==================== uart_receiver
### Clock nets, uart_receiver

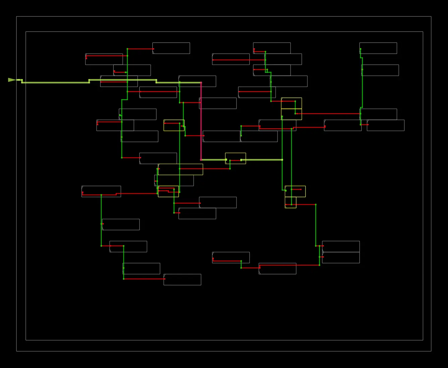
### Sequential cells colored by netlist name, uart_receiver

Drawn at 4 px/um. Other sequential cells in the stronger gray, the rest of the logic in the fainter gray.
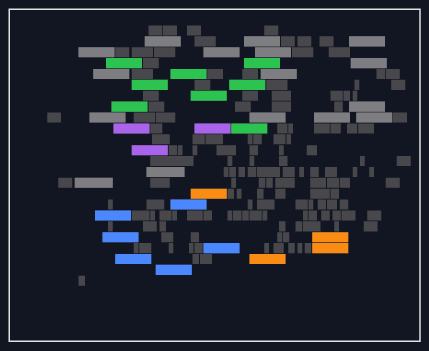
<file path="src/rtl/uart_pkg.sv">
// Shared UART definitions: frame states, frame geometry and the baud divisor
// calculation used by both the receive and transmit paths.
package uart_pkg;

  typedef enum logic [2:0] {
    IDLE      = 3'd0,
    START     = 3'd1,
    DATA      = 3'd2,
    PARITY    = 3'd3,
    STOP      = 3'd4,
    WAIT_IDLE = 3'd5
  } uart_state_e;

  localparam int DATA_BITS  = 8;
  localparam int OVERSAMPLE = 16;
  localparam int MID_SAMPLE = 7;
  localparam int SAMPLE_W   = $clog2(OVERSAMPLE);
  localparam int BIT_W      = $clog2(DATA_BITS);

  // Clocks per sample tick, rounded to nearest.
  function automatic int baud_div(input int clk_freq, input int baud, input int oversample);
    return (clk_freq + (baud * oversample) / 2) / (baud * oversample);
  endfunction

endpackage

</file>
<file path="src/rtl/uart_baud_tick.sv">
// Sample-tick generator: counts 0..DIV-1 and pulses tick on the last count.
// clear holds the count at zero so the next tick is a full DIV clocks away.
module uart_baud_tick #(
  parameter int DIV = 54
) (
  input  logic clk,
  input  logic reset,
  input  logic clear,
  output logic tick
);

  localparam int CW = (DIV > 1) ? $clog2(DIV) : 1;
  localparam logic [CW-1:0] LAST = CW'(DIV - 1);

  logic [CW-1:0] cnt_q;

  assign tick = !clear && (cnt_q == LAST);

  always_ff @(posedge clk or negedge reset) begin
    if (!reset) begin
      cnt_q <= '0;
    end else if (clear || tick) begin
      cnt_q <= '0;
    end else begin
      cnt_q <= cnt_q + CW'(1);
    end
  end

endmodule

</file>
<file path="src/rtl/uart_receiver.sv">
// UART receiver, 8N1 LSB first with 16x oversampling; define UART_RX_PARITY_EN
// for 8E1 frames with a parity_error pulse.
module uart_receiver
  import uart_pkg::*;
#(
  parameter int CLK_FREQ   = 100000000,
  parameter int BAUD       = 115200,
  parameter int OVERSAMPLE = 16,
  parameter int DIV        = baud_div(CLK_FREQ, BAUD, OVERSAMPLE)
) (
  input  logic        clk,
  input  logic        reset,
  input  logic        RxD,
  output logic [7:0]  rx_data,
  output logic        rx_valid,
  input  logic        rx_ready,
  output logic        framing_error,
  output logic        overrun,
  output logic        busy,
`ifdef UART_RX_PARITY_EN
  output logic        parity_error,
`endif
  output uart_state_e state_dbg
);

  localparam logic [SAMPLE_W-1:0] MID  = SAMPLE_W'(MID_SAMPLE);
  localparam logic [SAMPLE_W-1:0] LAST = SAMPLE_W'(OVERSAMPLE - 1);
  localparam logic [BIT_W-1:0]    LAST_BIT = BIT_W'(DATA_BITS - 1);

  uart_state_e             state_q, state_d;
  logic [1:0]              sync_q;
  logic                    rxs;
  logic                    tick;
  logic [SAMPLE_W-1:0]     sample_q, sample_d;
  logic [BIT_W-1:0]        bit_q, bit_d;
  logic [DATA_BITS-1:0]    shift_q, shift_d;
  logic                    byte_done;
  logic                    frame_err;
`ifdef UART_RX_PARITY_EN
  logic                    par_bad_q, par_bad_d;
  logic                    par_err;
`endif

  assign rxs       = sync_q[1];
  assign busy      = (state_q != IDLE);
  assign state_dbg = state_q;

  uart_baud_tick #(.DIV(DIV)) u_tick (
    .clk   (clk),
    .reset (reset),
    .clear ((state_q == IDLE) || (state_q == WAIT_IDLE)),
    .tick  (tick)
  );

  always_ff @(posedge clk or negedge reset) begin
    if (!reset) begin
      sync_q    <= 2'b11;
      state_q   <= IDLE;
      sample_q  <= '0;
      bit_q     <= '0;
      shift_q   <= '0;
`ifdef UART_RX_PARITY_EN
      par_bad_q <= 1'b0;
`endif
    end else begin
      sync_q    <= {sync_q[0], RxD};
      state_q   <= state_d;
      sample_q  <= sample_d;
      bit_q     <= bit_d;
      shift_q   <= shift_d;
`ifdef UART_RX_PARITY_EN
      par_bad_q <= par_bad_d;
`endif
    end
  end

  always_comb begin
    state_d   = state_q;
    sample_d  = sample_q;
    bit_d     = bit_q;
    shift_d   = shift_q;
    byte_done = 1'b0;
    frame_err = 1'b0;
`ifdef UART_RX_PARITY_EN
    par_bad_d = par_bad_q;
    par_err   = 1'b0;
`endif
    case (state_q)
      IDLE: begin
        sample_d = '0;
`ifdef UART_RX_PARITY_EN
        par_bad_d = 1'b0;
`endif
        if (!rxs) state_d = START;
      end
      START: if (tick) begin
        if (sample_q == MID) begin
          sample_d = '0;
          bit_d    = '0;
          state_d  = rxs ? IDLE : DATA;
        end else begin
          sample_d = sample_q + SAMPLE_W'(1);
        end
      end
      DATA: if (tick) begin
        if (sample_q == LAST) begin
          sample_d = '0;
          shift_d  = {rxs, shift_q[DATA_BITS-1:1]};
          bit_d    = bit_q + BIT_W'(1);
`ifdef UART_RX_PARITY_EN
          if (bit_q == LAST_BIT) state_d = PARITY;
`else
          if (bit_q == LAST_BIT) state_d = STOP;
`endif
        end else begin
          sample_d = sample_q + SAMPLE_W'(1);
        end
      end
`ifdef UART_RX_PARITY_EN
      PARITY: if (tick) begin
        if (sample_q == LAST) begin
          sample_d  = '0;
          par_bad_d = rxs ^ (^shift_q);
          state_d   = STOP;
        end else begin
          sample_d = sample_q + SAMPLE_W'(1);
        end
      end
`endif
      STOP: if (tick) begin
        if (sample_q == LAST) begin
          sample_d = '0;
`ifdef UART_RX_PARITY_EN
          par_err = par_bad_q;
`endif
          if (rxs) begin
            state_d = IDLE;
`ifdef UART_RX_PARITY_EN
            byte_done = !par_bad_q;
`else
            byte_done = 1'b1;
`endif
          end else begin
            frame_err = 1'b1;
            state_d   = WAIT_IDLE;
          end
        end else begin
          sample_d = sample_q + SAMPLE_W'(1);
        end
      end
      // A held-low line (break) must return high before a new start is armed.
      WAIT_IDLE: if (rxs) state_d = IDLE;
      default: state_d = IDLE;
    endcase
  end

  // Handshake: a byte transfers on any clock where rx_valid && rx_ready; rx_data
  // stays stable while rx_valid is high, and a byte arriving while the previous
  // one is still unaccepted is dropped with an overrun pulse.
  always_ff @(posedge clk or negedge reset) begin
    if (!reset) begin
      rx_data       <= '0;
      rx_valid      <= 1'b0;
      framing_error <= 1'b0;
      overrun       <= 1'b0;
`ifdef UART_RX_PARITY_EN
      parity_error  <= 1'b0;
`endif
    end else begin
      framing_error <= frame_err;
      overrun       <= byte_done && rx_valid && !rx_ready;
`ifdef UART_RX_PARITY_EN
      parity_error  <= par_err;
`endif
      if (byte_done && (!rx_valid || rx_ready)) begin
        rx_data  <= shift_q;
        rx_valid <= 1'b1;
      end else if (rx_valid && rx_ready) begin
        rx_valid <= 1'b0;
      end
    end
  end

endmodule

</file>
<file path="config.mk">
export PLATFORM = sky130hd
export DESIGN_NAME = uart_receiver
export DESIGN_NICKNAME = d
export VERILOG_FILES = /design/src/rtl/uart_pkg.sv /design/src/rtl/uart_baud_tick.sv /design/src/rtl/uart_receiver.sv
export SDC_FILE = /design/constraint.sdc
export NUM_CORES = 1
export LEC_CHECK = 0
export CAP_MARGIN = 20
export CORE_ASPECT_RATIO = 0.8
export CORE_MARGIN = 2
export CORE_UTILIZATION = 24
export DETAILED_ROUTE_END_ITERATION = 10
export PLACE_DENSITY = 0.46
export SLEW_MARGIN = 20
export SYNTH_ARGS = -nofsm -noshare
export SYNTH_HDL_FRONTEND = slang
export SYNTH_HIERARCHICAL = 1
export SYNTH_SLANG_ARGS = --single-unit
</file>
<file path="constraint.sdc">
create_clock -name clk -period 5.1 [get_ports clk]
set_input_delay 1.02 -clock clk [delete_from_list [all_inputs] [get_ports clk]]
set_output_delay 1.02 -clock clk [all_outputs]
set_load 0.01 [all_outputs]
</file>
==> deck_impl_summary.md <==
Key Metrics from the Run

Outcome
  – Status: completed

Synthesis
  – Yosys Chip Area: 1856 um^2
  – Synthesized Nets: 170
  – Cell taking the most area after synthesis: dfrtp_1
  – Leading post-synthesis cells by instance count: 35 x dfrtp_1, 17 x nor2_1, 12 x nand2_1

Worst setup path
  – Critical Path AT: 3260 ps
  – Setup crit start kind: register
  – Most Frequent Cell on Critical Path: nor2_1

CTS
  – Worst skew pair latency: roughly 290 ps

Power
  – VDD IR-drop max: around 0.097 mV
  – Clk pwr: 266 uW

Global route
  – Largest net degree at the start of global routing: 38
  – First-pass GRT wire length: just under 6 mm

Floorplan
  – Well tap count: roughly 110
  – Die area: 8455 um^2

Final layout
  – Seq/total area: 0.4194
  – Area grow syn2layout: 19.29%

Final timing
  – Final min period: 3088 ps
  – RSZ-0062 raised after global routing: no

Min path
  – Worst Hold Class: register to register
Notes on 'Clock nets' of uart_receiver above:
Clock Skew: 7.718 ps
clock buf count: 6
TritonCTS buffer count: 5

Notes on 'Sequential cells colored by netlist name' of uart_receiver above:
legend:
  orange:
    signal: sample_q
    sequential_cells: 4
  purple:
    signal: bit_q
    sequential_cells: 3
  green:
    signal: shift_q
    sequential_cells: 8
    where: top middle
  blue:
    signal: u_tick/cnt_q
    sequential_cells: 6
not colored: 16


==================== pg_div_seq_flat
### Supply network, pg_div_seq_flat

Drawn at 4 px/um. Pins as bars on the die edge.
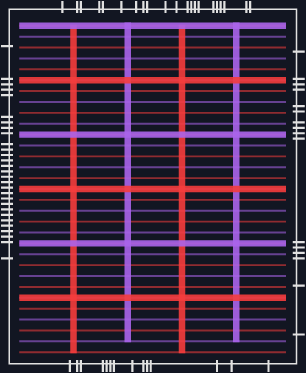
## config.mk

```make
export PLATFORM = sky130hd
export DESIGN_NAME = pg_div_seq_flat
export DESIGN_NICKNAME = d
export VERILOG_FILES = /design/src/rtl/pg_pkg.sv /design/src/rtl/pg_div_seq_if.sv /design/src/rtl/pg_div_seq.sv /design/src/flat_wrapper.sv
export SDC_FILE = /design/constraint.sdc
export NUM_CORES = 1
export LEC_CHECK = 0
export CAP_MARGIN = 30
export CELL_PAD_IN_SITES_DETAIL_PLACEMENT = 1
export CELL_PAD_IN_SITES_GLOBAL_PLACEMENT = 1
export CORE_ASPECT_RATIO = 1.25
export CORE_MARGIN = 2
export CORE_UTILIZATION = 47
export CTS_CLUSTER_SIZE = 20
export DETAILED_ROUTE_END_ITERATION = 8
export DONT_BUFFER_PORTS = 1
export PLACE_DENSITY = 0.79
export SLEW_MARGIN = 20
export SYNTH_ARGS = -nofsm -noshare
export SYNTH_HDL_FRONTEND = slang
export SYNTH_SLANG_ARGS = --single-unit
```

## constraint.sdc

```tcl
create_clock -name clk -period 3.21 [get_ports clk]
set_input_delay 0.642 -clock clk [delete_from_list [all_inputs] [get_ports clk]]
set_output_delay 0.642 -clock clk [all_outputs]
set_load 0.05 [all_outputs]
```

## src/rtl/pg_pkg.sv

```systemverilog
`default_nettype none
// ============================================================================
// Module      : pg_pkg
// Description : Shared widths, latency default and state codes for the
//               pattern-generator divider sequencer.
// Revision    : 1.0 - initial release
// ============================================================================
package pg_pkg;

    localparam int c_W_DEFAULT       = 12;
    localparam int c_DIV_LAT_DEFAULT = 1;

    localparam logic [2:0] c_ST_IDLE  = 3'd0;
    localparam logic [2:0] c_ST_LOAD  = 3'd1;
    localparam logic [2:0] c_ST_SWEEP = 3'd2;
    localparam logic [2:0] c_ST_DRAIN = 3'd3;
    localparam logic [2:0] c_ST_DONE  = 3'd4;

endpackage
`default_nettype wire

```

## src/rtl/pg_div_seq_if.sv

```systemverilog
`default_nettype none
// ============================================================================
// Module      : pg_div_seq_if
// Description : Control-side and divider-side signals of the sequencer.
// Revision    : 1.0 - initial release
// ============================================================================
interface pg_div_seq_if
    import pg_pkg::*;
#(
    parameter int W = c_W_DEFAULT
) ();

    logic         start;
    logic         abort;
    logic [W-1:0] cfg_total;
    logic [W-1:0] cfg_divisor;
    logic         div_reset;
    logic [W-1:0] div_dividend;
    logic [W-1:0] div_divisor;
    logic [W-1:0] div_cnt;
    logic         busy;
    logic         done;
    logic [W-1:0] result;
    logic         err_cfg;

    // master: register/control logic plus the divider; slave: the sequencer
    modport master (
        output start, abort, cfg_total, cfg_divisor, div_cnt,
        input  div_reset, div_dividend, div_divisor, busy, done, result, err_cfg
    );

    modport slave (
        input  start, abort, cfg_total, cfg_divisor, div_cnt,
        output div_reset, div_dividend, div_divisor, busy, done, result, err_cfg
    );

endinterface
`default_nettype wire

```

## src/rtl/pg_div_seq.sv

```systemverilog
`default_nettype none
// ============================================================================
// Module      : pg_div_seq
// Description : Sweeps 1..total into ff_divider and reports floor(total/divisor).
// Revision    : 1.0 - initial release
// ============================================================================
module pg_div_seq
    import pg_pkg::*;
#(
    parameter int W       = c_W_DEFAULT,
    parameter int DIV_LAT = c_DIV_LAT_DEFAULT
) (
    input  wire logic    clk,
    input  wire logic    rst_n,
    pg_div_seq_if.slave  bus
);

    localparam int              c_DRW        = (DIV_LAT > 1) ? $clog2(DIV_LAT) : 1;
    localparam logic [c_DRW-1:0] c_DRAIN_LOAD = c_DRW'(DIV_LAT - 1);

    logic [2:0]       r_state;
    logic [W-1:0]     r_total;
    logic [c_DRW-1:0] r_drain;
    logic             r_degen;
    logic             r_div_reset;
    logic [W-1:0]     r_dividend;
    logic [W-1:0]     r_divisor;
    logic             r_busy;
    logic             r_done;
    logic [W-1:0]     r_result;
    logic             r_err_cfg;

    always_ff @(posedge clk or negedge rst_n) begin
        if (!rst_n) begin
            r_state     <= c_ST_IDLE;
            r_total     <= '0;
            r_drain     <= '0;
            r_degen     <= 1'b0;
            r_div_reset <= 1'b0;
            r_dividend  <= '0;
            r_divisor   <= '0;
            r_busy      <= 1'b0;
            r_done      <= 1'b0;
            r_result    <= '0;
            r_err_cfg   <= 1'b0;
        end else if (bus.abort && (r_state != c_ST_IDLE)) begin
            r_state     <= c_ST_IDLE;
            r_div_reset <= 1'b0;
            r_dividend  <= '0;
            r_busy      <= 1'b0;
            r_done      <= 1'b0;
        end else begin
            case (r_state)
                c_ST_IDLE: begin
                    r_div_reset <= 1'b0;
                    r_dividend  <= '0;
                    r_done      <= 1'b0;
                    if (bus.start && !bus.abort) begin
                        r_total   <= bus.cfg_total;
                        r_divisor <= bus.cfg_divisor;
                        r_err_cfg <= 1'b0;
                        r_busy    <= 1'b1;
                        // Degenerate configs spend one DRAIN cycle so done lands after edge 1.
                        if ((bus.cfg_total == '0) || (bus.cfg_divisor == '0)) begin
                            r_state <= c_ST_DRAIN;
                            r_drain <= '0;
                            r_degen <= 1'b1;
                        end else begin
                            r_state     <= c_ST_LOAD;
                            r_div_reset <= 1'b1;
                            r_degen     <= 1'b0;
                        end
                    end
                end

                c_ST_LOAD: begin
                    r_div_reset <= 1'b0;
                    r_dividend  <= W'(1);
                    r_state     <= c_ST_SWEEP;
                end

                c_ST_SWEEP: begin
                    if (r_dividend == r_total) begin
                        r_dividend <= '0;
                        r_drain    <= c_DRAIN_LOAD;
                        r_state    <= c_ST_DRAIN;
                    end else begin
                        r_dividend <= r_dividend + W'(1);
                    end
                end

                c_ST_DRAIN: begin
                    if (r_drain == '0) begin
                        r_state   <= c_ST_DONE;
                        r_done    <= 1'b1;
                        r_result  <= r_degen ? '0 : bus.div_cnt;
                        r_err_cfg <= (r_divisor == '0);
                    end else begin
                        r_drain <= r_drain - c_DRW'(1);
                    end
                end

                c_ST_DONE: begin
                    r_done  <= 1'b0;
                    r_busy  <= 1'b0;
                    r_state <= c_ST_IDLE;
                end

                default: begin
                    r_state     <= c_ST_IDLE;
                    r_div_reset <= 1'b0;
                    r_dividend  <= '0;
                    r_busy      <= 1'b0;
                    r_done      <= 1'b0;
                end
            endcase
        end
    end

    assign bus.div_reset    = r_div_reset;
    assign bus.div_dividend = r_dividend;
    assign bus.div_divisor  = r_divisor;
    assign bus.busy         = r_busy;
    assign bus.done         = r_done;
    assign bus.result       = r_result;
    assign bus.err_cfg      = r_err_cfg;

endmodule
`default_nettype wire

```

## src/flat_wrapper.sv

```systemverilog
// flat-port wrapper written by rule: the top's interface ports become plain ports
module pg_div_seq_flat import pg_pkg::*;
#(
    parameter int W       = c_W_DEFAULT,
    parameter int DIV_LAT = c_DIV_LAT_DEFAULT
)
  (clk, rst_n, bus_start, bus_abort, bus_cfg_total, bus_cfg_divisor, bus_div_cnt, bus_div_reset, bus_div_dividend, bus_div_divisor, bus_busy, bus_done, bus_result, bus_err_cfg);
  pg_div_seq_if #(.W(W)) bus_i ();
  input  wire logic clk;
  input  wire logic rst_n;
  input wire logic [$bits(bus_i.start)-1:0] bus_start;
  input wire logic [$bits(bus_i.abort)-1:0] bus_abort;
  input wire logic [$bits(bus_i.cfg_total)-1:0] bus_cfg_total;
  input wire logic [$bits(bus_i.cfg_divisor)-1:0] bus_cfg_divisor;
  input wire logic [$bits(bus_i.div_cnt)-1:0] bus_div_cnt;
  output wire logic [$bits(bus_i.div_reset)-1:0] bus_div_reset;
  output wire logic [$bits(bus_i.div_dividend)-1:0] bus_div_dividend;
  output wire logic [$bits(bus_i.div_divisor)-1:0] bus_div_divisor;
  output wire logic [$bits(bus_i.busy)-1:0] bus_busy;
  output wire logic [$bits(bus_i.done)-1:0] bus_done;
  output wire logic [$bits(bus_i.result)-1:0] bus_result;
  output wire logic [$bits(bus_i.err_cfg)-1:0] bus_err_cfg;
  assign bus_i.start = bus_start;
  assign bus_i.abort = bus_abort;
  assign bus_i.cfg_total = bus_cfg_total;
  assign bus_i.cfg_divisor = bus_cfg_divisor;
  assign bus_i.div_cnt = bus_div_cnt;
  assign bus_div_reset = bus_i.div_reset;
  assign bus_div_dividend = bus_i.div_dividend;
  assign bus_div_divisor = bus_i.div_divisor;
  assign bus_busy = bus_i.busy;
  assign bus_done = bus_i.done;
  assign bus_result = bus_i.result;
  assign bus_err_cfg = bus_i.err_cfg;
  pg_div_seq #(.W(W), .DIV_LAT(DIV_LAT)) u_core (.clk(clk), .rst_n(rst_n), .bus(bus_i));
endmodule
```

==> deck_impl_summary.md <==
Key Metrics from the Run

Outcome
  – Status: completed

Synthesis
  – Top cell area share: 0.5248
  – Post-synth seq share: 0.5248
  – Number of enable flip-flop cells: 0
  – Async SR Flop Fraction: 1.000
  – Most common cell in the netlist: dfrtp_1
  – Number of library cell types mapped by synthesis: 39
  – Synthesized area per cell: 10.77 um^2
  – Biggest area cells: dfrtp_1 52%, mux2_2 11%, xnor2_1 4.3%
  – Adder Area Share: 0.004686
  – Synth Area in Simple Gates: 0.1926

Power
  – NetSw: 690.7 uW
  – Largest power group: sequential cells
  – Internal power: 1081 uW
  – Power per Cell Area: 627.5 nW/um^2
  – Seq pwr share: 0.669
  – Clock Power Share: 0.221

Placement
  – Dpl hpwl: between 4 and 5 mm
  – Pre-CTS setup slack: 1031 ps
  – PortBufs: 0
  – Placed Area: 2701 um^2

Global route
  – Grt ovf: 0
  – Total track usage: 0.1963
  – Gr busiest metal: met2
  – Met3 GRT Util: 0.05923
  – Initial antenna violation count: 0
  – Met1 usage: 0.2412
  – Grt met2 use: 0.3359

Final layout
  – Design Area, Final: 2823 um^2
  – Comb area share: 0.4162
  – Most frequent cells in the layout: 56 x dfrtp_1, 28 x nand2_1, 25 x mux2_2, 15 x o21ai_0
  – Inverters: 6
  – Sequential cell count: 56

CTS
  – Hold-fix buffers, CTS: 0
  – Post-CTS setup buffers: 0
  – Root Buffer: clkbuf_8
  – CTS clk-pin slew, worst paths: 100 ps

Routing
  – Wl on met1: 2.491 mm
  – Met3 wire len: 388 um
  – DR vias: 1857
  – # DRC: 0
  – Top Layer Used: met4

Worst setup path
  – Crit Path Class: register to register
  – FF-to-FF path depth: 5
  – CP required: roughly 3500 ps
  – Critical path depth: 5
  – Crit path from: u_core.bus.div_dividend[0]

Floorplan
  – FP Core Util: 0.4906

Final timing
  – RSZ-0062 raised after global routing: no
  – # setup viols final: 0
  – Achievable Freq: 457.8 MHz
  – WHS: 21.99 ps

Flow run
  – OpenROAD warnings: 26
Notes on 'Supply network' of pg_div_seq_flat above:
legend:
  purple:
    net: VDD
  red:
    net: VSS
signal pins: 80
met1 rails: 31
rows: 30
met5 straps: 6
CORE AREA: 5443 um^2
die height: 88.27 um


==================== accumulate_arbiter
### M2 wires, accumulate_arbiter

Drawn at 3 px/um.
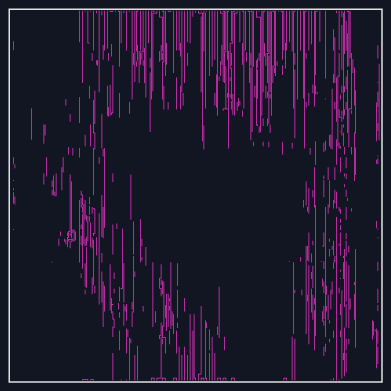
### Cell area per tile, accumulate_arbiter

Drawn at 3 px/um. 12 x 12 tiles, from black (low) to pale yellow (high), 0 to 100% covered.
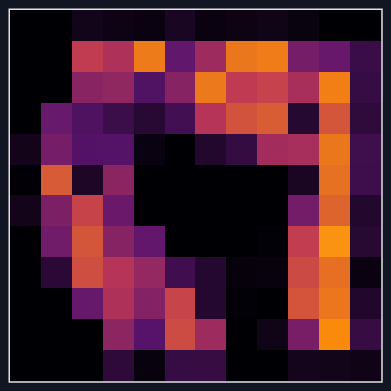
<file path="src/rtl/accumulate_arbiter.sv">
// Round-robin arbiter sharing one accumulator between N requesters, one whole burst at a time.
// Build option: define ACCUMULATE_ARBITER_FIXED_PRIORITY_EN for fixed priority (index 0 highest).
module accumulate_arbiter #(
  parameter int N    = 4,
  parameter int ARGW = 32,
  parameter int RESW = 40
) (
  input  logic                   clk,
  input  logic                   rst,
  input  logic [N-1:0]           req_stb,
  input  logic [N*ARGW-1:0]      req_dat,
  output logic [N-1:0]           req_rdy,
  output logic [N-1:0]           rsp_stb,
  output logic [RESW-1:0]        rsp_dat,
  input  logic [N-1:0]           rsp_rdy,
  output logic                   acc_stb,
  output logic [ARGW-1:0]        acc_dat,
  input  logic                   acc_rdy,
  input  logic                   acc_res_stb,
  input  logic [RESW-1:0]        acc_res_dat,
  output logic                   acc_res_rdy,
  output logic [1:0]             dbg_state,
  output logic [$clog2(N)-1:0]   dbg_ptr
);

  // Handshake: every stb/rdy pair transfers on a rising edge where both are high;
  // a strobe holds its data stable until accepted, and stb low for one cycle ends a burst.

  localparam int GW = $clog2(N);

  typedef enum logic [1:0] {
    IDLE  = 2'd0,
    BURST = 2'd1,
    DRAIN = 2'd2
  } state_t;

  state_t        state, state_n;
  logic [GW-1:0] gnt, gnt_n;
  logic [GW-1:0] ptr, ptr_n;
  logic          seen, seen_n;

  logic [GW-1:0] gnt_inc;
  logic [GW-1:0] cand;
  logic [GW-1:0] pick_idx;
  logic          pick_found;

  assign gnt_inc = (gnt == GW'(N - 1)) ? '0 : gnt + 1'b1;

  // Requester selection scans from ptr (or from 0 in fixed-priority builds).
  always_comb begin
    cand       = '0;
    pick_idx   = '0;
    pick_found = 1'b0;
    for (int k = 0; k < N; k++) begin
`ifdef ACCUMULATE_ARBITER_FIXED_PRIORITY_EN
      cand = GW'(k);
`else
      cand = GW'((int'(ptr) + k) % N);
`endif
      if (!pick_found && req_stb[cand]) begin
        pick_found = 1'b1;
        pick_idx   = cand;
      end
    end
  end

  always_ff @(posedge clk or negedge rst) begin
    if (!rst) begin
      state <= IDLE;
      gnt   <= '0;
      ptr   <= '0;
      seen  <= 1'b0;
    end else begin
      state <= state_n;
      gnt   <= gnt_n;
      ptr   <= ptr_n;
      seen  <= seen_n;
    end
  end

  always_comb begin
    state_n = state;
    gnt_n   = gnt;
    ptr_n   = ptr;
    seen_n  = seen;
    case (state)
      IDLE: begin
        if (pick_found) begin
          gnt_n   = pick_idx;
          seen_n  = 1'b0;
          state_n = BURST;
        end
      end
      BURST: begin
        if (req_stb[gnt] && acc_rdy) begin
          seen_n = 1'b1;
        end
        // A withdrawn grant with no beats never produces a result, so skip DRAIN.
        if (!req_stb[gnt]) begin
          if (seen) begin
            state_n = DRAIN;
          end else begin
            state_n = IDLE;
            ptr_n   = gnt_inc;
          end
        end
      end
      DRAIN: begin
        if (acc_res_stb && rsp_rdy[gnt]) begin
          state_n = IDLE;
          ptr_n   = gnt_inc;
        end
      end
      default: begin
        state_n = IDLE;
      end
    endcase
  end

  always_comb begin
    req_rdy     = '0;
    rsp_stb     = '0;
    acc_stb     = 1'b0;
    acc_res_rdy = 1'b0;
    case (state)
      BURST: begin
        acc_stb      = req_stb[gnt];
        req_rdy[gnt] = acc_rdy;
      end
      DRAIN: begin
        rsp_stb[gnt] = acc_res_stb;
        acc_res_rdy  = rsp_rdy[gnt];
      end
      default: begin
      end
    endcase
  end

  assign acc_dat   = req_dat[int'(gnt)*ARGW +: ARGW];
  assign rsp_dat   = acc_res_dat;
  assign dbg_state = state;
  assign dbg_ptr   = ptr;

endmodule

</file>
<file path="config.mk">
export PLATFORM = sky130hd
export DESIGN_NAME = accumulate_arbiter
export DESIGN_NICKNAME = d
export VERILOG_FILES = /design/src/rtl/accumulate_arbiter.sv
export SDC_FILE = /design/constraint.sdc
export NUM_CORES = 1
export LEC_CHECK = 0
export CAP_MARGIN = 20
export CELL_PAD_IN_SITES_DETAIL_PLACEMENT = 0
export CELL_PAD_IN_SITES_GLOBAL_PLACEMENT = 1
export CORE_MARGIN = 8
export CORE_UTILIZATION = 14
export CTS_BUF_LIST = sky130_fd_sc_hd__clkbuf_2
export DETAILED_ROUTE_END_ITERATION = 6
export HOLD_SLACK_MARGIN = 0.05
export PLACE_DENSITY_LB_ADDON = 0.3
export SLEW_MARGIN = 20
export SYNTH_ARGS = -nofsm -noshare
export SYNTH_HDL_FRONTEND = slang
export SYNTH_SLANG_ARGS = --single-unit
</file>
<file path="constraint.sdc">
create_clock -name clk -period 2.5 [get_ports clk]
set_clock_uncertainty 0.15 [all_clocks]
set_input_delay 0.375 -clock clk [delete_from_list [all_inputs] [get_ports clk]]
set_output_delay 0.375 -clock clk [all_outputs]
set_load 0.005 [all_outputs]
</file>
==> deck_impl_summary.md <==
Key Metrics from the Run

Worst setup path
  – Max stage delay on crit path: 480 ps
  – Critical-path top delay cell: mux4_2
  – Worst setup EP type: output port
  – Critical path depth: 4
  – R2r endpoint: dbg_ptr[0]
  – Crit path cell chain: buf_12 -> buf_12 -> mux4_2 -> clkdlybuf4s50_1
  – Critical Path AT: about 1900 ps
  – RR Startpoint: gnt[0]
  – Setup crit start kind: register
  – FF-to-FF path depth: 6

Final layout
  – Area grow syn2layout: 122.5%
  – Bufs w/o clock: between 200 and 250
  – Diodes inserted: 0
  – Most frequent cells in the layout: 161 x clkdlybuf4s50_1, 33 x mux4_2, 22 x dlymetal6s2s_1, 14 x buf_4, 8 x and3_1
  – Most instantiated logic cell after routing: clkdlybuf4s50_1
  – Number of logic gates: 78
  – ClkCell Share: 0.005536
  – Nets: 484

Synthesis
  – Synth Flop Type: dfrtp_1
  – Synthesized Nets: around 320
  – Synthesized area per cell: 11.78 um^2
  – Yosys Chip Area: 1625 um^2
  – Synth mux share: 0.5012
  – Adder Area Share: 0.03079
  – XOR Share, Synth: 0

Power
  – Power consumption: 2682 uW
  – NetSw: ~930 uW
  – Combinational cell power: 2350 uW
  – Pleak: about 0.0015 uW
  – Switching Share: 0.3458
  – Power per Cell Area: 741.7 nW/um^2

Global route
  – Grt met2 use: 0.1734
  – First-pass GRT wire length: 11.33 mm
  – Largest net degree at the start of global routing: 24
  – Met1 usage: 0.1055

Placement
  – Pre-CTS setup slack: between 5 and 6 ps
  – Gpl congestion: 0.7744

Routing
  – # DRC: 0
  – WL/cell: 19.81 um
  – Pre-Repair DR Iteration Count: 4
  – Wl on met1: between 3 and 4 mm
  – DR vias: roughly 1800
  – Wirelength, routed: between 8 and 9 mm
  – Via/cell ratio: around 4
  – Top Layer Used: met4
  – 1st-iter DRT viols: slightly below 50

Floorplan
  – I/O pin count: 266
  – Well tap count: 143
  – Die height: between 100 and 150 um

Final timing
  – Slew headroom: 0.7248
  – Final min period: 2422 ps
  – Achievable Freq: 412.9 MHz
  – Setup tns final: 0 ps
  – RSZ-0062 raised after global routing: yes

CTS
  – Worst skew pair latency: 230 ps
  – Clk sink count: 7
  – Post-CTS setup buffers: 1
  – CTS resizes: 2
  – Clock Tree Buf Depth: 2

Flow run
  – OpenROAD warnings: 30
  – Max-cap violations: 0

Outcome
  – Status: completed
## Picture notes: 'M2 wires' of accumulate_arbiter
main direction: vertical
wire length on this layer: 4490 um

## Picture notes: 'Cell area per tile' of accumulate_arbiter
nearly empty tiles: 28%
fullest tile: 76%
mean over tiles: 22%
tiles over 75% full: 0.70%
emptiest ninth of the die: middle
CORE AREA: 11370 um^2
utilization after layout: 0.3180
FP Core Util: 0.1430


==================== weight_encode_loader
### M2 wires, weight_encode_loader

Drawn at 4 px/um.
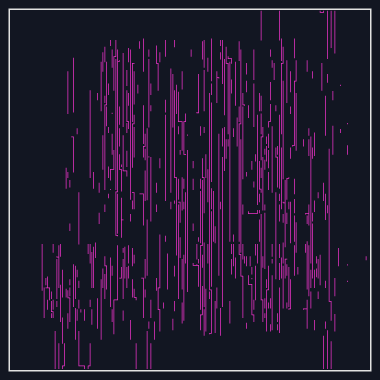
### Supply network, weight_encode_loader

Drawn at 4 px/um. Pins as bars on the die edge.
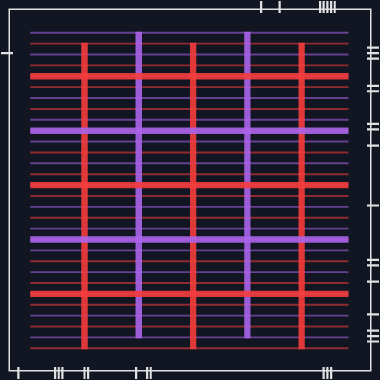
<file path="config.mk">
export PLATFORM = sky130hd
export DESIGN_NAME = weight_encode_loader
export DESIGN_NICKNAME = d
export VERILOG_FILES = /design/src/rtl/weight_encode_loader.sv
export SDC_FILE = /design/constraint.sdc
export NUM_CORES = 1
export LEC_CHECK = 0
export CORE_MARGIN = 5
export CORE_UTILIZATION = 48
export CTS_CLUSTER_SIZE = 30
export DETAILED_ROUTE_END_ITERATION = 7
export PLACE_DENSITY_LB_ADDON = 0.1
export SYNTH_ARGS = -nofsm -noshare
export SYNTH_HDL_FRONTEND = slang
export SYNTH_SLANG_ARGS = --single-unit
</file>
<file path="constraint.sdc">
create_clock -name clk -period 5.9 [get_ports clk]
set_clock_uncertainty 0.1 [all_clocks]
set_input_delay 1.475 -clock clk [delete_from_list [all_inputs] [get_ports clk]]
set_output_delay 1.475 -clock clk [all_outputs]
set_load 0.01 [all_outputs]
</file>
<file path="src/rtl/weight_encode_loader.sv">
// Column weight loader: collects SIZE signed weights, encodes each into the 5-bit
// RPE code, and streams them down the column as one gap-free burst.
module weight_encode_loader #(
  parameter int SIZE = 8
) (
  input  logic       clk,
  input  logic       rst,
  input  logic [7:0] w_in,
  input  logic       w_in_valid,
  output logic       w_in_ready,
  input  logic       array_busy,
  input  logic [7:0] act_in,
  output logic [6:0] act_out,
  output logic [4:0] Weight_out,
  output logic       Weight_out_valid,
  output logic       busy,
  output logic       load_done
);

  // state   | meaning
  // IDLE    | empty, waiting for the first weight of a load
  // COLLECT | accepting weights 1..SIZE-1 into the buffer
  // WAIT    | buffer full, holding until the column stops computing
  // SHIFT   | emitting one code per cycle, buf[SIZE-1] first
  // DONE    | burst finished, pulse load_done and return to IDLE

  localparam int CW = (SIZE > 1) ? $clog2(SIZE) : 1;

  typedef enum logic [2:0] {
    IDLE,
    COLLECT,
    WAIT,
    SHIFT,
    DONE
  } state_t;

  state_t         state;
  logic [CW-1:0]  count;
  logic [CW-1:0]  idx;
  logic [4:0]     wbuf [SIZE];
  logic           accept;
  logic           unused_act_lsb;

  // Odd weights within +-15 are exact (MSR4); everything else is rounded to a
  // multiple of 16 and clamped so the magnitude fits the 4-bit field.
  function automatic logic [4:0] encode_weight(input logic signed [7:0] w);
    logic signed [4:0] q;
    if (w[0] && (w >= -8'sd15) && (w <= 8'sd15)) begin
      encode_weight = {1'b0, w[4:1]};
    end else begin
      q = 5'(($signed({w[7], w}) + 9'sd8) >>> 4);
      if (q > 5'sd7)
        q = 5'sd7;
      else if (q < -5'sd7)
        q = -5'sd7;
      if (q[4])
        q = q - 5'sd1;
      encode_weight = {1'b1, q[3:0]};
    end
  endfunction

  assign accept = w_in_valid & w_in_ready;

  // The RPE re-inserts the dropped LSB as 1, so only the top seven bits travel.
  assign act_out        = act_in[7:1];
  assign unused_act_lsb = act_in[0];

  always_ff @(posedge clk or posedge rst) begin
    if (rst) begin
      state            <= IDLE;
      count            <= '0;
      idx              <= '0;
      w_in_ready       <= 1'b1;
      Weight_out       <= '0;
      Weight_out_valid <= 1'b0;
      busy             <= 1'b0;
      load_done        <= 1'b0;
      for (int i = 0; i < SIZE; i++) wbuf[i] <= '0;
    end else begin
      load_done <= 1'b0;
      case (state)
        IDLE: begin
          if (accept) begin
            wbuf[0] <= encode_weight($signed(w_in));
            count   <= CW'(1);
            state   <= COLLECT;
            busy    <= 1'b1;
          end
        end
        COLLECT: begin
          if (accept) begin
            wbuf[count] <= encode_weight($signed(w_in));
            count       <= count + 1'b1;
            if (count == CW'(SIZE - 1)) begin
              state      <= WAIT;
              w_in_ready <= 1'b0;
            end
          end
        end
        WAIT: begin
          if (!array_busy) begin
            state <= SHIFT;
            idx   <= CW'(SIZE - 1);
          end
        end
        SHIFT: begin
          // No stall path here: a gap would shift every code one RPE too far.
          Weight_out       <= wbuf[idx];
          Weight_out_valid <= 1'b1;
          idx              <= idx - 1'b1;
          if (idx == '0)
            state <= DONE;
        end
        DONE: begin
          Weight_out_valid <= 1'b0;
          load_done        <= 1'b1;
          count            <= '0;
          w_in_ready       <= 1'b1;
          busy             <= 1'b0;
          state            <= IDLE;
        end
        default: begin
          state      <= IDLE;
          w_in_ready <= 1'b1;
          busy       <= 1'b0;
        end
      endcase
    end
  end

endmodule

</file>
==> deck_impl_summary.md <==
Key Metrics from the Run

Worst setup path
  – Worst setup EP type: register
  – Buf/Inv on CP: 2
  – Reg2reg setup slack: ~3800 ps
  – R2r endpoint: wbuf[38]
  – RR Startpoint: w_in_ready

Synthesis
  – Aoi share: 0.09365
  – Number of library cell types mapped by synthesis: 51
  – Ys flops: 58
  – Async SR Flop Fraction: 1.000
  – Post-synth seq share: 0.4727

Global route
  – First-pass GRT wire length: between 10 and 15 mm
  – Initial antenna violation count: 0

Final timing
  – Setup ws final: roughly 1300 ps
  – Fin. Hold Viols: 0
  – Actual slew at the worst max-slew pin: 771.9 ps
  – Achievable Freq: 216.4 MHz
  – WHS: 378.1 ps
  – Final min period: 4621 ps

Final layout
  – Comb. cell area: around 1500 um^2
  – Nets: roughly 300
  – Layout cell share with drive strength beyond 1: 0.2708
  – Max reg flops: approximately 40
  – Number of logic gates: around 180
  – Layout Cells excl Fill: 354
  – Non-clk buf share: 0.05910
  – Comb area share: 0.4261
  – Diodes inserted: 0
  – Most frequent cells in the layout: 57 x dfrtp_1, 30 x mux2_2, 24 x nor2_1, 20 x clkdlybuf4s50_1, 14 x nand2_1
  – Utilization after layout: 0.5599
  – Area grow syn2layout: 14.37%
  – Clock buf count: 11

Min path
  – Worst Hold Class: register to register
  – Hold Crit Start: wbuf[34]

Floorplan
  – I/O pin count: 36

CTS
  – Clk sink count: between 50 and 60
  – Root Buffer: clkbuf_8
  – CTS clk-pin slew, worst paths: ~60 ps
  – Post-CTS setup buffers: 0

Placement
  – Pre-CTS setup slack: 914.8 ps
  – Dpl hpwl: 4.280 mm

Routing
  – Via/cell ratio: approximately 5.6
  – Routed wl met2: slightly above 3 mm
  – Wirelength, routed: 6.015 mm

Outcome
  – Status: completed

Power
  – Seq pwr share: 0.444
  – Clk pwr: 432 uW
  – Largest power group: clock
  – Combinational Power Share: 0.075
  – Combinational cell power: roughly 67 uW

Flow run
  – OpenROAD warnings: 30
## Picture notes: 'M2 wires' of weight_encode_loader
share of all routed wire: 50%
longest straight run: 49.1 um
wire length on this layer: 3030 um
nets with wire on the layer: 255
main direction: vertical

## Picture notes: 'Supply network' of weight_encode_loader
legend:
  purple:
    net: VDD
  red:
    net: VSS
rows: 29
signal pins: 36
met5 straps: 5
met1 rails: 30
CORE AREA: 6277 um^2
VDD IR-drop max: 0.1428 mV
Die Wd: 90.01 um


==================== keypad_scanner
==> src/rtl/keypad_scanner.sv <==
// keypad_scanner: strobes a 4x4 keypad's rows active-low, samples its columns, debounces and emits one code per press.
// Latency: key_valid rises 1 cycle after the row-3 sample edge of the DEBOUNCE_SCANS-th qualifying frame.
// Backpressure: none; key_valid is a one-cycle pulse and key_code holds until the next accepted press.

module keypad_scanner #(
    parameter int ROW_DWELL      = 10,
    parameter int DEBOUNCE_SCANS = 4
) (
    input  logic       clk_10000Hz,
    input  logic       reset,
    input  logic [3:0] key_col,
    output logic [3:0] key_row,
    output logic [3:0] key_code,
    output logic       key_valid,
    output logic       key_pressed
);

    localparam int DW = (ROW_DWELL > 1) ? $clog2(ROW_DWELL) : 1;
    localparam int CW = $clog2(DEBOUNCE_SCANS + 1);
    localparam logic [DW-1:0] DWELL_LAST = DW'(ROW_DWELL - 1);
    localparam logic [CW-1:0] CNT_ONE    = CW'(1);
    localparam logic [CW-1:0] CNT_MAX    = CW'(DEBOUNCE_SCANS);

    typedef enum logic [1:0] {
        IDLE     = 2'd0,
        PRESS_DB = 2'd1,
        HELD     = 2'd2,
        REL_DB   = 2'd3
    } state_t;

    // Column synchronizer
    logic [3:0] col_s1_q;
    logic [3:0] col_s2_q;

    // Scan counter and frame record
    logic [DW-1:0]   dwell_q;
    logic [DW-1:0]   dwell_d;
    logic [1:0]      row_idx_q;
    logic [1:0]      row_idx_d;
    logic [3:0]      key_row_q;
    logic [3:0]      key_row_d;
    logic [3:0][3:0] frame_q;
    logic [3:0][3:0] frame_d;
    logic            eval_q;
    logic            eval_d;
    logic            sample;

    // Frame classification
    logic [4:0] n_low;
    logic [3:0] single_code;
    logic       cls_none;
    logic       cls_single;

    // Debounce FSM and registered outputs
    state_t        state_q;
    state_t        state_d;
    logic [3:0]    cand_q;
    logic [3:0]    cand_d;
    logic [CW-1:0] cnt_q;
    logic [CW-1:0] cnt_d;
    logic          accept;
    logic          release_key;
    logic [3:0]    key_code_q;
    logic [3:0]    key_code_d;
    logic          key_valid_q;
    logic          key_valid_d;
    logic          key_pressed_q;
    logic          key_pressed_d;

    // Two-flop synchronizer for the asynchronous column lines (idle high = no key)
    always_ff @(posedge clk_10000Hz or negedge reset) begin
        if (!reset) begin
            col_s1_q <= 4'hF;
            col_s2_q <= 4'hF;
        end else begin
            col_s1_q <= key_col;
            col_s2_q <= col_s1_q;
        end
    end

    // Next-state for the row scan: sample at the last dwell cycle, then step to the next row
    always_comb begin
        sample    = (dwell_q == DWELL_LAST);
        dwell_d   = sample ? '0 : dwell_q + DW'(1);
        row_idx_d = sample ? row_idx_q + 2'd1 : row_idx_q;
        key_row_d = ~(4'b0001 << row_idx_d);
        frame_d   = frame_q;
        if (sample) begin
            frame_d[row_idx_q] = col_s2_q;
        end
        // A completed frame is flagged on the row-3 sample edge; the FSM consumes it on the next edge
        eval_d    = sample && (row_idx_q == 2'd3);
    end

    // Scan registers; key_row is registered so the strobe never glitches
    always_ff @(posedge clk_10000Hz or negedge reset) begin
        if (!reset) begin
            dwell_q   <= '0;
            row_idx_q <= 2'd0;
            key_row_q <= 4'b1110;
            frame_q   <= '1;
            eval_q    <= 1'b0;
        end else begin
            dwell_q   <= dwell_d;
            row_idx_q <= row_idx_d;
            key_row_q <= key_row_d;
            frame_q   <= frame_d;
            eval_q    <= eval_d;
        end
    end

    // Classify the stored frame: count low column bits and remember where the (only) one is
    always_comb begin
        n_low       = 5'd0;
        single_code = 4'd0;
        for (int r = 0; r < 4; r++) begin
            for (int c = 0; c < 4; c++) begin
                if (!frame_q[r][c]) begin
                    n_low       = n_low + 5'd1;
                    single_code = 4'(r * 4 + c);
                end
            end
        end
        cls_none   = (n_low == 5'd0);
        cls_single = (n_low == 5'd1);
    end

    // FSM state register together with the registered outputs
    always_ff @(posedge clk_10000Hz or negedge reset) begin
        if (!reset) begin
            state_q       <= IDLE;
            cand_q        <= 4'd0;
            cnt_q         <= '0;
            key_code_q    <= 4'd0;
            key_valid_q   <= 1'b0;
            key_pressed_q <= 1'b0;
        end else begin
            state_q       <= state_d;
            cand_q        <= cand_d;
            cnt_q         <= cnt_d;
            key_code_q    <= key_code_d;
            key_valid_q   <= key_valid_d;
            key_pressed_q <= key_pressed_d;
        end
    end

    // FSM next state: evaluated only once per frame, otherwise holds
    always_comb begin
        state_d     = state_q;
        cand_d      = cand_q;
        cnt_d       = cnt_q;
        accept      = 1'b0;
        release_key = 1'b0;
        if (eval_q) begin
            case (state_q)
                IDLE: begin
                    if (cls_single) begin
                        cand_d = single_code;
                        if (CNT_ONE == CNT_MAX) begin
                            state_d = HELD;
                            cnt_d   = '0;
                            accept  = 1'b1;
                        end else begin
                            state_d = PRESS_DB;
                            cnt_d   = CNT_ONE;
                        end
                    end
                end
                PRESS_DB: begin
                    if (cls_single) begin
                        if (single_code == cand_q) begin
                            if (cnt_q + CNT_ONE == CNT_MAX) begin
                                state_d = HELD;
                                cnt_d   = '0;
                                accept  = 1'b1;
                            end else begin
                                cnt_d = cnt_q + CNT_ONE;
                            end
                        end else begin
                            // Different key: restart the count on the new candidate
                            cand_d = single_code;
                            cnt_d  = CNT_ONE;
                        end
                    end else begin
                        state_d = IDLE;
                        cnt_d   = '0;
                    end
                end
                HELD: begin
                    // Only an empty frame starts release; other keys are ignored (no rollover)
                    if (cls_none) begin
                        if (CNT_ONE == CNT_MAX) begin
                            state_d     = IDLE;
                            cnt_d       = '0;
                            release_key = 1'b1;
                        end else begin
                            state_d = REL_DB;
                            cnt_d   = CNT_ONE;
                        end
                    end
                end
                REL_DB: begin
                    if (cls_none) begin
                        if (cnt_q + CNT_ONE == CNT_MAX) begin
                            state_d     = IDLE;
                            cnt_d       = '0;
                            release_key = 1'b1;
                        end else begin
                            cnt_d = cnt_q + CNT_ONE;
                        end
                    end else begin
                        state_d = HELD;
                        cnt_d   = '0;
                    end
                end
                default: begin
                    state_d = IDLE;
                    cnt_d   = '0;
                end
            endcase
        end
    end

    // FSM outputs: latch the code and pulse valid on accept, track the held level
    always_comb begin
        key_code_d    = accept ? cand_d : key_code_q;
        key_valid_d   = accept;
        key_pressed_d = key_pressed_q;
        if (accept) begin
            key_pressed_d = 1'b1;
        end else if (release_key) begin
            key_pressed_d = 1'b0;
        end
    end

    assign key_row     = key_row_q;
    assign key_code    = key_code_q;
    assign key_valid   = key_valid_q;
    assign key_pressed = key_pressed_q;

endmodule
==> config.mk <==
export PLATFORM = sky130hd
export DESIGN_NAME = keypad_scanner
export DESIGN_NICKNAME = d
export VERILOG_FILES = /design/src/rtl/keypad_scanner.sv
export SDC_FILE = /design/constraint.sdc
export NUM_CORES = 1
export LEC_CHECK = 0
export CAP_MARGIN = 30
export CELL_PAD_IN_SITES_DETAIL_PLACEMENT = 1
export CELL_PAD_IN_SITES_GLOBAL_PLACEMENT = 2
export CORE_ASPECT_RATIO = 0.9
export CORE_MARGIN = 5
export CORE_UTILIZATION = 40
export DETAILED_ROUTE_END_ITERATION = 16
export PLACE_DENSITY = 0.82
export SLEW_MARGIN = 10
export SYNTH_ARGS = -nofsm -noshare
export SYNTH_HDL_FRONTEND = slang
export SYNTH_SLANG_ARGS = --single-unit
==> constraint.sdc <==
create_clock -name clk_10000Hz -period 12.4 [get_ports clk_10000Hz]
set_clock_uncertainty 0.15 [all_clocks]
set_input_delay 1.24 -clock clk_10000Hz [delete_from_list [all_inputs] [get_ports clk_10000Hz]]
set_output_delay 1.24 -clock clk_10000Hz [all_outputs]
set_load 0.01 [all_outputs]
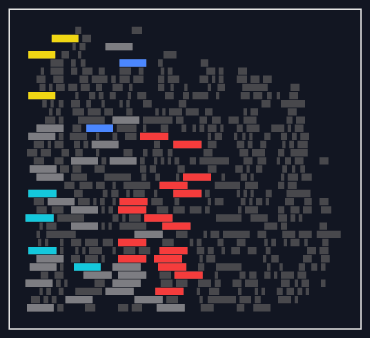
*Sequential cells colored by netlist name, keypad_scanner*
Drawn at 3 px/um. Other sequential cells in the stronger gray, the rest of the logic in the fainter gray.
legend:
  blue:
    signal: state_q
    sequential_cells: 2
  yellow:
    signal: cnt_q
    sequential_cells: 3
  cyan:
    signal: key_row
    sequential_cells: 4
  red:
    signal: frame_q
    sequential_cells: 16
not colored: 25
Seq/total area: 0.2845
Reg area: 1285 um^2
Seq. pwr: 185 uW
utilization after layout: 0.4465

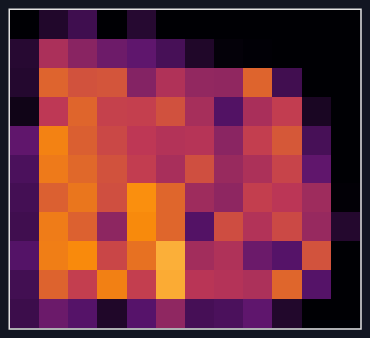
*Cell area per tile, keypad_scanner*
Drawn at 3 px/um. 12 x 11 tiles, from black (low) to pale yellow (high), 0 to 100% covered.
nearly empty tiles: 18%
emptiest ninth of the die: top right
tiles over 75% full: 2.3%
fullest tile: 83%
mean over tiles: 35%

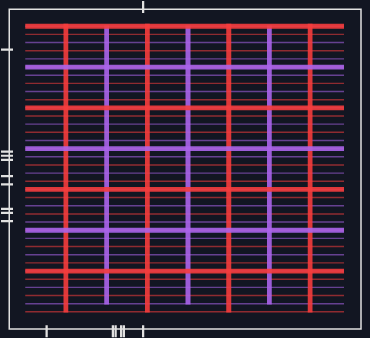
*Supply network, keypad_scanner*
Drawn at 3 px/um. Pins as bars on the die edge.
legend:
  purple:
    net: VDD
  red:
    net: VSS
rows: 35
met4 straps: 7
met1 rails: 36
die height: 106.1 um
Die Wd: 116.7 um

==> deck_impl_summary.md <==
Key Metrics from the Run

Outcome
  – Status: completed

Final timing
  – Achievable Freq: 93.91 MHz
  – Final worst path period share: 0.8588
  – Final min period: between 10000 and 15000 ps
  – WHS: 203.6 ps

Worst setup path
  – FF-to-FF path depth: 49
  – CP required: 12420 ps
  – Max stage delay on crit path: 790 ps
  – Reg2reg setup slack: 1750 ps
  – Critical path depth: around 50
  – Critical Path AT: 10670 ps
  – RR Startpoint: frame_q[0]

Placement
  – PortBufs: 15
  – Dpl hpwl: around 7 mm
  – Pre-CTS setup slack: approximately 1700 ps

Routing
  – Wirelength, routed: 8.974 mm
  – Pre-Repair DR Iteration Count: 4
  – Via/cell ratio: 5.439
  – Met3 wire len: 90 um

Min path
  – Worst Hold Class: register to register
  – WHS Endpoint: col_s2_q[3]

Power
  – NetSw: between 300 and 400 uW
  – Combinational cell power: 563 uW
  – Largest power group: combinational cells

Synthesis
  – Number of enable flip-flop cells: 0
  – Synthesized Nets: 449

Global route
  – Gr busiest metal: met2
  – First-pass GRT wire length: 16.04 mm
  – Met1 usage: 0.2158

CTS
  – CTS clk-pin slew, worst paths: 70 ps
  – Hold-fix buffers, CTS: 0

Final layout
  – Most frequent cells in the layout: 45 x nand2_1, 30 x xnor2_1, 27 x inv_1, 27 x dfstp_2, 23 x dfrtp_1
  – Sequential cell count: 50
  – Non-clk buf share: 0.03989
  – Clock buf count: 6
  – Layout Cells excl Fill: 561
  – Max reg flops: 16
  – Inverters: 29
  – Biggest Area Class: combinational gates

Floorplan
  – CORE AREA: between 10000 and 15000 um^2
  – Die area: 12380 um^2

==================== d1_read_ctrl
## src/rtl/d1_read_ctrl.sv

```systemverilog
// D1 FIFO read-side controller. It pops the FIFO while data is available and
// the next stage is not applying backpressure. It absorbs the FIFO's one-cycle
// read latency, forwards each word as a registered data/valid pair, and
// latches a sticky error when the FIFO reports an overflow.
module d1_read_ctrl #(
  parameter int unsigned data_width  = 6,
  parameter int unsigned count_width = 8
) (
  input  logic                   clk,
  input  logic                   reset_L,
  input  logic                   init,
  input  logic                   empty_fifo_D1,
  input  logic                   error_D1,
  input  logic [data_width-1:0]  data_out_D1,
  input  logic                   pause_in,
  output logic                   rd_enable_D1,
  output logic [data_width-1:0]  data_out,
  output logic                   valid_out,
  output logic [count_width-1:0] word_count,
  output logic                   error_out,
  output logic                   idle_out,
  output logic [1:0]             state
);

  typedef enum logic [1:0] {
    ST_RESET  = 2'd0,
    ST_IDLE   = 2'd1,
    ST_ACTIVE = 2'd2,
    ST_ERROR  = 2'd3
  } state_t;

  state_t                 state_q;
  state_t                 state_d;
  logic                   pop_d;
  logic                   pop_n;
  logic                   valid_n;
  logic                   error_n;
  logic                   idle_n;
  logic [data_width-1:0]  data_n;
  logic [count_width-1:0] count_n;

  // State register
  always_ff @(posedge clk or negedge reset_L) begin
    if (!reset_L) begin
      state_q <= ST_RESET;
    end else begin
      state_q <= state_d;
    end
  end

  // Next state, pop request, and next values of the forwarding stage
  always_comb begin
    state_d      = state_q;
    rd_enable_D1 = 1'b0;
    pop_n        = 1'b0;
    valid_n      = 1'b0;
    data_n       = '0;
    count_n      = word_count;
    error_n      = 1'b0;
    idle_n       = 1'b0;

    case (state_q)
      ST_RESET: begin
        if (init) state_d = ST_IDLE;
      end
      ST_IDLE: begin
        if (error_D1)           state_d = ST_ERROR;
        else if (!empty_fifo_D1) state_d = ST_ACTIVE;
      end
      ST_ACTIVE: begin
        rd_enable_D1 = !empty_fifo_D1 && !pause_in && !error_D1;
        if (error_D1)           state_d = ST_ERROR;
        else if (empty_fifo_D1) state_d = ST_IDLE;
      end
      ST_ERROR: begin
        state_d = ST_ERROR;
      end
      default: begin
        state_d = ST_RESET;
      end
    endcase

    // A pop from the previous cycle completes even if the state leaves ACTIVE now
    pop_n   = rd_enable_D1;
    valid_n = pop_d;
    data_n  = pop_d ? data_out_D1 : '0;
    count_n = pop_d ? word_count + count_width'(1) : word_count;

    // init low flushes the FIFO too, so the in-flight word is discarded
    if (!init) begin
      state_d = ST_RESET;
      pop_n   = 1'b0;
      valid_n = 1'b0;
      data_n  = '0;
      count_n = '0;
    end

    error_n = (state_d == ST_ERROR);
    idle_n  = (state_d == ST_IDLE) && !pop_n && !valid_n;
  end

  // Forwarding stage and status registers
  always_ff @(posedge clk or negedge reset_L) begin
    if (!reset_L) begin
      pop_d      <= 1'b0;
      valid_out  <= 1'b0;
      data_out   <= '0;
      word_count <= '0;
      error_out  <= 1'b0;
      idle_out   <= 1'b0;
    end else begin
      pop_d      <= pop_n;
      valid_out  <= valid_n;
      data_out   <= data_n;
      word_count <= count_n;
      error_out  <= error_n;
      idle_out   <= idle_n;
    end
  end

  assign state = state_q;

endmodule

```

## config.mk

```make
export PLATFORM = sky130hd
export DESIGN_NAME = d1_read_ctrl
export DESIGN_NICKNAME = d
export VERILOG_FILES = /design/src/rtl/d1_read_ctrl.sv
export SDC_FILE = /design/constraint.sdc
export NUM_CORES = 1
export LEC_CHECK = 0
export ABC_AREA = 1
export CAP_MARGIN = 20
export CORE_MARGIN = 2
export CORE_UTILIZATION = 42
export CTS_CLUSTER_SIZE = 28
export DETAILED_ROUTE_END_ITERATION = 10
export PLACE_DENSITY_LB_ADDON = 0.1
export SKIP_CTS_REPAIR_TIMING = 1
export SYNTH_ARGS = -nofsm -noshare
export SYNTH_HDL_FRONTEND = slang
export SYNTH_SLANG_ARGS = --single-unit
export TNS_END_PERCENT = 30
```

## constraint.sdc

```tcl
create_clock -name clk -period 1.3 [get_ports clk]
set_input_delay 0.26 -clock clk [delete_from_list [all_inputs] [get_ports clk]]
set_output_delay 0.26 -clock clk [all_outputs]
set_load 0.02 [all_outputs]
```

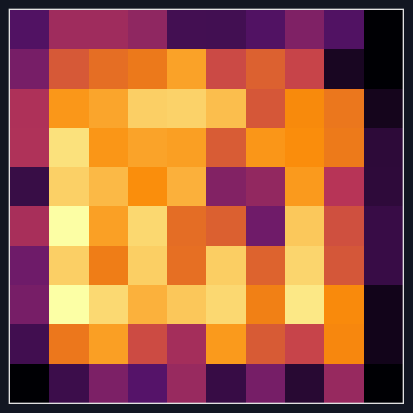
*Cell area per tile, d1_read_ctrl*
Drawn at 8 px/um. 10 x 10 tiles, from black (low) to pale yellow (high), 0 to 100% covered.
fullest tile: 100%
nearly empty tiles: 4.0%
mean over tiles: 54%
tiles over 75% full: 33%
emptiest ninth of the die: top right

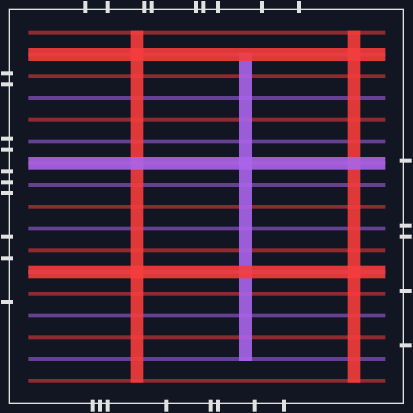
*Supply network, d1_read_ctrl*
Drawn at 8 px/um. Pins as bars on the die edge.
legend:
  red:
    net: VSS
  purple:
    net: VDD
signal pins: 32
met4 straps: 3

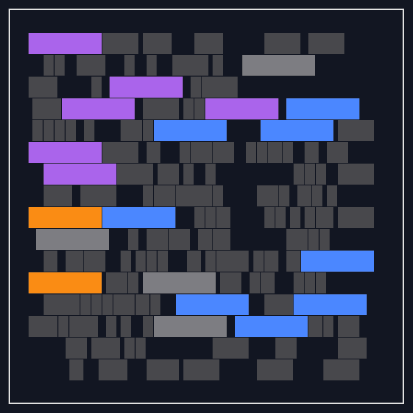
*Sequential cells colored by netlist name, d1_read_ctrl*
Drawn at 8 px/um. Other sequential cells in the stronger gray, the rest of the logic in the fainter gray.
legend:
  purple:
    signal: data_out
    sequential_cells: 6
    where: top left
  blue:
    signal: word_count
    sequential_cells: 8
  orange:
    signal: state
    sequential_cells: 2
Seq/total area: 0.3724
Reg area: 500.5 um^2

==> deck_impl_summary.md <==
Key Metrics from the Run

Outcome
  – Status: complete, but fails checks
  – Violated checks: setup timing

Global route
  – Met3 GRT Util: 0.03681
  – Grt met2 use: 0.2725
  – Initial antenna violation count: 0

Final timing
  – WHS: 303.7 ps
  – Slew headroom: 0.8341
  – Max-slew violations: 0
  – Final min period: 1374 ps
  – Final worst path period share: 1.057
  – Clock Skew: 1.809 ps
  – # setup viols final: 1
  – Setup ws final: -74.35 ps

CTS
  – Worst skew pair latency: 280 ps
  – CTS tree: done
  – CTS clk-pin slew, worst paths: 100 ps
  – Clk sink count: 20
  – Root Buffer: clkbuf_4
  – TritonCTS buffer count: 3
  – Clock Tree Buf Depth: 2

Min path
  – Worst Hold Class: input port to asynchronous set/reset pin

Final layout
  – Diodes inserted: 0
  – Clock buf count: 3
  – Biggest Area Class: flip-flops and latches
  – Utilization after layout: 0.6920
  – Fillcell total: 174
  – Area grow syn2layout: 57.48%
  – Comb area share: 0.2067

Power
  – Clock Power Share: 0.261
  – Power consumption: 1037 uW
  – VDD IR-drop max: 0.6720 mV

Worst setup path
  – RR Startpoint: word_count[0]
  – Critical Path AT: 1110 ps
  – R2r endpoint: word_count[6]
  – Crit path from: state[0]
  – Worst setup EP type: output port
  – Crit path cell chain: nor3_2 -> nand2_1 -> inv_1 -> buf_6
  – Critical path depth: 4
  – Critical-path top delay cell: dfrtp_1
  – CP required: 1040 ps

Floorplan
  – Die area: 2408 um^2
  – Die Wd: 49.08 um
  – Well tap count: 27
  – Rows: 16
  – Die height: just under 50 um

Synthesis
  – Async SR Flop Fraction: 1.000
  – Synth Flop Type: dfrtp_1
  – Ys flops: 20
  – Number of enable flip-flop cells: 0
  – Synth mux share: 0
  – Cells after synthesis: 101
  – Synth warn: 0
  – Adder Area Share: 0.01466
  – Aoi share: 0.03812
  – Number of library cell types mapped by synthesis: 17
  – Post-synth seq share: 0.5865
  – Ys cells: 101
  – Most common cell in the netlist: nand2_1

Routing
  – ANT nets after route: 0
  – WL/cell: 9.624 um
  – Wirelength, routed: 1.665 mm
  – # DRC: 0

Placement
  – Placed cells: 170

==================== fwd_hazard_unit
### Supply network, fwd_hazard_unit

Drawn at 2 px/um. Pins as bars on the die edge.
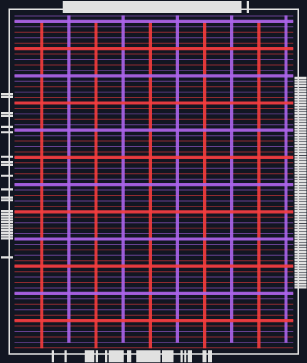
<file path="src/rtl/fwd_hazard_unit.sv">
// Operand forwarding and load-use hazard detection for the dOrv32 pipeline.
// Tracks in-flight register writes from EX until they are visible in the register file.
module fwd_hazard_unit #(
  parameter int XLEN     = 32,
  parameter int NREAD    = 2,
  parameter int DEPTH    = 3,
  parameter int LOAD_LAT = 1
) (
  input  logic                    clk,
  input  logic                    rst_n,
  input  logic                    ex_valid,
  input  logic                    ex_we,
  input  logic                    ex_is_load,
  input  logic [4:0]              ex_rd,
  input  logic [XLEN-1:0]         ex_data,
  input  logic                    ld_valid,
  input  logic [XLEN-1:0]         ld_data,
  input  logic [NREAD*5-1:0]      rs_addr,
  input  logic [NREAD*XLEN-1:0]   rf_data,
  output logic [NREAD*XLEN-1:0]   fwd_data,
  output logic                    stall,
  output logic [31:0]             stall_cnt,
  output logic                    ld_err
);

  typedef struct packed {
    logic            v;
    logic            rdy;
    logic [4:0]      rd;
    logic [XLEN-1:0] data;
  } slot_t;

  slot_t hist [1:DEPTH];   // registered history, index = age in cycles behind EX
  slot_t eff  [0:DEPTH];   // slot view seen this cycle, with returning load data applied
  logic  ld_pending;

  // Slot LOAD_LAT sees returning load data in the same cycle, so a consumer can
  // pick it up without waiting for it to be captured.
  always_comb begin
    eff[0].v    = ex_valid & ex_we & (ex_rd != 5'd0);
    eff[0].rdy  = ~ex_is_load;
    eff[0].rd   = ex_rd;
    eff[0].data = ex_data;
    for (int k = 1; k <= DEPTH; k++) eff[k] = hist[k];
    ld_pending = hist[LOAD_LAT].v & ~hist[LOAD_LAT].rdy;
    if (ld_valid && ld_pending) begin
      eff[LOAD_LAT].rdy  = 1'b1;
      eff[LOAD_LAT].data = ld_data;
    end
  end

  logic [4:0]      addr;
  logic            hit;
  logic            hit_rdy;
  logic [XLEN-1:0] hit_data;

  // NOTE: scratch variables are assigned with blocking '=' and given a default
  // before any conditional use, so this block stays purely combinational.
  always_comb begin
    stall    = 1'b0;
    fwd_data = rf_data;
    addr     = '0;
    hit      = 1'b0;
    hit_rdy  = 1'b0;
    hit_data = '0;
    for (int p = 0; p < NREAD; p++) begin
      addr     = rs_addr[p*5 +: 5];
      hit      = 1'b0;
      hit_rdy  = 1'b0;
      hit_data = '0;
      // Oldest to youngest, so the last match kept is the youngest one.
      for (int k = DEPTH; k >= 0; k--) begin
        if (eff[k].v && (eff[k].rd == addr)) begin
          hit      = 1'b1;
          hit_rdy  = eff[k].rdy;
          hit_data = eff[k].data;
        end
      end
      if ((addr != 5'd0) && hit) begin
        if (hit_rdy) fwd_data[p*XLEN +: XLEN] = hit_data;
        else         stall = 1'b1;
      end
    end
  end

  // NOTE: the history is a short shift register, not a RAM, so every slot is
  // reset; a stale valid bit after reset would raise false stalls.
  always_ff @(posedge clk or negedge rst_n) begin
    if (!rst_n) begin
      for (int k = 1; k <= DEPTH; k++) hist[k] <= '0;
      stall_cnt <= '0;
      ld_err    <= 1'b0;
    end else begin
      for (int k = 1; k <= DEPTH; k++) hist[k] <= eff[k-1];
      if (ld_valid && !ld_pending) ld_err <= 1'b1;
      if (stall) stall_cnt <= stall_cnt + 32'd1;
    end
  end

endmodule

</file>
<file path="config.mk">
export PLATFORM = sky130hd
export DESIGN_NAME = fwd_hazard_unit
export DESIGN_NICKNAME = d
export VERILOG_FILES = /design/src/rtl/fwd_hazard_unit.sv
export SDC_FILE = /design/constraint.sdc
export NUM_CORES = 1
export LEC_CHECK = 0
export CAP_MARGIN = 20
export CORE_ASPECT_RATIO = 1.2
export CORE_MARGIN = 2
export CORE_UTILIZATION = 35
export CTS_BUF_LIST = sky130_fd_sc_hd__clkbuf_8
export DETAILED_ROUTE_END_ITERATION = 8
export PLACE_DENSITY = 0.67
export SYNTH_ARGS = -nofsm -noshare
export SYNTH_HDL_FRONTEND = slang
export SYNTH_SLANG_ARGS = --single-unit
</file>
<file path="constraint.sdc">
create_clock -name clk -period 3.95 [get_ports clk]
set_input_delay 0.79 -clock clk [delete_from_list [all_inputs] [get_ports clk]]
set_output_delay 0.79 -clock clk [all_outputs]
set_load 0.005 [all_outputs]
</file>
==> deck_impl_summary.md <==
Key Metrics from the Run

Outcome
  – Status: completed

Worst setup path
  – Critical path depth: 11
  – Setup crit start kind: input port
  – Crit path cell chain: clkdlybuf4s15_2 -> xnor2_2 -> nand4_1 -> o2111a_1 -> buf_12 -> buf_12 -> a221oi_2 -> a211oi_2 -> a21oi_2 -> o21ai_1 -> clkdlybuf4s50_1
  – CP required: approximately 3200 ps
  – Critical Path AT: slightly above 3000 ps
  – Buf/Inv on CP: 4
  – CP Capture Point: fwd_data[26]
  – RR Startpoint: eff[75]
  – Reg2reg setup slack: 1140 ps

Placement
  – Pre-CTS setup slack: -505.0 ps
  – Placed cells: 1368
  – Dpl hpwl: between 15 and 20 mm
  – Gpl congestion: about 0.85

Synthesis
  – Adder Area Share: 0.001527
  – Most common cell in the netlist: dfrtp_1
  – Number of enable flip-flop cells: 0
  – XOR Share, Synth: 0.07588
  – Cells after synthesis: 790
  – Yosys Chip Area: between 8000 and 9000 um^2
  – Ys cells: 790
  – Ys flops: 150
  – Number of library cell types mapped by synthesis: 45
  – Comb area leader: AND-OR/OR-AND gates
  – Synth Flop Type: dfrtp_1

Final layout
  – Nets: between 1000 and 1500
  – Comb. cell area: 4149 um^2
  – Clock buf count: 18
  – Area grow syn2layout: 50.89%
  – Max reg flops: 84
  – Reg area: 3755 um^2
  – Sequential cell count: 150
  – ClkCell Share: 0.03137

Global route
  – Largest net degree at the start of global routing: 63
  – Vias in the first global route: 7547
  – Grt ovf: 0
  – Met1 usage: 0.2642
  – First-pass GRT wire length: 40.23 mm

Floorplan
  – FP Core Util: 0.3544

Final timing
  – Final worst path period share: 0.9740
  – Slew headroom: 0.4839
  – Setup ws final: 102.9 ps

CTS
  – TritonCTS buffer count: 17
  – CTS clk-pin slew, worst paths: around 90 ps
  – Hold-fix buffers, CTS: 0
  – Clk sink count: around 150
  – Post-CTS setup buffers: 20

Min path
  – Worst Hold Class: input port to asynchronous set/reset pin

Routing
  – Wirelength, routed: between 20 and 30 mm
  – WL/cell: 18.75 um
  – Pre-Repair DR Iteration Count: 5
  – Routed wl met2: 13.76 mm

Flow run
  – Max-cap violations: 0

Power
  – Seq pwr share: 0.493
  – Seq. pwr: between 1500 and 2000 uW
About 'Supply network' of fwd_hazard_unit:
legend:
  red:
    net: VSS
  purple:
    net: VDD
met1 rails: 62
met5 straps: 12
met4 straps: 10
signal pins: 247
rows: 61
CORE AREA: 23130 um^2
VDD IR-drop max: 0.1823 mV


==================== pc_fetch_stage
`src/rtl/pc_fetch_stage.sv`:
```
// -----------------------------------------------------------------------------
// pc_fetch_stage
//   Instruction-fetch stage. It holds the program counter and drives the
//   instruction-memory request and address. It also produces PC+1 for the
//   PC-source mux (mux6, input in_adder1). Fetched words are captured into
//   the IF/ID pipeline register.
//
//   The stage copes with three kinds of disturbance:
//     - memory wait states (imem_ready low)
//     - hazard stalls (stall_if)
//     - branch flushes (flush_if)
//   Their priority is flush > stall > wait.
//
// Ports
//   clk           rising-edge clock
//   rst_n         asynchronous active-low reset
//   in_next_pc    next PC from mux6 out_pc (sampled only on advance or flush)
//   stall_if      hazard stall: hold PC and IF/ID
//   flush_if      branch taken: squash IF/ID, load in_next_pc
//   imem_ready    instruction memory returns valid data this cycle
//   imem_rdata    instruction read data
//   imem_req      fetch request (high in FETCH and WAIT)
//   imem_addr     fetch address, always equal to pc
//   out_pc_plus1  pc + 1 modulo 2^ADDR_W, feeds mux6 in_adder1
//   if_id_pc      PC of the instruction held in IF/ID
//   if_id_instr   instruction held in IF/ID
//   if_id_valid   IF/ID holds a real instruction (0 = bubble)
// -----------------------------------------------------------------------------
module pc_fetch_stage #(
  parameter int unsigned         ADDR_W   = 5,
  parameter int unsigned         INSTR_W  = 16,
  parameter logic [ADDR_W-1:0]   RESET_PC = '0
) (
  input  logic               clk,
  input  logic               rst_n,
  input  logic [ADDR_W-1:0]  in_next_pc,
  input  logic               stall_if,
  input  logic               flush_if,
  input  logic               imem_ready,
  input  logic [INSTR_W-1:0] imem_rdata,
  output logic               imem_req,
  output logic [ADDR_W-1:0]  imem_addr,
  output logic [ADDR_W-1:0]  out_pc_plus1,
  output logic [ADDR_W-1:0]  if_id_pc,
  output logic [INSTR_W-1:0] if_id_instr,
  output logic               if_id_valid
);

  // FETCH and WAIT behave identically. WAIT only records that the previous
  // request was not answered.
  typedef enum logic [1:0] {
    S_IDLE  = 2'd0,
    S_FETCH = 2'd1,
    S_WAIT  = 2'd2,
    S_HOLD  = 2'd3
  } state_t;

  state_t            state;
  logic [ADDR_W-1:0] pc;
  logic              fetching;
  logic              flush_go;

  assign fetching     = (state == S_FETCH) || (state == S_WAIT);
  // A flush is ignored in IDLE: there is no request yet to redirect.
  assign flush_go     = flush_if && (state != S_IDLE);

  assign imem_req     = fetching;
  assign imem_addr    = pc;
  // Natural truncation gives the 11111 -> 00000 wrap with no carry out.
  assign out_pc_plus1 = pc + ADDR_W'(1);

  // NOTE: all state here uses non-blocking assignments. Every register then
  // updates from the same pre-edge values, which is what a pipeline needs.
  always_ff @(posedge clk or negedge rst_n) begin
    if (!rst_n) begin
      state       <= S_IDLE;
      pc          <= RESET_PC;
      if_id_pc    <= '0;
      if_id_instr <= '0;
      if_id_valid <= 1'b0;
    end else if (flush_go) begin
      // Redirect wins over everything. An outstanding WAIT is simply
      // abandoned, so the new address is presented next cycle.
      pc          <= in_next_pc;
      if_id_valid <= 1'b0;
      state       <= S_FETCH;
    end else begin
      unique case (state)
        S_IDLE: begin
          state <= S_FETCH;
        end
        S_FETCH, S_WAIT: begin
          if (stall_if) begin
            // IF/ID is frozen, valid included, so the consumer sees the
            // same instruction for the whole stall.
            state <= S_HOLD;
          end else if (imem_ready) begin
            if_id_instr <= imem_rdata;
            if_id_pc    <= pc;
            if_id_valid <= 1'b1;
            pc          <= in_next_pc;
            state       <= S_FETCH;
          end else begin
            // Memory not ready: keep the address stable and feed a bubble.
            if_id_valid <= 1'b0;
            state       <= S_WAIT;
          end
        end
        S_HOLD: begin
          // Any data returned while holding is dropped. The same pc is
          // fetched again once the stall releases.
          if (!stall_if) begin
            state <= S_FETCH;
          end
        end
        default: begin
          state <= S_IDLE;
        end
      endcase
    end
  end

endmodule
```
`config.mk`:
```
export PLATFORM = sky130hd
export DESIGN_NAME = pc_fetch_stage
export DESIGN_NICKNAME = d
export VERILOG_FILES = /design/src/rtl/pc_fetch_stage.sv
export SDC_FILE = /design/constraint.sdc
export NUM_CORES = 1
export LEC_CHECK = 0
export ABC_AREA = 1
export CAP_MARGIN = 20
export CORE_AREA = 4 4 74 76
export CTS_CLUSTER_DIAMETER = 30
export CTS_CLUSTER_SIZE = 30
export DETAILED_ROUTE_END_ITERATION = 12
export DIE_AREA = 0 0 78 80
export HOLD_SLACK_MARGIN = 0.08
export PLACE_DENSITY = 0.65
export RECOVER_POWER = 100
export SYNTH_ARGS = -nofsm -noshare
export SYNTH_HDL_FRONTEND = slang
export SYNTH_SLANG_ARGS = --single-unit
```
`constraint.sdc`:
```
create_clock -name clk -period 2.5 [get_ports clk]
set_input_delay 0.75 -clock clk [delete_from_list [all_inputs] [get_ports clk]]
set_output_delay 0.75 -clock clk [all_outputs]
set_load 0.02 [all_outputs]
```
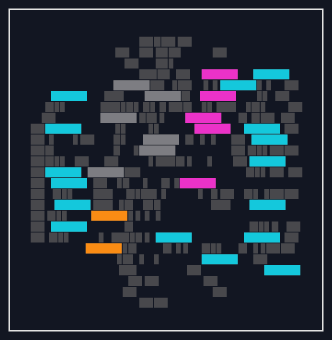
*Sequential cells colored by netlist name, pc_fetch_stage*
Drawn at 4 px/um. Other sequential cells in the stronger gray, the rest of the logic in the fainter gray.
legend:
  cyan:
    signal: if_id_instr
    sequential_cells: 16
  magenta:
    signal: if_id_pc
    sequential_cells: 5
  orange:
    signal: state
    sequential_cells: 2
not colored: 6
Reg area: 725.7 um^2
Seq/total area: 0.3511

==> deck_impl_summary.md <==
Key Metrics from the Run

Outcome
  – Status: completed

Synthesis
  – Synth Area in Simple Gates: 0.3500
  – Top cell area share: 0.5370
  – Ys cells: roughly 150
  – Biggest area cells: dfrtp_1 54%, nand2_1 16%, nand4_1 11%
  – Synth Flop Type: dfrtp_1
  – Synthesized area per cell: 9.009 um^2
  – Leading post-synthesis cells by instance count: 58 x nand2_1, 29 x dfrtp_1, 24 x nand4_1
  – Async SR Flop Fraction: 1.000
  – Number of enable flip-flop cells: 0
  – Aoi share: 0

Floorplan
  – FP Core Util: 0.2861
  – I/O pin count: 59
  – CORE AREA: 4723 um^2
  – Die area: 6240 um^2

CTS
  – Worst skew pair latency: around 270 ps
  – Clk sink count: 29
  – CTS tree: done
  – Root Buffer: clkbuf_8

Global route
  – First-pass GRT wire length: 5.720 mm
  – Vias in the first global route: 1317
  – Met3 GRT Util: 0.05192
  – Largest net degree at the start of global routing: 30
  – Total track usage: 0.1180

Min path
  – Hold Crit Start: if_id_instr[15]

Power
  – Seq. pwr: 712 uW
  – VDD IR-drop max: 0.3787 mV
  – Combinational cell power: 854 uW
  – Internal power: 1235 uW
  – Switching Share: 0.3769
  – Power consumption: 1983 uW
  – Clock Power Share: 0.210

Worst setup path
  – CP Capture Point: out_pc_plus1[3]
  – Reg2reg setup slack: approximately 440 ps
  – FF-to-FF path depth: 6
  – Crit Path Class: register to output port
  – Critical path depth: 4
  – Critical Path AT: between 1500 and 2000 ps
  – Crit path cell chain: buf_4 -> nand3_1 -> xnor2_1 -> clkdlybuf4s50_1

Routing
  – Via/cell ratio: 4.437
  – Routed wl met2: 1.666 mm
  – # DRC: 0
  – Met3 wire len: 340 um
  – ANT nets after route: 0
  – DR vias: 1238

Final layout
  – Largest register by flop count: if_id_instr
  – Non-clk buf share: 0.2942
  – Bufs w/o clock: 64
  – Layout Cells excl Fill: 279
  – Area grow syn2layout: 52.96%
  – Inverters: 7
  – Comb. cell area: 521.8 um^2
  – Fillcell total: 458

Placement
  – Placed Area: about 2000 um^2
  – Dpl hpwl: 2.444 mm
  – Pre-CTS setup slack: 259.0 ps

Final timing
  – Achievable Freq: 418.2 MHz
  – # setup viols final: 0
  – Final min period: 2391 ps
  – Setup tns final: 0 ps

Flow run
  – OpenROAD warnings: 27
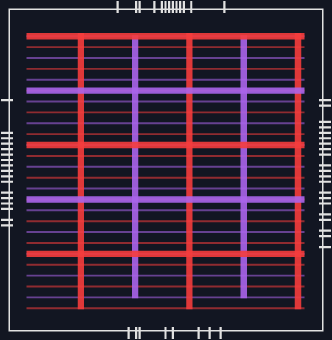
*Supply network, pc_fetch_stage*
Drawn at 4 px/um. Pins as bars on the die edge.
legend:
  red:
    net: VSS
  purple:
    net: VDD
met5 straps: 5
signal pins: 59


==================== multi_debounce_counter
==> config.mk <==
export PLATFORM = sky130hd
export DESIGN_NAME = multi_debounce_counter
export DESIGN_NICKNAME = d
export VERILOG_FILES = /design/src/rtl/debounce_pkg.sv /design/src/rtl/debounce_channel.sv /design/src/rtl/multi_debounce_counter.sv
export SDC_FILE = /design/constraint.sdc
export NUM_CORES = 1
export LEC_CHECK = 0
export ABC_AREA = 1
export CAP_MARGIN = 25
export CORE_MARGIN = 2
export CORE_UTILIZATION = 52
export CTS_CLUSTER_SIZE = 8
export DETAILED_ROUTE_END_ITERATION = 8
export PLACE_DENSITY_LB_ADDON = 0.1
export SYNTH_ARGS = -nofsm -noshare
export SYNTH_HDL_FRONTEND = slang
export SYNTH_SLANG_ARGS = --single-unit
export TNS_END_PERCENT = 1
==> constraint.sdc <==
create_clock -name clk -period 1.36 [get_ports clk]
set_input_delay 0.408 -clock clk [delete_from_list [all_inputs] [get_ports clk]]
set_output_delay 0.408 -clock clk [all_outputs]
set_load 0.02 [all_outputs]
==> src/rtl/debounce_pkg.sv <==
// Shared types and defaults for the push-button front end.
// Edge-mode encoding matches the two-bit edge_mode_i control field.
package debounce_pkg;

   typedef enum logic [1:0] {
      EDGE_RISE = 2'b00,
      EDGE_FALL = 2'b01,
      EDGE_BOTH = 2'b10,
      EDGE_NONE = 2'b11
   } edge_mode_e;

   // 1 ms hold time at a 10 MHz core clock
   localparam int STABLE_CYCLES_10MHZ = 10000;

   // True when a debounced transition to new_level should raise an event.
   function automatic logic edge_match(input edge_mode_e mode, input logic new_level);
      case (mode)
         EDGE_RISE: return new_level;
         EDGE_FALL: return !new_level;
         EDGE_BOTH: return 1'b1;
         default:   return 1'b0;
      endcase
   endfunction

endpackage

==> src/rtl/debounce_channel.sv <==
// One button channel: 2-flop sync, stable-time debounce, edge strobe, event counter.
// level/pulse move STABLE_CYCLES+2 edges after btn settles, count one edge later; no backpressure.
module debounce_channel
   import debounce_pkg::*;
#(
   parameter int STABLE_CYCLES = STABLE_CYCLES_10MHZ,
   parameter int CNT_W         = 8,
   parameter int SATURATE      = 0
) (
   input  logic             clk,
   input  logic             rst_n,
   input  logic             btn,
   input  edge_mode_e       edge_mode,
   input  logic             clr,
   output logic             level,
   output logic             pulse,
   output logic [CNT_W-1:0] count,
   output logic             ovf
);

   localparam int              DB_W   = $clog2(STABLE_CYCLES);
   localparam logic [DB_W-1:0] DB_MAX = DB_W'(STABLE_CYCLES - 1);

   logic            sync_meta;
   logic            sync;
   logic [DB_W-1:0] db_cnt;
   logic            toggle;

   always_ff @(posedge clk or negedge rst_n) begin
      if (!rst_n) begin
         sync_meta <= 1'b0;
         sync      <= 1'b0;
      end else begin
         sync_meta <= btn;
         sync      <= sync_meta;
      end
   end

   assign toggle = (sync != level) && (db_cnt == DB_MAX);

   // Any return of sync to the current level restarts the qualification window.
   always_ff @(posedge clk or negedge rst_n) begin
      if (!rst_n) begin
         db_cnt <= '0;
         level  <= 1'b0;
      end else if (sync == level) begin
         db_cnt <= '0;
      end else if (toggle) begin
         db_cnt <= '0;
         level  <= ~level;
      end else begin
         db_cnt <= db_cnt + 1'b1;
      end
   end

   // Mode is looked at only when level actually flips, so mode changes alone never strobe.
   always_ff @(posedge clk or negedge rst_n) begin
      if (!rst_n) begin
         pulse <= 1'b0;
      end else begin
         pulse <= toggle && edge_match(edge_mode, ~level);
      end
   end

   always_ff @(posedge clk or negedge rst_n) begin
      if (!rst_n) begin
         count <= '0;
         ovf   <= 1'b0;
      end else if (clr) begin
         count <= '0;
         ovf   <= 1'b0;
      end else if (pulse) begin
         if (&count) begin
            ovf <= 1'b1;
            if (SATURATE == 0) begin
               count <= '0;
            end
         end else begin
            count <= count + 1'b1;
         end
      end
   end

endmodule

==> src/rtl/multi_debounce_counter.sv <==
// N independent debounced button channels with packed per-channel event counts.
// Latency is that of debounce_channel; free-running, no backpressure.
module multi_debounce_counter
   import debounce_pkg::*;
#(
   parameter int N_CH          = 4,
   parameter int STABLE_CYCLES = STABLE_CYCLES_10MHZ,
   parameter int CNT_W         = 8,
   parameter int SATURATE      = 0
) (
   input  logic                  clk,
   input  logic                  rst_n_i,
   input  logic [N_CH-1:0]       btn_i,
   input  logic [1:0]            edge_mode_i,
   input  logic [N_CH-1:0]       clr_i,
   output logic [N_CH-1:0]       level_o,
   output logic [N_CH-1:0]       pulse_o,
   output logic [N_CH*CNT_W-1:0] count_o,
   output logic [N_CH-1:0]       ovf_o
);

   edge_mode_e       mode;
   logic [CNT_W-1:0] ch_count [N_CH];

   assign mode = edge_mode_e'(edge_mode_i);

   for (genvar ch = 0; ch < N_CH; ch++) begin : g_ch
      debounce_channel #(
         .STABLE_CYCLES (STABLE_CYCLES),
         .CNT_W         (CNT_W),
         .SATURATE      (SATURATE)
      ) u_ch (
         .clk       (clk),
         .rst_n     (rst_n_i),
         .btn       (btn_i[ch]),
         .edge_mode (mode),
         .clr       (clr_i[ch]),
         .level     (level_o[ch]),
         .pulse     (pulse_o[ch]),
         .count     (ch_count[ch]),
         .ovf       (ovf_o[ch])
      );

      assign count_o[ch*CNT_W +: CNT_W] = ch_count[ch];
   end

endmodule

==> deck_impl_summary.md <==
Key Metrics from the Run

Synthesis
  – Ys cells: about 720
  – Cells after synthesis: 719
  – Comb area leader: simple AND/OR/NAND/NOR gates
  – Synth warn: 0
  – Synthesized area per cell: 7.911 um^2
  – Synthesized Nets: 743
  – Synth Flop Type: dfrtp_1
  – Ys flops: 108
  – Biggest area cells: dfrtp_1 48%, nand2_1 11%, nor2_1 9.4%

Routing
  – # DRC: 0
  – Top Layer Used: met4
  – Wl on met1: 5.441 mm
  – Wirelength, routed: 12.07 mm
  – Pre-Repair DR Iteration Count: 5
  – 1st-iter DRT viols: about 250

Final timing
  – Setup ws final: -31.63 ps
  – WHS: 5.598 ps
  – RSZ-0062 raised after global routing: yes
  – Actual slew at the worst max-slew pin: 322.4 ps
  – Final worst path period share: 1.023
  – # setup viols final: 3

Global route
  – Initial antenna violation count: 0
  – Gr busiest metal: met2
  – Total track usage: 0.2132
  – First-pass GRT wire length: 20.36 mm

CTS
  – Post-CTS setup buffers: 1
  – H-tree Lvls: 3
  – CTS tree: done
  – Clk sink count: 108

Final layout
  – Biggest Area Class: combinational gates
  – Design Area, Final: approximately 7200 um^2
  – Reg area: about 2700 um^2
  – Most frequent cells in the layout: 152 x nand2_1, 131 x nor2_1, 98 x dfrtp_1, 90 x inv_1, 75 x buf_4
  – Area grow syn2layout: 26.70%
  – Largest register by flop count: g_ch.u_ch.db_cnt
  – Largest regs: g_ch.u_ch.db_cnt: 56 flops, g_ch.u_ch.count: 32 flops

Floorplan
  – Well tap count: 140

Flow run
  – Max-cap violations: 0

Worst setup path
  – FF-to-FF path depth: 6
  – R2r endpoint: g_ch[2].u_ch.count[0]
  – Crit Path Class: register to output port
  – CP Capture Point: count_o[25]
  – CP required: 950 ps

Power
  – Seq pwr share: 0.578
  – NetSw: 1271 uW
  – Largest power group: sequential cells
  – Pleak: 0.003537 uW
  – Power consumption: 5704 uW
  – Combinational Power Share: 0.062
  – Power per Cell Area: 791.4 nW/um^2

Outcome
  – Status: complete, but fails checks
  – Violated checks: setup timing

Placement
  – Pre-CTS setup slack: -307.7 ps
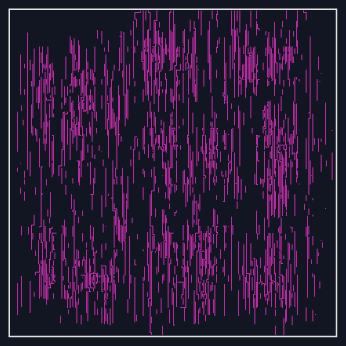
*M2 wires, multi_debounce_counter*
Drawn at 3 px/um.
wire length on this layer: 6050 um
main direction: vertical
grt met2 use: 0.3710
DR vias: 4937

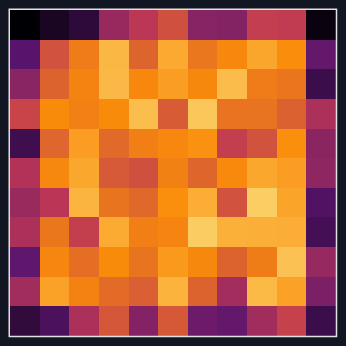
*Cell area per tile, multi_debounce_counter*
Drawn at 3 px/um. 11 x 11 tiles, from black (low) to pale yellow (high), 0 to 100% covered.
tiles over 75% full: 26%
nearly empty tiles: 0.80%
fullest tile: 89%
mean over tiles: 60%


==================== ahbl_sram_fill_master_flat
--- src/rtl/ahbl_sram_fill_master_if.sv ---
// AHB-Lite bus bundle between the SRAM fill master and the SRAM slave/mux.
// HRDATA is present only when AHBL_SRAM_FILL_VERIFY_EN is defined.
interface ahbl_sram_fill_master_if #(
  parameter int ADDR_W = 32
);
  logic [ADDR_W-1:0] HADDR;
  logic [1:0]        HTRANS;
  logic              HWRITE;
  logic [2:0]        HSIZE;
  logic [2:0]        HBURST;
  logic [31:0]       HWDATA;
  logic              HREADY;
  logic              HRESP;
`ifdef AHBL_SRAM_FILL_VERIFY_EN
  logic [31:0]       HRDATA;
`endif

  modport master (
    output HADDR, HTRANS, HWRITE, HSIZE, HBURST, HWDATA,
`ifdef AHBL_SRAM_FILL_VERIFY_EN
    input  HRDATA,
`endif
    input  HREADY, HRESP
  );

  modport slave (
    input  HADDR, HTRANS, HWRITE, HSIZE, HBURST, HWDATA,
`ifdef AHBL_SRAM_FILL_VERIFY_EN
    output HRDATA,
`endif
    output HREADY, HRESP
  );
endinterface

--- src/rtl/ahbl_sram_fill_master.sv ---
// AHB-Lite SRAM fill master: writes a constant or address-derived pattern
// over a word-aligned region using pipelined INCR word writes, restarting
// with NONSEQ at every 2^KB_BOUNDARY byte boundary.
// Optional read-back verify pass: define AHBL_SRAM_FILL_VERIFY_EN.
module ahbl_sram_fill_master #(
  parameter int ADDR_W      = 32,
  parameter int LEN_W       = 16,
  parameter int KB_BOUNDARY = 10
) (
  input  logic              HCLK,
  input  logic              HRESET,
  input  logic              start,
  input  logic [ADDR_W-1:0] base_addr,
  input  logic [LEN_W-1:0]  num_words,
  input  logic              mode,
  input  logic [31:0]       pattern,
  output logic              busy,
  output logic              done,
  output logic              err,
  output logic [ADDR_W-1:0] err_addr,
`ifdef AHBL_SRAM_FILL_VERIFY_EN
  output logic [LEN_W-1:0]  mismatch_cnt,
`endif
  ahbl_sram_fill_master_if.master bus
);

  localparam logic [1:0] TR_IDLE   = 2'b00;
  localparam logic [1:0] TR_NONSEQ = 2'b10;
  localparam logic [1:0] TR_SEQ    = 2'b11;

  typedef enum logic [2:0] {
    S_IDLE  = 3'd0,
    S_ADDR  = 3'd1,
    S_LAST  = 3'd2,
    S_ABORT = 3'd3,
    S_FIN   = 3'd4,
    S_RADDR = 3'd5,
    S_RLAST = 3'd6
  } state_t;

  state_t            state_r, state_nxt_s;
  logic [ADDR_W-1:0] haddr_r, haddr_nxt_s;
  logic [1:0]        htrans_r, htrans_nxt_s;
  logic              hwrite_r, hwrite_nxt_s;
  logic [31:0]       hwdata_r, hwdata_nxt_s;
  logic              busy_r, done_r;
  logic              err_r, err_nxt_s;
  logic [ADDR_W-1:0] err_addr_r, err_addr_nxt_s;
  logic [LEN_W-1:0]  rem_r, rem_nxt_s;
  logic              mode_r, mode_nxt_s;
  logic [31:0]       pattern_r, pattern_nxt_s;
  logic              dphase_r, dphase_nxt_s;
  logic [ADDR_W-1:0] daddr_r, daddr_nxt_s;
`ifdef AHBL_SRAM_FILL_VERIFY_EN
  logic [ADDR_W-1:0] base_r, base_nxt_s;
  logic [LEN_W-1:0]  len_r, len_nxt_s;
  logic [LEN_W-1:0]  mcnt_r, mcnt_nxt_s;
  logic              rd_bad_s;
`endif

  logic              err_cyc_s;
  logic              last_beat_s;
  logic [ADDR_W-1:0] next_addr_s;
  logic [ADDR_W-1:0] aligned_base_s;
  logic [1:0]        next_tr_s;

  // Value written to (or expected back from) the beat at byte address a.
  function automatic logic [31:0] fill_value(input logic m, input logic [ADDR_W-1:0] a,
                                             input logic [31:0] p);
    return m ? 32'(a) : p;
  endfunction

  // First ERROR cycle: a data phase is pending, slave stalls with HRESP=1.
  assign err_cyc_s      = dphase_r & ~bus.HREADY & bus.HRESP;
  assign next_addr_s    = haddr_r + ADDR_W'(32'd4);
  assign next_tr_s      = (next_addr_s[KB_BOUNDARY-1:0] == {KB_BOUNDARY{1'b0}}) ? TR_NONSEQ : TR_SEQ;
  assign last_beat_s    = (rem_r == {{(LEN_W-1){1'b0}}, 1'b1});
  assign aligned_base_s = base_addr & ~ADDR_W'(32'd3);
`ifdef AHBL_SRAM_FILL_VERIFY_EN
  assign rd_bad_s = dphase_r & bus.HREADY &
                    (bus.HRDATA != fill_value(mode_r, daddr_r, pattern_r));
`endif

  // FSM state register.
  always_ff @(posedge HCLK) begin
    if (HRESET) state_r <= S_IDLE;
    else        state_r <= state_nxt_s;
  end

  // Next-state logic; an ERROR cycle preempts every bus state.
  always_comb begin
    state_nxt_s = state_r;
    if (err_cyc_s) begin
      state_nxt_s = S_ABORT;
    end else begin
      case (state_r)
        S_IDLE:  state_nxt_s = start ? ((num_words != {LEN_W{1'b0}}) ? S_ADDR : S_FIN) : S_IDLE;
        S_ADDR:  state_nxt_s = (bus.HREADY && last_beat_s) ? S_LAST : S_ADDR;
`ifdef AHBL_SRAM_FILL_VERIFY_EN
        S_LAST:  state_nxt_s = bus.HREADY ? S_RADDR : S_LAST;
`else
        S_LAST:  state_nxt_s = bus.HREADY ? S_FIN : S_LAST;
`endif
        S_ABORT: state_nxt_s = bus.HREADY ? S_FIN : S_ABORT;
        S_FIN:   state_nxt_s = S_IDLE;
        S_RADDR: state_nxt_s = (bus.HREADY && last_beat_s) ? S_RLAST : S_RADDR;
        S_RLAST: state_nxt_s = bus.HREADY ? S_FIN : S_RLAST;
        default: state_nxt_s = S_IDLE;
      endcase
    end
  end

  // Bus and datapath next values; every register holds unless updated here.
  always_comb begin
    haddr_nxt_s    = haddr_r;
    htrans_nxt_s   = htrans_r;
    hwrite_nxt_s   = hwrite_r;
    hwdata_nxt_s   = hwdata_r;
    err_nxt_s      = err_r;
    err_addr_nxt_s = err_addr_r;
    rem_nxt_s      = rem_r;
    mode_nxt_s     = mode_r;
    pattern_nxt_s  = pattern_r;
    dphase_nxt_s   = dphase_r;
    daddr_nxt_s    = daddr_r;
`ifdef AHBL_SRAM_FILL_VERIFY_EN
    base_nxt_s     = base_r;
    len_nxt_s      = len_r;
    mcnt_nxt_s     = mcnt_r;
`endif
    if (err_cyc_s) begin
      // Cancel the pending address and record the failing beat.
      htrans_nxt_s   = TR_IDLE;
      hwrite_nxt_s   = 1'b0;
      err_nxt_s      = 1'b1;
      err_addr_nxt_s = daddr_r;
      dphase_nxt_s   = 1'b0;
    end else begin
      case (state_r)
        S_IDLE: begin
          if (start && (num_words != {LEN_W{1'b0}})) begin
            haddr_nxt_s    = aligned_base_s;
            htrans_nxt_s   = TR_NONSEQ;
            hwrite_nxt_s   = 1'b1;
            rem_nxt_s      = num_words;
            mode_nxt_s     = mode;
            pattern_nxt_s  = pattern;
            err_nxt_s      = 1'b0;
            err_addr_nxt_s = {ADDR_W{1'b0}};
            dphase_nxt_s   = 1'b0;
`ifdef AHBL_SRAM_FILL_VERIFY_EN
            base_nxt_s     = aligned_base_s;
            len_nxt_s      = num_words;
            mcnt_nxt_s     = {LEN_W{1'b0}};
`endif
          end else begin
            dphase_nxt_s = 1'b0;
          end
        end
        S_ADDR, S_RADDR: begin
          if (bus.HREADY) begin
            haddr_nxt_s  = next_addr_s;
            daddr_nxt_s  = haddr_r;
            dphase_nxt_s = 1'b1;
            rem_nxt_s    = rem_r - {{(LEN_W-1){1'b0}}, 1'b1};
            if (state_r == S_ADDR) hwdata_nxt_s = fill_value(mode_r, haddr_r, pattern_r);
            else                   hwdata_nxt_s = hwdata_r;
            if (last_beat_s) begin
              htrans_nxt_s = TR_IDLE;
              hwrite_nxt_s = 1'b0;
            end else begin
              htrans_nxt_s = next_tr_s;
            end
          end else begin
            haddr_nxt_s = haddr_r;
          end
        end
        S_LAST: begin
          if (bus.HREADY) begin
            dphase_nxt_s = 1'b0;
`ifdef AHBL_SRAM_FILL_VERIFY_EN
            // Write pass complete: restart at the base for the read-back.
            haddr_nxt_s  = base_r;
            htrans_nxt_s = TR_NONSEQ;
            hwrite_nxt_s = 1'b0;
            rem_nxt_s    = len_r;
`else
            htrans_nxt_s = TR_IDLE;
`endif
          end else begin
            htrans_nxt_s = TR_IDLE;
          end
        end
        S_RLAST: begin
          if (bus.HREADY) dphase_nxt_s = 1'b0;
          else            dphase_nxt_s = dphase_r;
        end
        S_ABORT, S_FIN: begin
          dphase_nxt_s = 1'b0;
        end
        default: begin
          htrans_nxt_s = TR_IDLE;
          dphase_nxt_s = 1'b0;
        end
      endcase
`ifdef AHBL_SRAM_FILL_VERIFY_EN
      // Read-back compare; only the first mismatch captures err_addr.
      if ((state_r == S_RADDR || state_r == S_RLAST) && rd_bad_s) begin
        if (mcnt_r != {LEN_W{1'b1}}) mcnt_nxt_s = mcnt_r + {{(LEN_W-1){1'b0}}, 1'b1};
        else                         mcnt_nxt_s = mcnt_r;
        if (!err_r) begin
          err_nxt_s      = 1'b1;
          err_addr_nxt_s = daddr_r;
        end else begin
          err_nxt_s      = err_r;
        end
      end else begin
        mcnt_nxt_s = mcnt_r;
      end
`endif
    end
  end

  // Output and datapath registers; busy/done follow the state being entered.
  always_ff @(posedge HCLK) begin
    if (HRESET) begin
      haddr_r    <= {ADDR_W{1'b0}};
      htrans_r   <= TR_IDLE;
      hwrite_r   <= 1'b0;
      hwdata_r   <= 32'h0000_0000;
      busy_r     <= 1'b0;
      done_r     <= 1'b0;
      err_r      <= 1'b0;
      err_addr_r <= {ADDR_W{1'b0}};
      rem_r      <= {LEN_W{1'b0}};
      mode_r     <= 1'b0;
      pattern_r  <= 32'h0000_0000;
      dphase_r   <= 1'b0;
      daddr_r    <= {ADDR_W{1'b0}};
`ifdef AHBL_SRAM_FILL_VERIFY_EN
      base_r     <= {ADDR_W{1'b0}};
      len_r      <= {LEN_W{1'b0}};
      mcnt_r     <= {LEN_W{1'b0}};
`endif
    end else begin
      haddr_r    <= haddr_nxt_s;
      htrans_r   <= htrans_nxt_s;
      hwrite_r   <= hwrite_nxt_s;
      hwdata_r   <= hwdata_nxt_s;
      busy_r     <= (state_nxt_s inside {S_ADDR, S_LAST, S_ABORT, S_RADDR, S_RLAST});
      done_r     <= (state_nxt_s == S_FIN);
      err_r      <= err_nxt_s;
      err_addr_r <= err_addr_nxt_s;
      rem_r      <= rem_nxt_s;
      mode_r     <= mode_nxt_s;
      pattern_r  <= pattern_nxt_s;
      dphase_r   <= dphase_nxt_s;
      daddr_r    <= daddr_nxt_s;
`ifdef AHBL_SRAM_FILL_VERIFY_EN
      base_r     <= base_nxt_s;
      len_r      <= len_nxt_s;
      mcnt_r     <= mcnt_nxt_s;
`endif
    end
  end

  assign bus.HADDR  = haddr_r;
  assign bus.HTRANS = htrans_r;
  assign bus.HWRITE = hwrite_r;
  assign bus.HSIZE  = 3'b010;
  assign bus.HBURST = 3'b001;
  assign bus.HWDATA = hwdata_r;
  assign busy       = busy_r;
  assign done       = done_r;
  assign err        = err_r;
  assign err_addr   = err_addr_r;
`ifdef AHBL_SRAM_FILL_VERIFY_EN
  assign mismatch_cnt = mcnt_r;
`endif

endmodule
--- src/flat_wrapper.sv ---
// flat-port wrapper written by rule: the top's interface ports become plain ports
module ahbl_sram_fill_master_flat 
#(
  parameter int ADDR_W      = 32,
  parameter int LEN_W       = 16,
  parameter int KB_BOUNDARY = 10
)
  (HCLK, HRESET, start, base_addr, num_words, mode, pattern, busy, done, err, err_addr, bus_HADDR, bus_HTRANS, bus_HWRITE, bus_HSIZE, bus_HBURST, bus_HWDATA, bus_HREADY, bus_HRESP);
  ahbl_sram_fill_master_if #(.ADDR_W(ADDR_W)) bus_i ();
  input  logic HCLK;
  input  logic HRESET;
  input  logic start;
  input  logic [ADDR_W-1:0] base_addr;
  input  logic [LEN_W-1:0] num_words;
  input  logic mode;
  input  logic [31:0] pattern;
  output logic busy;
  output logic done;
  output logic err;
  output logic [ADDR_W-1:0] err_addr;
  output wire logic [$bits(bus_i.HADDR)-1:0] bus_HADDR;
  output wire logic [$bits(bus_i.HTRANS)-1:0] bus_HTRANS;
  output wire logic [$bits(bus_i.HWRITE)-1:0] bus_HWRITE;
  output wire logic [$bits(bus_i.HSIZE)-1:0] bus_HSIZE;
  output wire logic [$bits(bus_i.HBURST)-1:0] bus_HBURST;
  output wire logic [$bits(bus_i.HWDATA)-1:0] bus_HWDATA;
  input wire logic [$bits(bus_i.HREADY)-1:0] bus_HREADY;
  input wire logic [$bits(bus_i.HRESP)-1:0] bus_HRESP;
  assign bus_HADDR = bus_i.HADDR;
  assign bus_HTRANS = bus_i.HTRANS;
  assign bus_HWRITE = bus_i.HWRITE;
  assign bus_HSIZE = bus_i.HSIZE;
  assign bus_HBURST = bus_i.HBURST;
  assign bus_HWDATA = bus_i.HWDATA;
  assign bus_i.HREADY = bus_HREADY;
  assign bus_i.HRESP = bus_HRESP;
  ahbl_sram_fill_master #(.ADDR_W(ADDR_W), .LEN_W(LEN_W), .KB_BOUNDARY(KB_BOUNDARY)) u_core (.HCLK(HCLK), .HRESET(HRESET), .start(start), .base_addr(base_addr), .num_words(num_words), .mode(mode), .pattern(pattern), .busy(busy), .done(done), .err(err), .err_addr(err_addr), .bus(bus_i));
endmodule
--- config.mk ---
export PLATFORM = sky130hd
export DESIGN_NAME = ahbl_sram_fill_master_flat
export DESIGN_NICKNAME = d
export VERILOG_FILES = /design/src/rtl/ahbl_sram_fill_master_if.sv /design/src/rtl/ahbl_sram_fill_master.sv /design/src/flat_wrapper.sv
export SDC_FILE = /design/constraint.sdc
export NUM_CORES = 1
export LEC_CHECK = 0
export ABC_AREA = 1
export ABC_CLOCK_PERIOD_IN_PS = 2200
export CAP_MARGIN = 20
export CORE_UTILIZATION = 45
export CTS_CLUSTER_SIZE = 20
export DETAILED_ROUTE_END_ITERATION = 8
export GPL_TIMING_DRIVEN = 0
export PLACE_DENSITY = 0.76
export SLEW_MARGIN = 20
export SYNTH_ARGS = -nofsm -noshare
export SYNTH_HDL_FRONTEND = slang
export SYNTH_SLANG_ARGS = --single-unit
--- constraint.sdc ---
create_clock -name HCLK -period 2.2 [get_ports HCLK]
set_input_delay 0.22 -clock HCLK [delete_from_list [all_inputs] [get_ports HCLK]]
set_output_delay 0.22 -clock HCLK [all_outputs]
set_load 0.1 [all_outputs]
==> deck_impl_summary.md <==
Key Metrics from the Run

Routing
  – 1st-iter DRT viols: 827
  – # DRC: 0
  – WL/cell: 17.53 um
  – Met3 wire len: 3.015 mm
  – Routed wl met2: 13.38 mm
  – Wirelength, routed: 30.21 mm
  – Pre-Repair DR Iteration Count: 5
  – ANT nets after route: 0
  – Wl on met1: about 13 mm

Min path
  – Hold-critical path depth: 4

Final timing
  – Setup tns final: -0.9994 ps
  – Actual slew at the worst max-slew pin: 1013 ps
  – WHS: 321.8 ps
  – Setup ws final: -0.9994 ps
  – RSZ-0062 raised after global routing: no
  – Achievable Freq: 454.3 MHz
  – # setup viols final: 1
  – Fin. Hold Viols: 0

Power
  – VDD IR-drop max: just under 0.6 mV
  – Power consumption: 10070 uW
  – Combinational cell power: 2880 uW
  – Largest power group: sequential cells

Worst setup path
  – Crit Path Class: register to output port
  – Critical Path AT: 1980 ps
  – Crit path from: u_core.bus.HADDR[15]
  – Critical path depth: 1
  – Max stage delay on crit path: roughly 900 ps

Synthesis
  – Ys cells: between 1000 and 1500
  – Top cell area share: 0.4257
  – Async SR Flop Fraction: 0
  – Number of library cell types mapped by synthesis: 37
  – XOR Share, Synth: 0.01029
  – Biggest area cells: dfxtp_1 43%, nand2_1 15%, nor2_1 9.1%
  – Most common cell in the netlist: nand2_1
  – Post-Synthesis Cell Area: 8512 um^2
  – Post-synth seq share: 0.4257
  – Yosys Chip Area: about 8500 um^2

Placement
  – PortBufs: 180
  – Dpl hpwl: 22.31 mm
  – Gpl congestion: between 0.9 and 1
  – Pre-CTS setup slack: -233.7 ps

Floorplan
  – Rows: 49
  – Well tap count: about 230
  – Die Wd: 139.5 um
  – I/O pin count: slightly below 200
  – Die area: 19470 um^2

CTS
  – Hold-fix buffers, CTS: 0
  – Clk sink count: between 150 and 200
  – CTS clk-pin slew, worst paths: 70 ps
  – CTS resizes: 33

Global route
  – Initial antenna violation count: 0
  – Grt met2 use: 0.4774

Final layout
  – Clock buf count: 17
  – Most frequent cells in the layout: 335 x nand2_1, 206 x nor2_1, 178 x dfxtp_1, 148 x clkdlybuf4s50_1, 127 x o21ai_0
  – Non-clk buf share: 0.1935
  – Area grow syn2layout: 31.96%
  – Number of logic gates: 943
  – Layout Cells excl Fill: 1723
  – Biggest Area Class: combinational gates

Outcome
  – Violated checks: setup timing
  – Status: complete, but fails checks

Flow run
  – OpenROAD warnings: 29
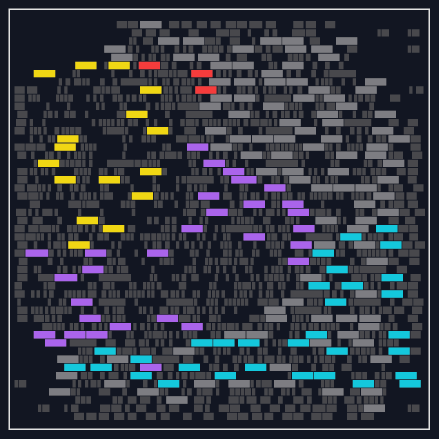
*Sequential cells colored by netlist name, ahbl_sram_fill_master_flat*
Drawn at 3 px/um. Other sequential cells in the stronger gray, the rest of the logic in the fainter gray.
legend:
  red:
    signal: u_core.state_r
    sequential_cells: 3
  yellow:
    signal: u_core.rem_r
    sequential_cells: 16
  cyan:
    signal: u_core.bus.HWDATA
    sequential_cells: 32
  purple:
    signal: u_core.bus.HADDR
    sequential_cells: 30
not colored: 100
Reg area: 3630 um^2
utilization after layout: 0.6148
Seq. pwr: 3930 uW

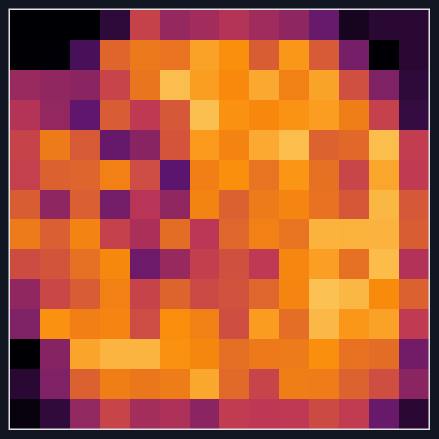
*Cell area per tile, ahbl_sram_fill_master_flat*
Drawn at 3 px/um. 14 x 14 tiles, from black (low) to pale yellow (high), 0 to 100% covered.
emptiest ninth of the die: top left
tiles over 75% full: 19%
fullest tile: 87%
CORE AREA: 18270 um^2
FP Core Util: 0.4659


==================== ahb_resp_mux_n_flat
### M2 wires, ahb_resp_mux_n_flat

Drawn at 4 px/um.
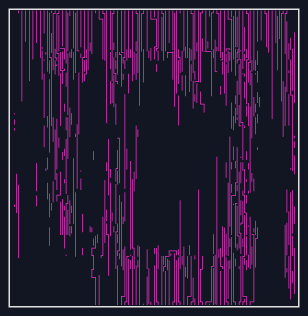
### Supply network, ahb_resp_mux_n_flat

Drawn at 4 px/um. Pins as bars on the die edge.
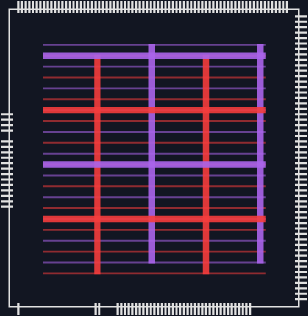
File: src/rtl/ahb_resp_mux_n_pkg.sv
// Shared encodings and helpers for the N-slave AHB response multiplexer.
// The ahb_resp_mux_n top reads the AHB_MUX_TIMEOUT_EN macro; nothing in this package depends on it.
package ahb_mux_pkg;

   localparam logic [1:0] HTRANS_IDLE   = 2'b00;
   localparam logic [1:0] HTRANS_BUSY   = 2'b01;
   localparam logic [1:0] HTRANS_NONSEQ = 2'b10;
   localparam logic [1:0] HTRANS_SEQ    = 2'b11;

   localparam logic HRESP_OKAY  = 1'b0;
   localparam logic HRESP_ERROR = 1'b1;

   localparam int MAX_SLV = 16;

   typedef enum logic [1:0] {
      DS_IDLE = 2'd0,
      DS_ERR1 = 2'd1,
      DS_ERR2 = 2'd2
   } def_state_e;

   // Callers zero-extend their select vector to MAX_SLV bits.
   function automatic logic is_onehot(input logic [MAX_SLV-1:0] v);
      return (v != '0) && ((v & (v - 1'b1)) == '0);
   endfunction

endpackage

File: src/rtl/ahb_resp_mux_n_if.sv
// Bus bundle between the slave bank, the decoder and the master side of the response mux.
// The slave modport is the mux's view; the master modport is the view of whatever drives it.
interface ahb_resp_mux_n_if #(
   parameter int NUM_SLV = 4,
   parameter int DATA_W  = 32
);
   logic [NUM_SLV-1:0]        hsel;
   logic [1:0]                htrans;
   logic [NUM_SLV-1:0]        hready_s;
   logic [NUM_SLV-1:0]        hresp_s;
   logic [NUM_SLV*DATA_W-1:0] hrdata_s;
   logic [DATA_W-1:0]         hrdata;
   logic                      hready;
   logic                      hresp;

   // Handshake: a transfer's address phase is accepted on any rising edge
   // where hready=1; its data phase then lasts until the next edge with
   // hready=1, and hresp/hrdata belong to that data phase.
   modport slave (
      input  hsel, htrans, hready_s, hresp_s, hrdata_s,
      output hrdata, hready, hresp
   );

   modport master (
      output hsel, htrans, hready_s, hresp_s, hrdata_s,
      input  hrdata, hready, hresp
   );
endinterface

File: src/rtl/ahb_resp_mux_n_default_slave.sv
// Built-in default slave: two-cycle AHB ERROR response for unmapped,
// multiply-decoded or timed-out transfers; OKAY with no wait states otherwise.
module ahb_default_slave
   import ahb_mux_pkg::*;
(
   input  logic       clk,
   input  logic       rst_n,
   input  logic       cap,
   input  logic       trans,
   input  logic       decode_err,
   input  logic       force_err,
   output logic       hready_def,
   output logic       hresp_def,
   output def_state_e state
);

   def_state_e state_q;
   def_state_e state_d;
   logic       bad_xfer;

   assign bad_xfer = cap && trans && decode_err;
   assign state    = state_q;

   always_ff @(posedge clk or negedge rst_n) begin
      if (!rst_n) begin
         state_q <= DS_IDLE;
      end else begin
         state_q <= state_d;
      end
   end

   always_comb begin
      state_d    = state_q;
      hready_def = 1'b1;
      hresp_def  = HRESP_OKAY;
      case (state_q)
         DS_IDLE: begin
            if (force_err || bad_xfer) begin
               state_d = DS_ERR1;
            end
         end
         DS_ERR1: begin
            hready_def = 1'b0;
            hresp_def  = HRESP_ERROR;
            state_d    = DS_ERR2;
         end
         DS_ERR2: begin
            // hready is high here, so the next address phase is taken on this edge.
            hresp_def = HRESP_ERROR;
            state_d   = bad_xfer ? DS_ERR1 : DS_IDLE;
         end
         default: begin
            state_d = DS_IDLE;
         end
      endcase
   end

endmodule

File: src/rtl/ahb_resp_mux_n.sv
// N-slave AHB read-data/response mux with registered data-phase select and built-in default slave.
// Optional wait-state timeout (timeout_irq/timeout_clr ports) is built when AHB_MUX_TIMEOUT_EN is defined.
module ahb_resp_mux_n
   import ahb_mux_pkg::*;
#(
   parameter int NUM_SLV        = 4,
   parameter int DATA_W         = 32,
   parameter int TIMEOUT_CYCLES = 16
) (
   input  logic                  hclk,
   input  logic                  hresetn,
   ahb_resp_mux_n_if.slave       bus,
   output logic [NUM_SLV-1:0]    sel_dp,
   output def_state_e            dbg_state
`ifdef AHB_MUX_TIMEOUT_EN
   ,
   input  logic                  timeout_clr,
   output logic                  timeout_irq
`endif
);

   logic              sel_onehot;
   logic              decode_err;
   logic              to_active;
   logic              force_err;
   logic              trans_in;
   logic              hready_def;
   logic              hresp_def;
   logic              use_def;
   logic [DATA_W-1:0] mux_rdata;
   logic              mux_ready;
   logic              mux_resp;

   assign sel_onehot = is_onehot(MAX_SLV'(sel_dp));
   assign decode_err = !is_onehot(MAX_SLV'(bus.hsel));

`ifdef AHB_MUX_TIMEOUT_EN
   localparam int CNT_W = $clog2(TIMEOUT_CYCLES + 1);

   logic             trans_dp;
   logic [CNT_W-1:0] stall_cnt;
   logic             to_active_q;
   logic             stall;
   logic             hit;

   // Stalls during a timeout-owned data phase are not counted again.
   assign stall     = sel_onehot && trans_dp && !to_active_q && !mux_ready;
   assign hit       = stall && (stall_cnt == CNT_W'(TIMEOUT_CYCLES - 1));
   assign to_active = to_active_q;
   assign force_err = hit;
   assign trans_in  = bus.htrans[1] && !to_active_q;

   always_ff @(posedge hclk or negedge hresetn) begin
      if (!hresetn) begin
         sel_dp      <= '0;
         trans_dp    <= 1'b0;
         stall_cnt   <= '0;
         to_active_q <= 1'b0;
         timeout_irq <= 1'b0;
      end else begin
         if (bus.hready) begin
            sel_dp   <= to_active_q ? '0 : bus.hsel;
            trans_dp <= to_active_q ? 1'b0 : bus.htrans[1];
         end
         if (!stall || hit) begin
            stall_cnt <= '0;
         end else begin
            stall_cnt <= stall_cnt + 1'b1;
         end
         // The default slave's ERR2 cycle is the last cycle the timeout owns the bus.
         if (hit) begin
            to_active_q <= 1'b1;
         end else if (dbg_state == DS_ERR2) begin
            to_active_q <= 1'b0;
         end
         if (hit) begin
            timeout_irq <= 1'b1;
         end else if (timeout_clr) begin
            timeout_irq <= 1'b0;
         end
      end
   end
`else
   assign to_active = 1'b0;
   assign force_err = 1'b0;
   assign trans_in  = bus.htrans[1];

   always_ff @(posedge hclk or negedge hresetn) begin
      if (!hresetn) begin
         sel_dp <= '0;
      end else if (bus.hready) begin
         sel_dp <= bus.hsel;
      end
   end
`endif

   ahb_default_slave u_default_slave (
      .clk        (hclk),
      .rst_n      (hresetn),
      .cap        (bus.hready),
      .trans      (trans_in),
      .decode_err (decode_err),
      .force_err  (force_err),
      .hready_def (hready_def),
      .hresp_def  (hresp_def),
      .state      (dbg_state)
   );

   always_comb begin
      mux_rdata = '0;
      mux_ready = 1'b0;
      mux_resp  = 1'b0;
      for (int i = 0; i < NUM_SLV; i++) begin
         mux_rdata = mux_rdata | (bus.hrdata_s[i*DATA_W +: DATA_W] & {DATA_W{sel_dp[i]}});
         mux_ready = mux_ready | (bus.hready_s[i] & sel_dp[i]);
         mux_resp  = mux_resp  | (bus.hresp_s[i]  & sel_dp[i]);
      end
   end

   assign use_def = !sel_onehot || to_active;

   always_comb begin
      bus.hrdata = mux_rdata;
      bus.hready = mux_ready;
      bus.hresp  = mux_resp;
      if (use_def) begin
         bus.hrdata = '0;
         bus.hready = hready_def;
         bus.hresp  = hresp_def;
      end
   end

endmodule

File: src/flat_wrapper.sv
// flat-port wrapper written by rule: the top's interface ports become plain ports
module ahb_resp_mux_n_flat import ahb_mux_pkg::*;
#(
   parameter int NUM_SLV        = 4,
   parameter int DATA_W         = 32,
   parameter int TIMEOUT_CYCLES = 16
)
  (hclk, hresetn, sel_dp, dbg_state, bus_hsel, bus_htrans, bus_hready_s, bus_hresp_s, bus_hrdata_s, bus_hrdata, bus_hready, bus_hresp);
  ahb_resp_mux_n_if #(.NUM_SLV(NUM_SLV), .DATA_W(DATA_W)) bus_i ();
  input  logic hclk;
  input  logic hresetn;
  output logic [NUM_SLV-1:0] sel_dp;
  output def_state_e dbg_state;
  input wire logic [$bits(bus_i.hsel)-1:0] bus_hsel;
  input wire logic [$bits(bus_i.htrans)-1:0] bus_htrans;
  input wire logic [$bits(bus_i.hready_s)-1:0] bus_hready_s;
  input wire logic [$bits(bus_i.hresp_s)-1:0] bus_hresp_s;
  input wire logic [$bits(bus_i.hrdata_s)-1:0] bus_hrdata_s;
  output wire logic [$bits(bus_i.hrdata)-1:0] bus_hrdata;
  output wire logic [$bits(bus_i.hready)-1:0] bus_hready;
  output wire logic [$bits(bus_i.hresp)-1:0] bus_hresp;
  assign bus_i.hsel = bus_hsel;
  assign bus_i.htrans = bus_htrans;
  assign bus_i.hready_s = bus_hready_s;
  assign bus_i.hresp_s = bus_hresp_s;
  assign bus_i.hrdata_s = bus_hrdata_s;
  assign bus_hrdata = bus_i.hrdata;
  assign bus_hready = bus_i.hready;
  assign bus_hresp = bus_i.hresp;
  ahb_resp_mux_n #(.NUM_SLV(NUM_SLV), .DATA_W(DATA_W), .TIMEOUT_CYCLES(TIMEOUT_CYCLES)) u_core (.hclk(hclk), .hresetn(hresetn), .bus(bus_i), .sel_dp(sel_dp), .dbg_state(dbg_state));
endmodule
File: config.mk
export PLATFORM = sky130hd
export DESIGN_NAME = ahb_resp_mux_n_flat
export DESIGN_NICKNAME = d
export VERILOG_FILES = /design/src/rtl/ahb_resp_mux_n_pkg.sv /design/src/rtl/ahb_resp_mux_n_if.sv /design/src/rtl/ahb_resp_mux_n_default_slave.sv /design/src/rtl/ahb_resp_mux_n.sv /design/src/flat_wrapper.sv
export SDC_FILE = /design/constraint.sdc
export NUM_CORES = 1
export LEC_CHECK = 0
export ABC_CLOCK_PERIOD_IN_PS = 2600
export CAP_MARGIN = 20
export CORE_AREA = 8 8 64 66
export DETAILED_ROUTE_END_ITERATION = 16
export DIE_AREA = 0 0 72 74
export DONT_BUFFER_PORTS = 1
export SLEW_MARGIN = 20
export SYNTH_ARGS = -nofsm -noshare
export SYNTH_HDL_FRONTEND = slang
export SYNTH_SLANG_ARGS = --single-unit
File: constraint.sdc
create_clock -name hclk -period 2.6 [get_ports hclk]
set_input_delay 0.52 -clock hclk [delete_from_list [all_inputs] [get_ports hclk]]
set_output_delay 0.52 -clock hclk [all_outputs]
set_load 0.01 [all_outputs]
==> deck_impl_summary.md <==
Key Metrics from the Run

Outcome
  – Status: completed

Synthesis
  – Top cell area share: 0.4138
  – Cell taking the most area after synthesis: a22oi_1
  – XOR Share, Synth: 0.01463
  – Aoi share: 0.6165
  – Post-synth seq share: 0.1254
  – Cells after synthesis: 159
  – Synthesized area per cell: 7.531 um^2
  – Number of library cell types mapped by synthesis: 26
  – Number of enable flip-flop cells: 0

Min path
  – Hold-critical path depth: 1
  – Hold Crit Start: bus_hsel[2]

Power
  – Switching Share: 0.5581
  – Combinational cell power: 1990 uW
  – NetSw: 1293 uW
  – Combinational Power Share: 0.860
  – Power per Cell Area: 1613 nW/um^2
  – Pleak: 0.0005946 uW

CTS
  – Clk sink count: 6
  – Worst skew pair latency: between 200 and 300 ps
  – Hold-fix buffers, CTS: 1
  – Clock Tree Buf Depth: 2
  – CTS tree: done
  – Post-CTS setup buffers: 0
  – Root Buffer: clkbuf_4

Final timing
  – WHS: 420.0 ps
  – Final worst path period share: 0.9193
  – Setup tns final: 0 ps
  – Final min period: 2390 ps
  – Slew headroom: 0.7273
  – # setup viols final: 0
  – Actual slew at the worst max-slew pin: a little over 400 ps
  – Fin. Hold Viols: 0

Routing
  – DR vias: between 1500 and 2000
  – Met3 wire len: 673 um
  – Wl on met1: 2.111 mm
  – Pre-Repair DR Iteration Count: 5
  – WL/cell: about 28 um
  – Top Layer Used: met4

Worst setup path
  – Max stage delay on crit path: around 500 ps
  – Reg2reg setup slack: 460 ps
  – Crit path from: u_core.sel_dp[2]
  – Critical Path AT: 1870 ps
  – CP required: ~2100 ps
  – CP Capture Point: bus_hready
  – Most Frequent Cell on Critical Path: buf_4
  – Worst setup EP type: output port

Final layout
  – Bufs w/o clock: 30
  – Reg area: 151.4 um^2
  – Sequential cell count: 6
  – Seq/total area: 0.1054
  – Layout cell share with drive strength beyond 1: 0.2486
  – Comb area share: 0.6725
  – Fillcell total: 305
  – Clock buf count: 3
  – Largest register by flop count: u_core.sel_dp
  – Layout Cells excl Fill: between 200 and 250
  – ClkCell Share: 0.01568
  – Nets: 323
  – Biggest Area Class: combinational gates
  – Area grow syn2layout: 19.96%

Floorplan
  – Well tap count: 46
  – Die area: 5328 um^2

Global route
  – Grt met2 use: 0.3381
  – Initial antenna violation count: 0
  – Met1 usage: 0.2047
  – Gr busiest metal: met2
  – Met3 GRT Util: 0.07143
## Picture notes: 'M2 wires' of ahb_resp_mux_n_flat
longest straight run: 36.9 um
wire length on this layer: 3160 um

## Picture notes: 'Supply network' of ahb_resp_mux_n_flat
legend:
  purple:
    net: VDD
  red:
    net: VSS
signal pins: 184
met4 straps: 4
VDD IR-drop max: 0.7104 mV
die height: 74 um
Die Wd: 72 um



## Gallery

Sequential cells colored by netlist name.
image #1
Drawn at 4 px/um. Other sequential cells in the stronger gray, the rest of the logic in the fainter gray.
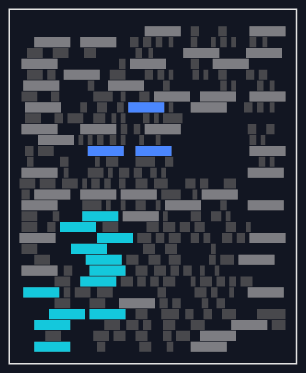
image #2
Drawn at 3 px/um. Other sequential cells in the stronger gray, the rest of the logic in the fainter gray.
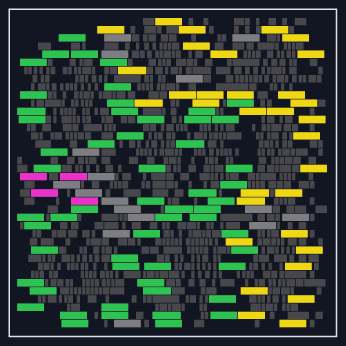
image #3
Drawn at 4 px/um. Other cells in gray.
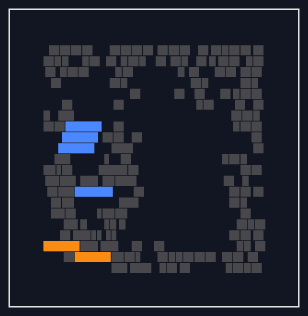
image #4
Drawn at 4 px/um. Other sequential cells in the stronger gray, the rest of the logic in the fainter gray.
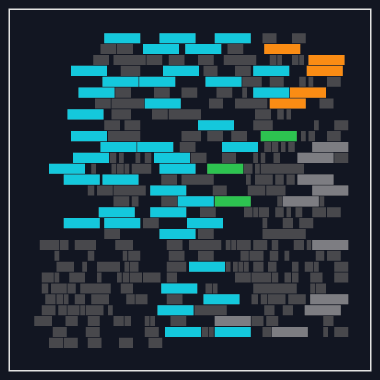
image #5
Drawn at 2 px/um. Other sequential cells in the stronger gray, the rest of the logic in the fainter gray.
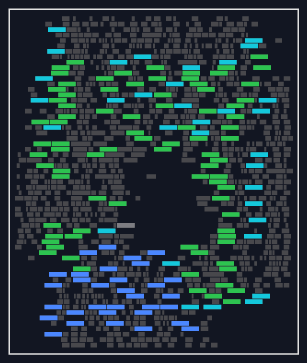
Of these, fewest cells: image #3
Of these, fewest sequential cells: image #3
pg_div_seq_flat is image #1.
fwd_hazard_unit is image #5.
multi_debounce_counter is image #2.
ahb_resp_mux_n_flat is image #3.
weight_encode_loader is image #4.


==> screenshots <==
Clock nets.
(a)
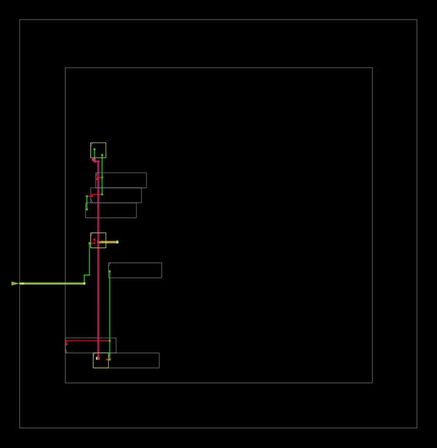
(b)
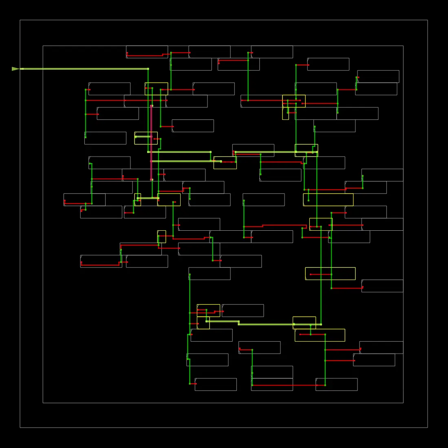
(c)
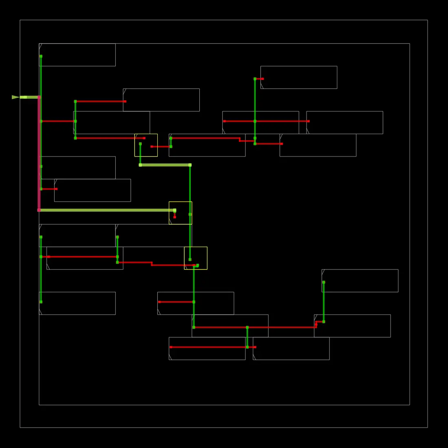
(d)
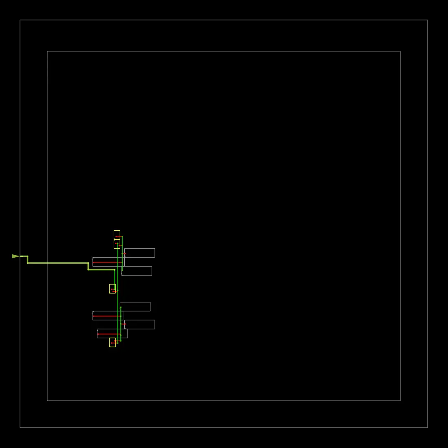
(e)
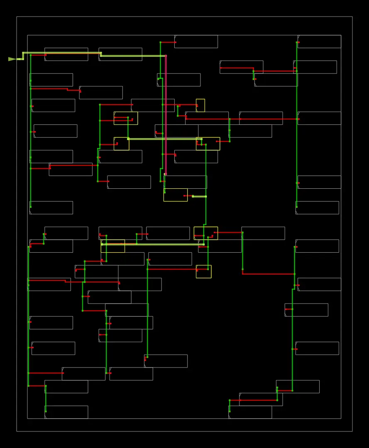
(f)
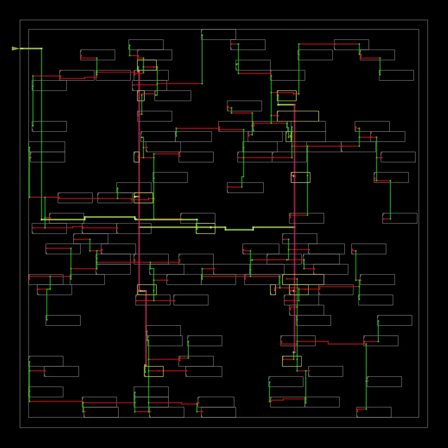
accumulate_arbiter is (d).
d1_read_ctrl is (c).
ahb_resp_mux_n_flat is (a).
pg_div_seq_flat is (e).
weight_encode_loader is (b).
multi_debounce_counter is (f).
- most sequential cells: (f)

Power is estimated from default activity; no workload was simulated.
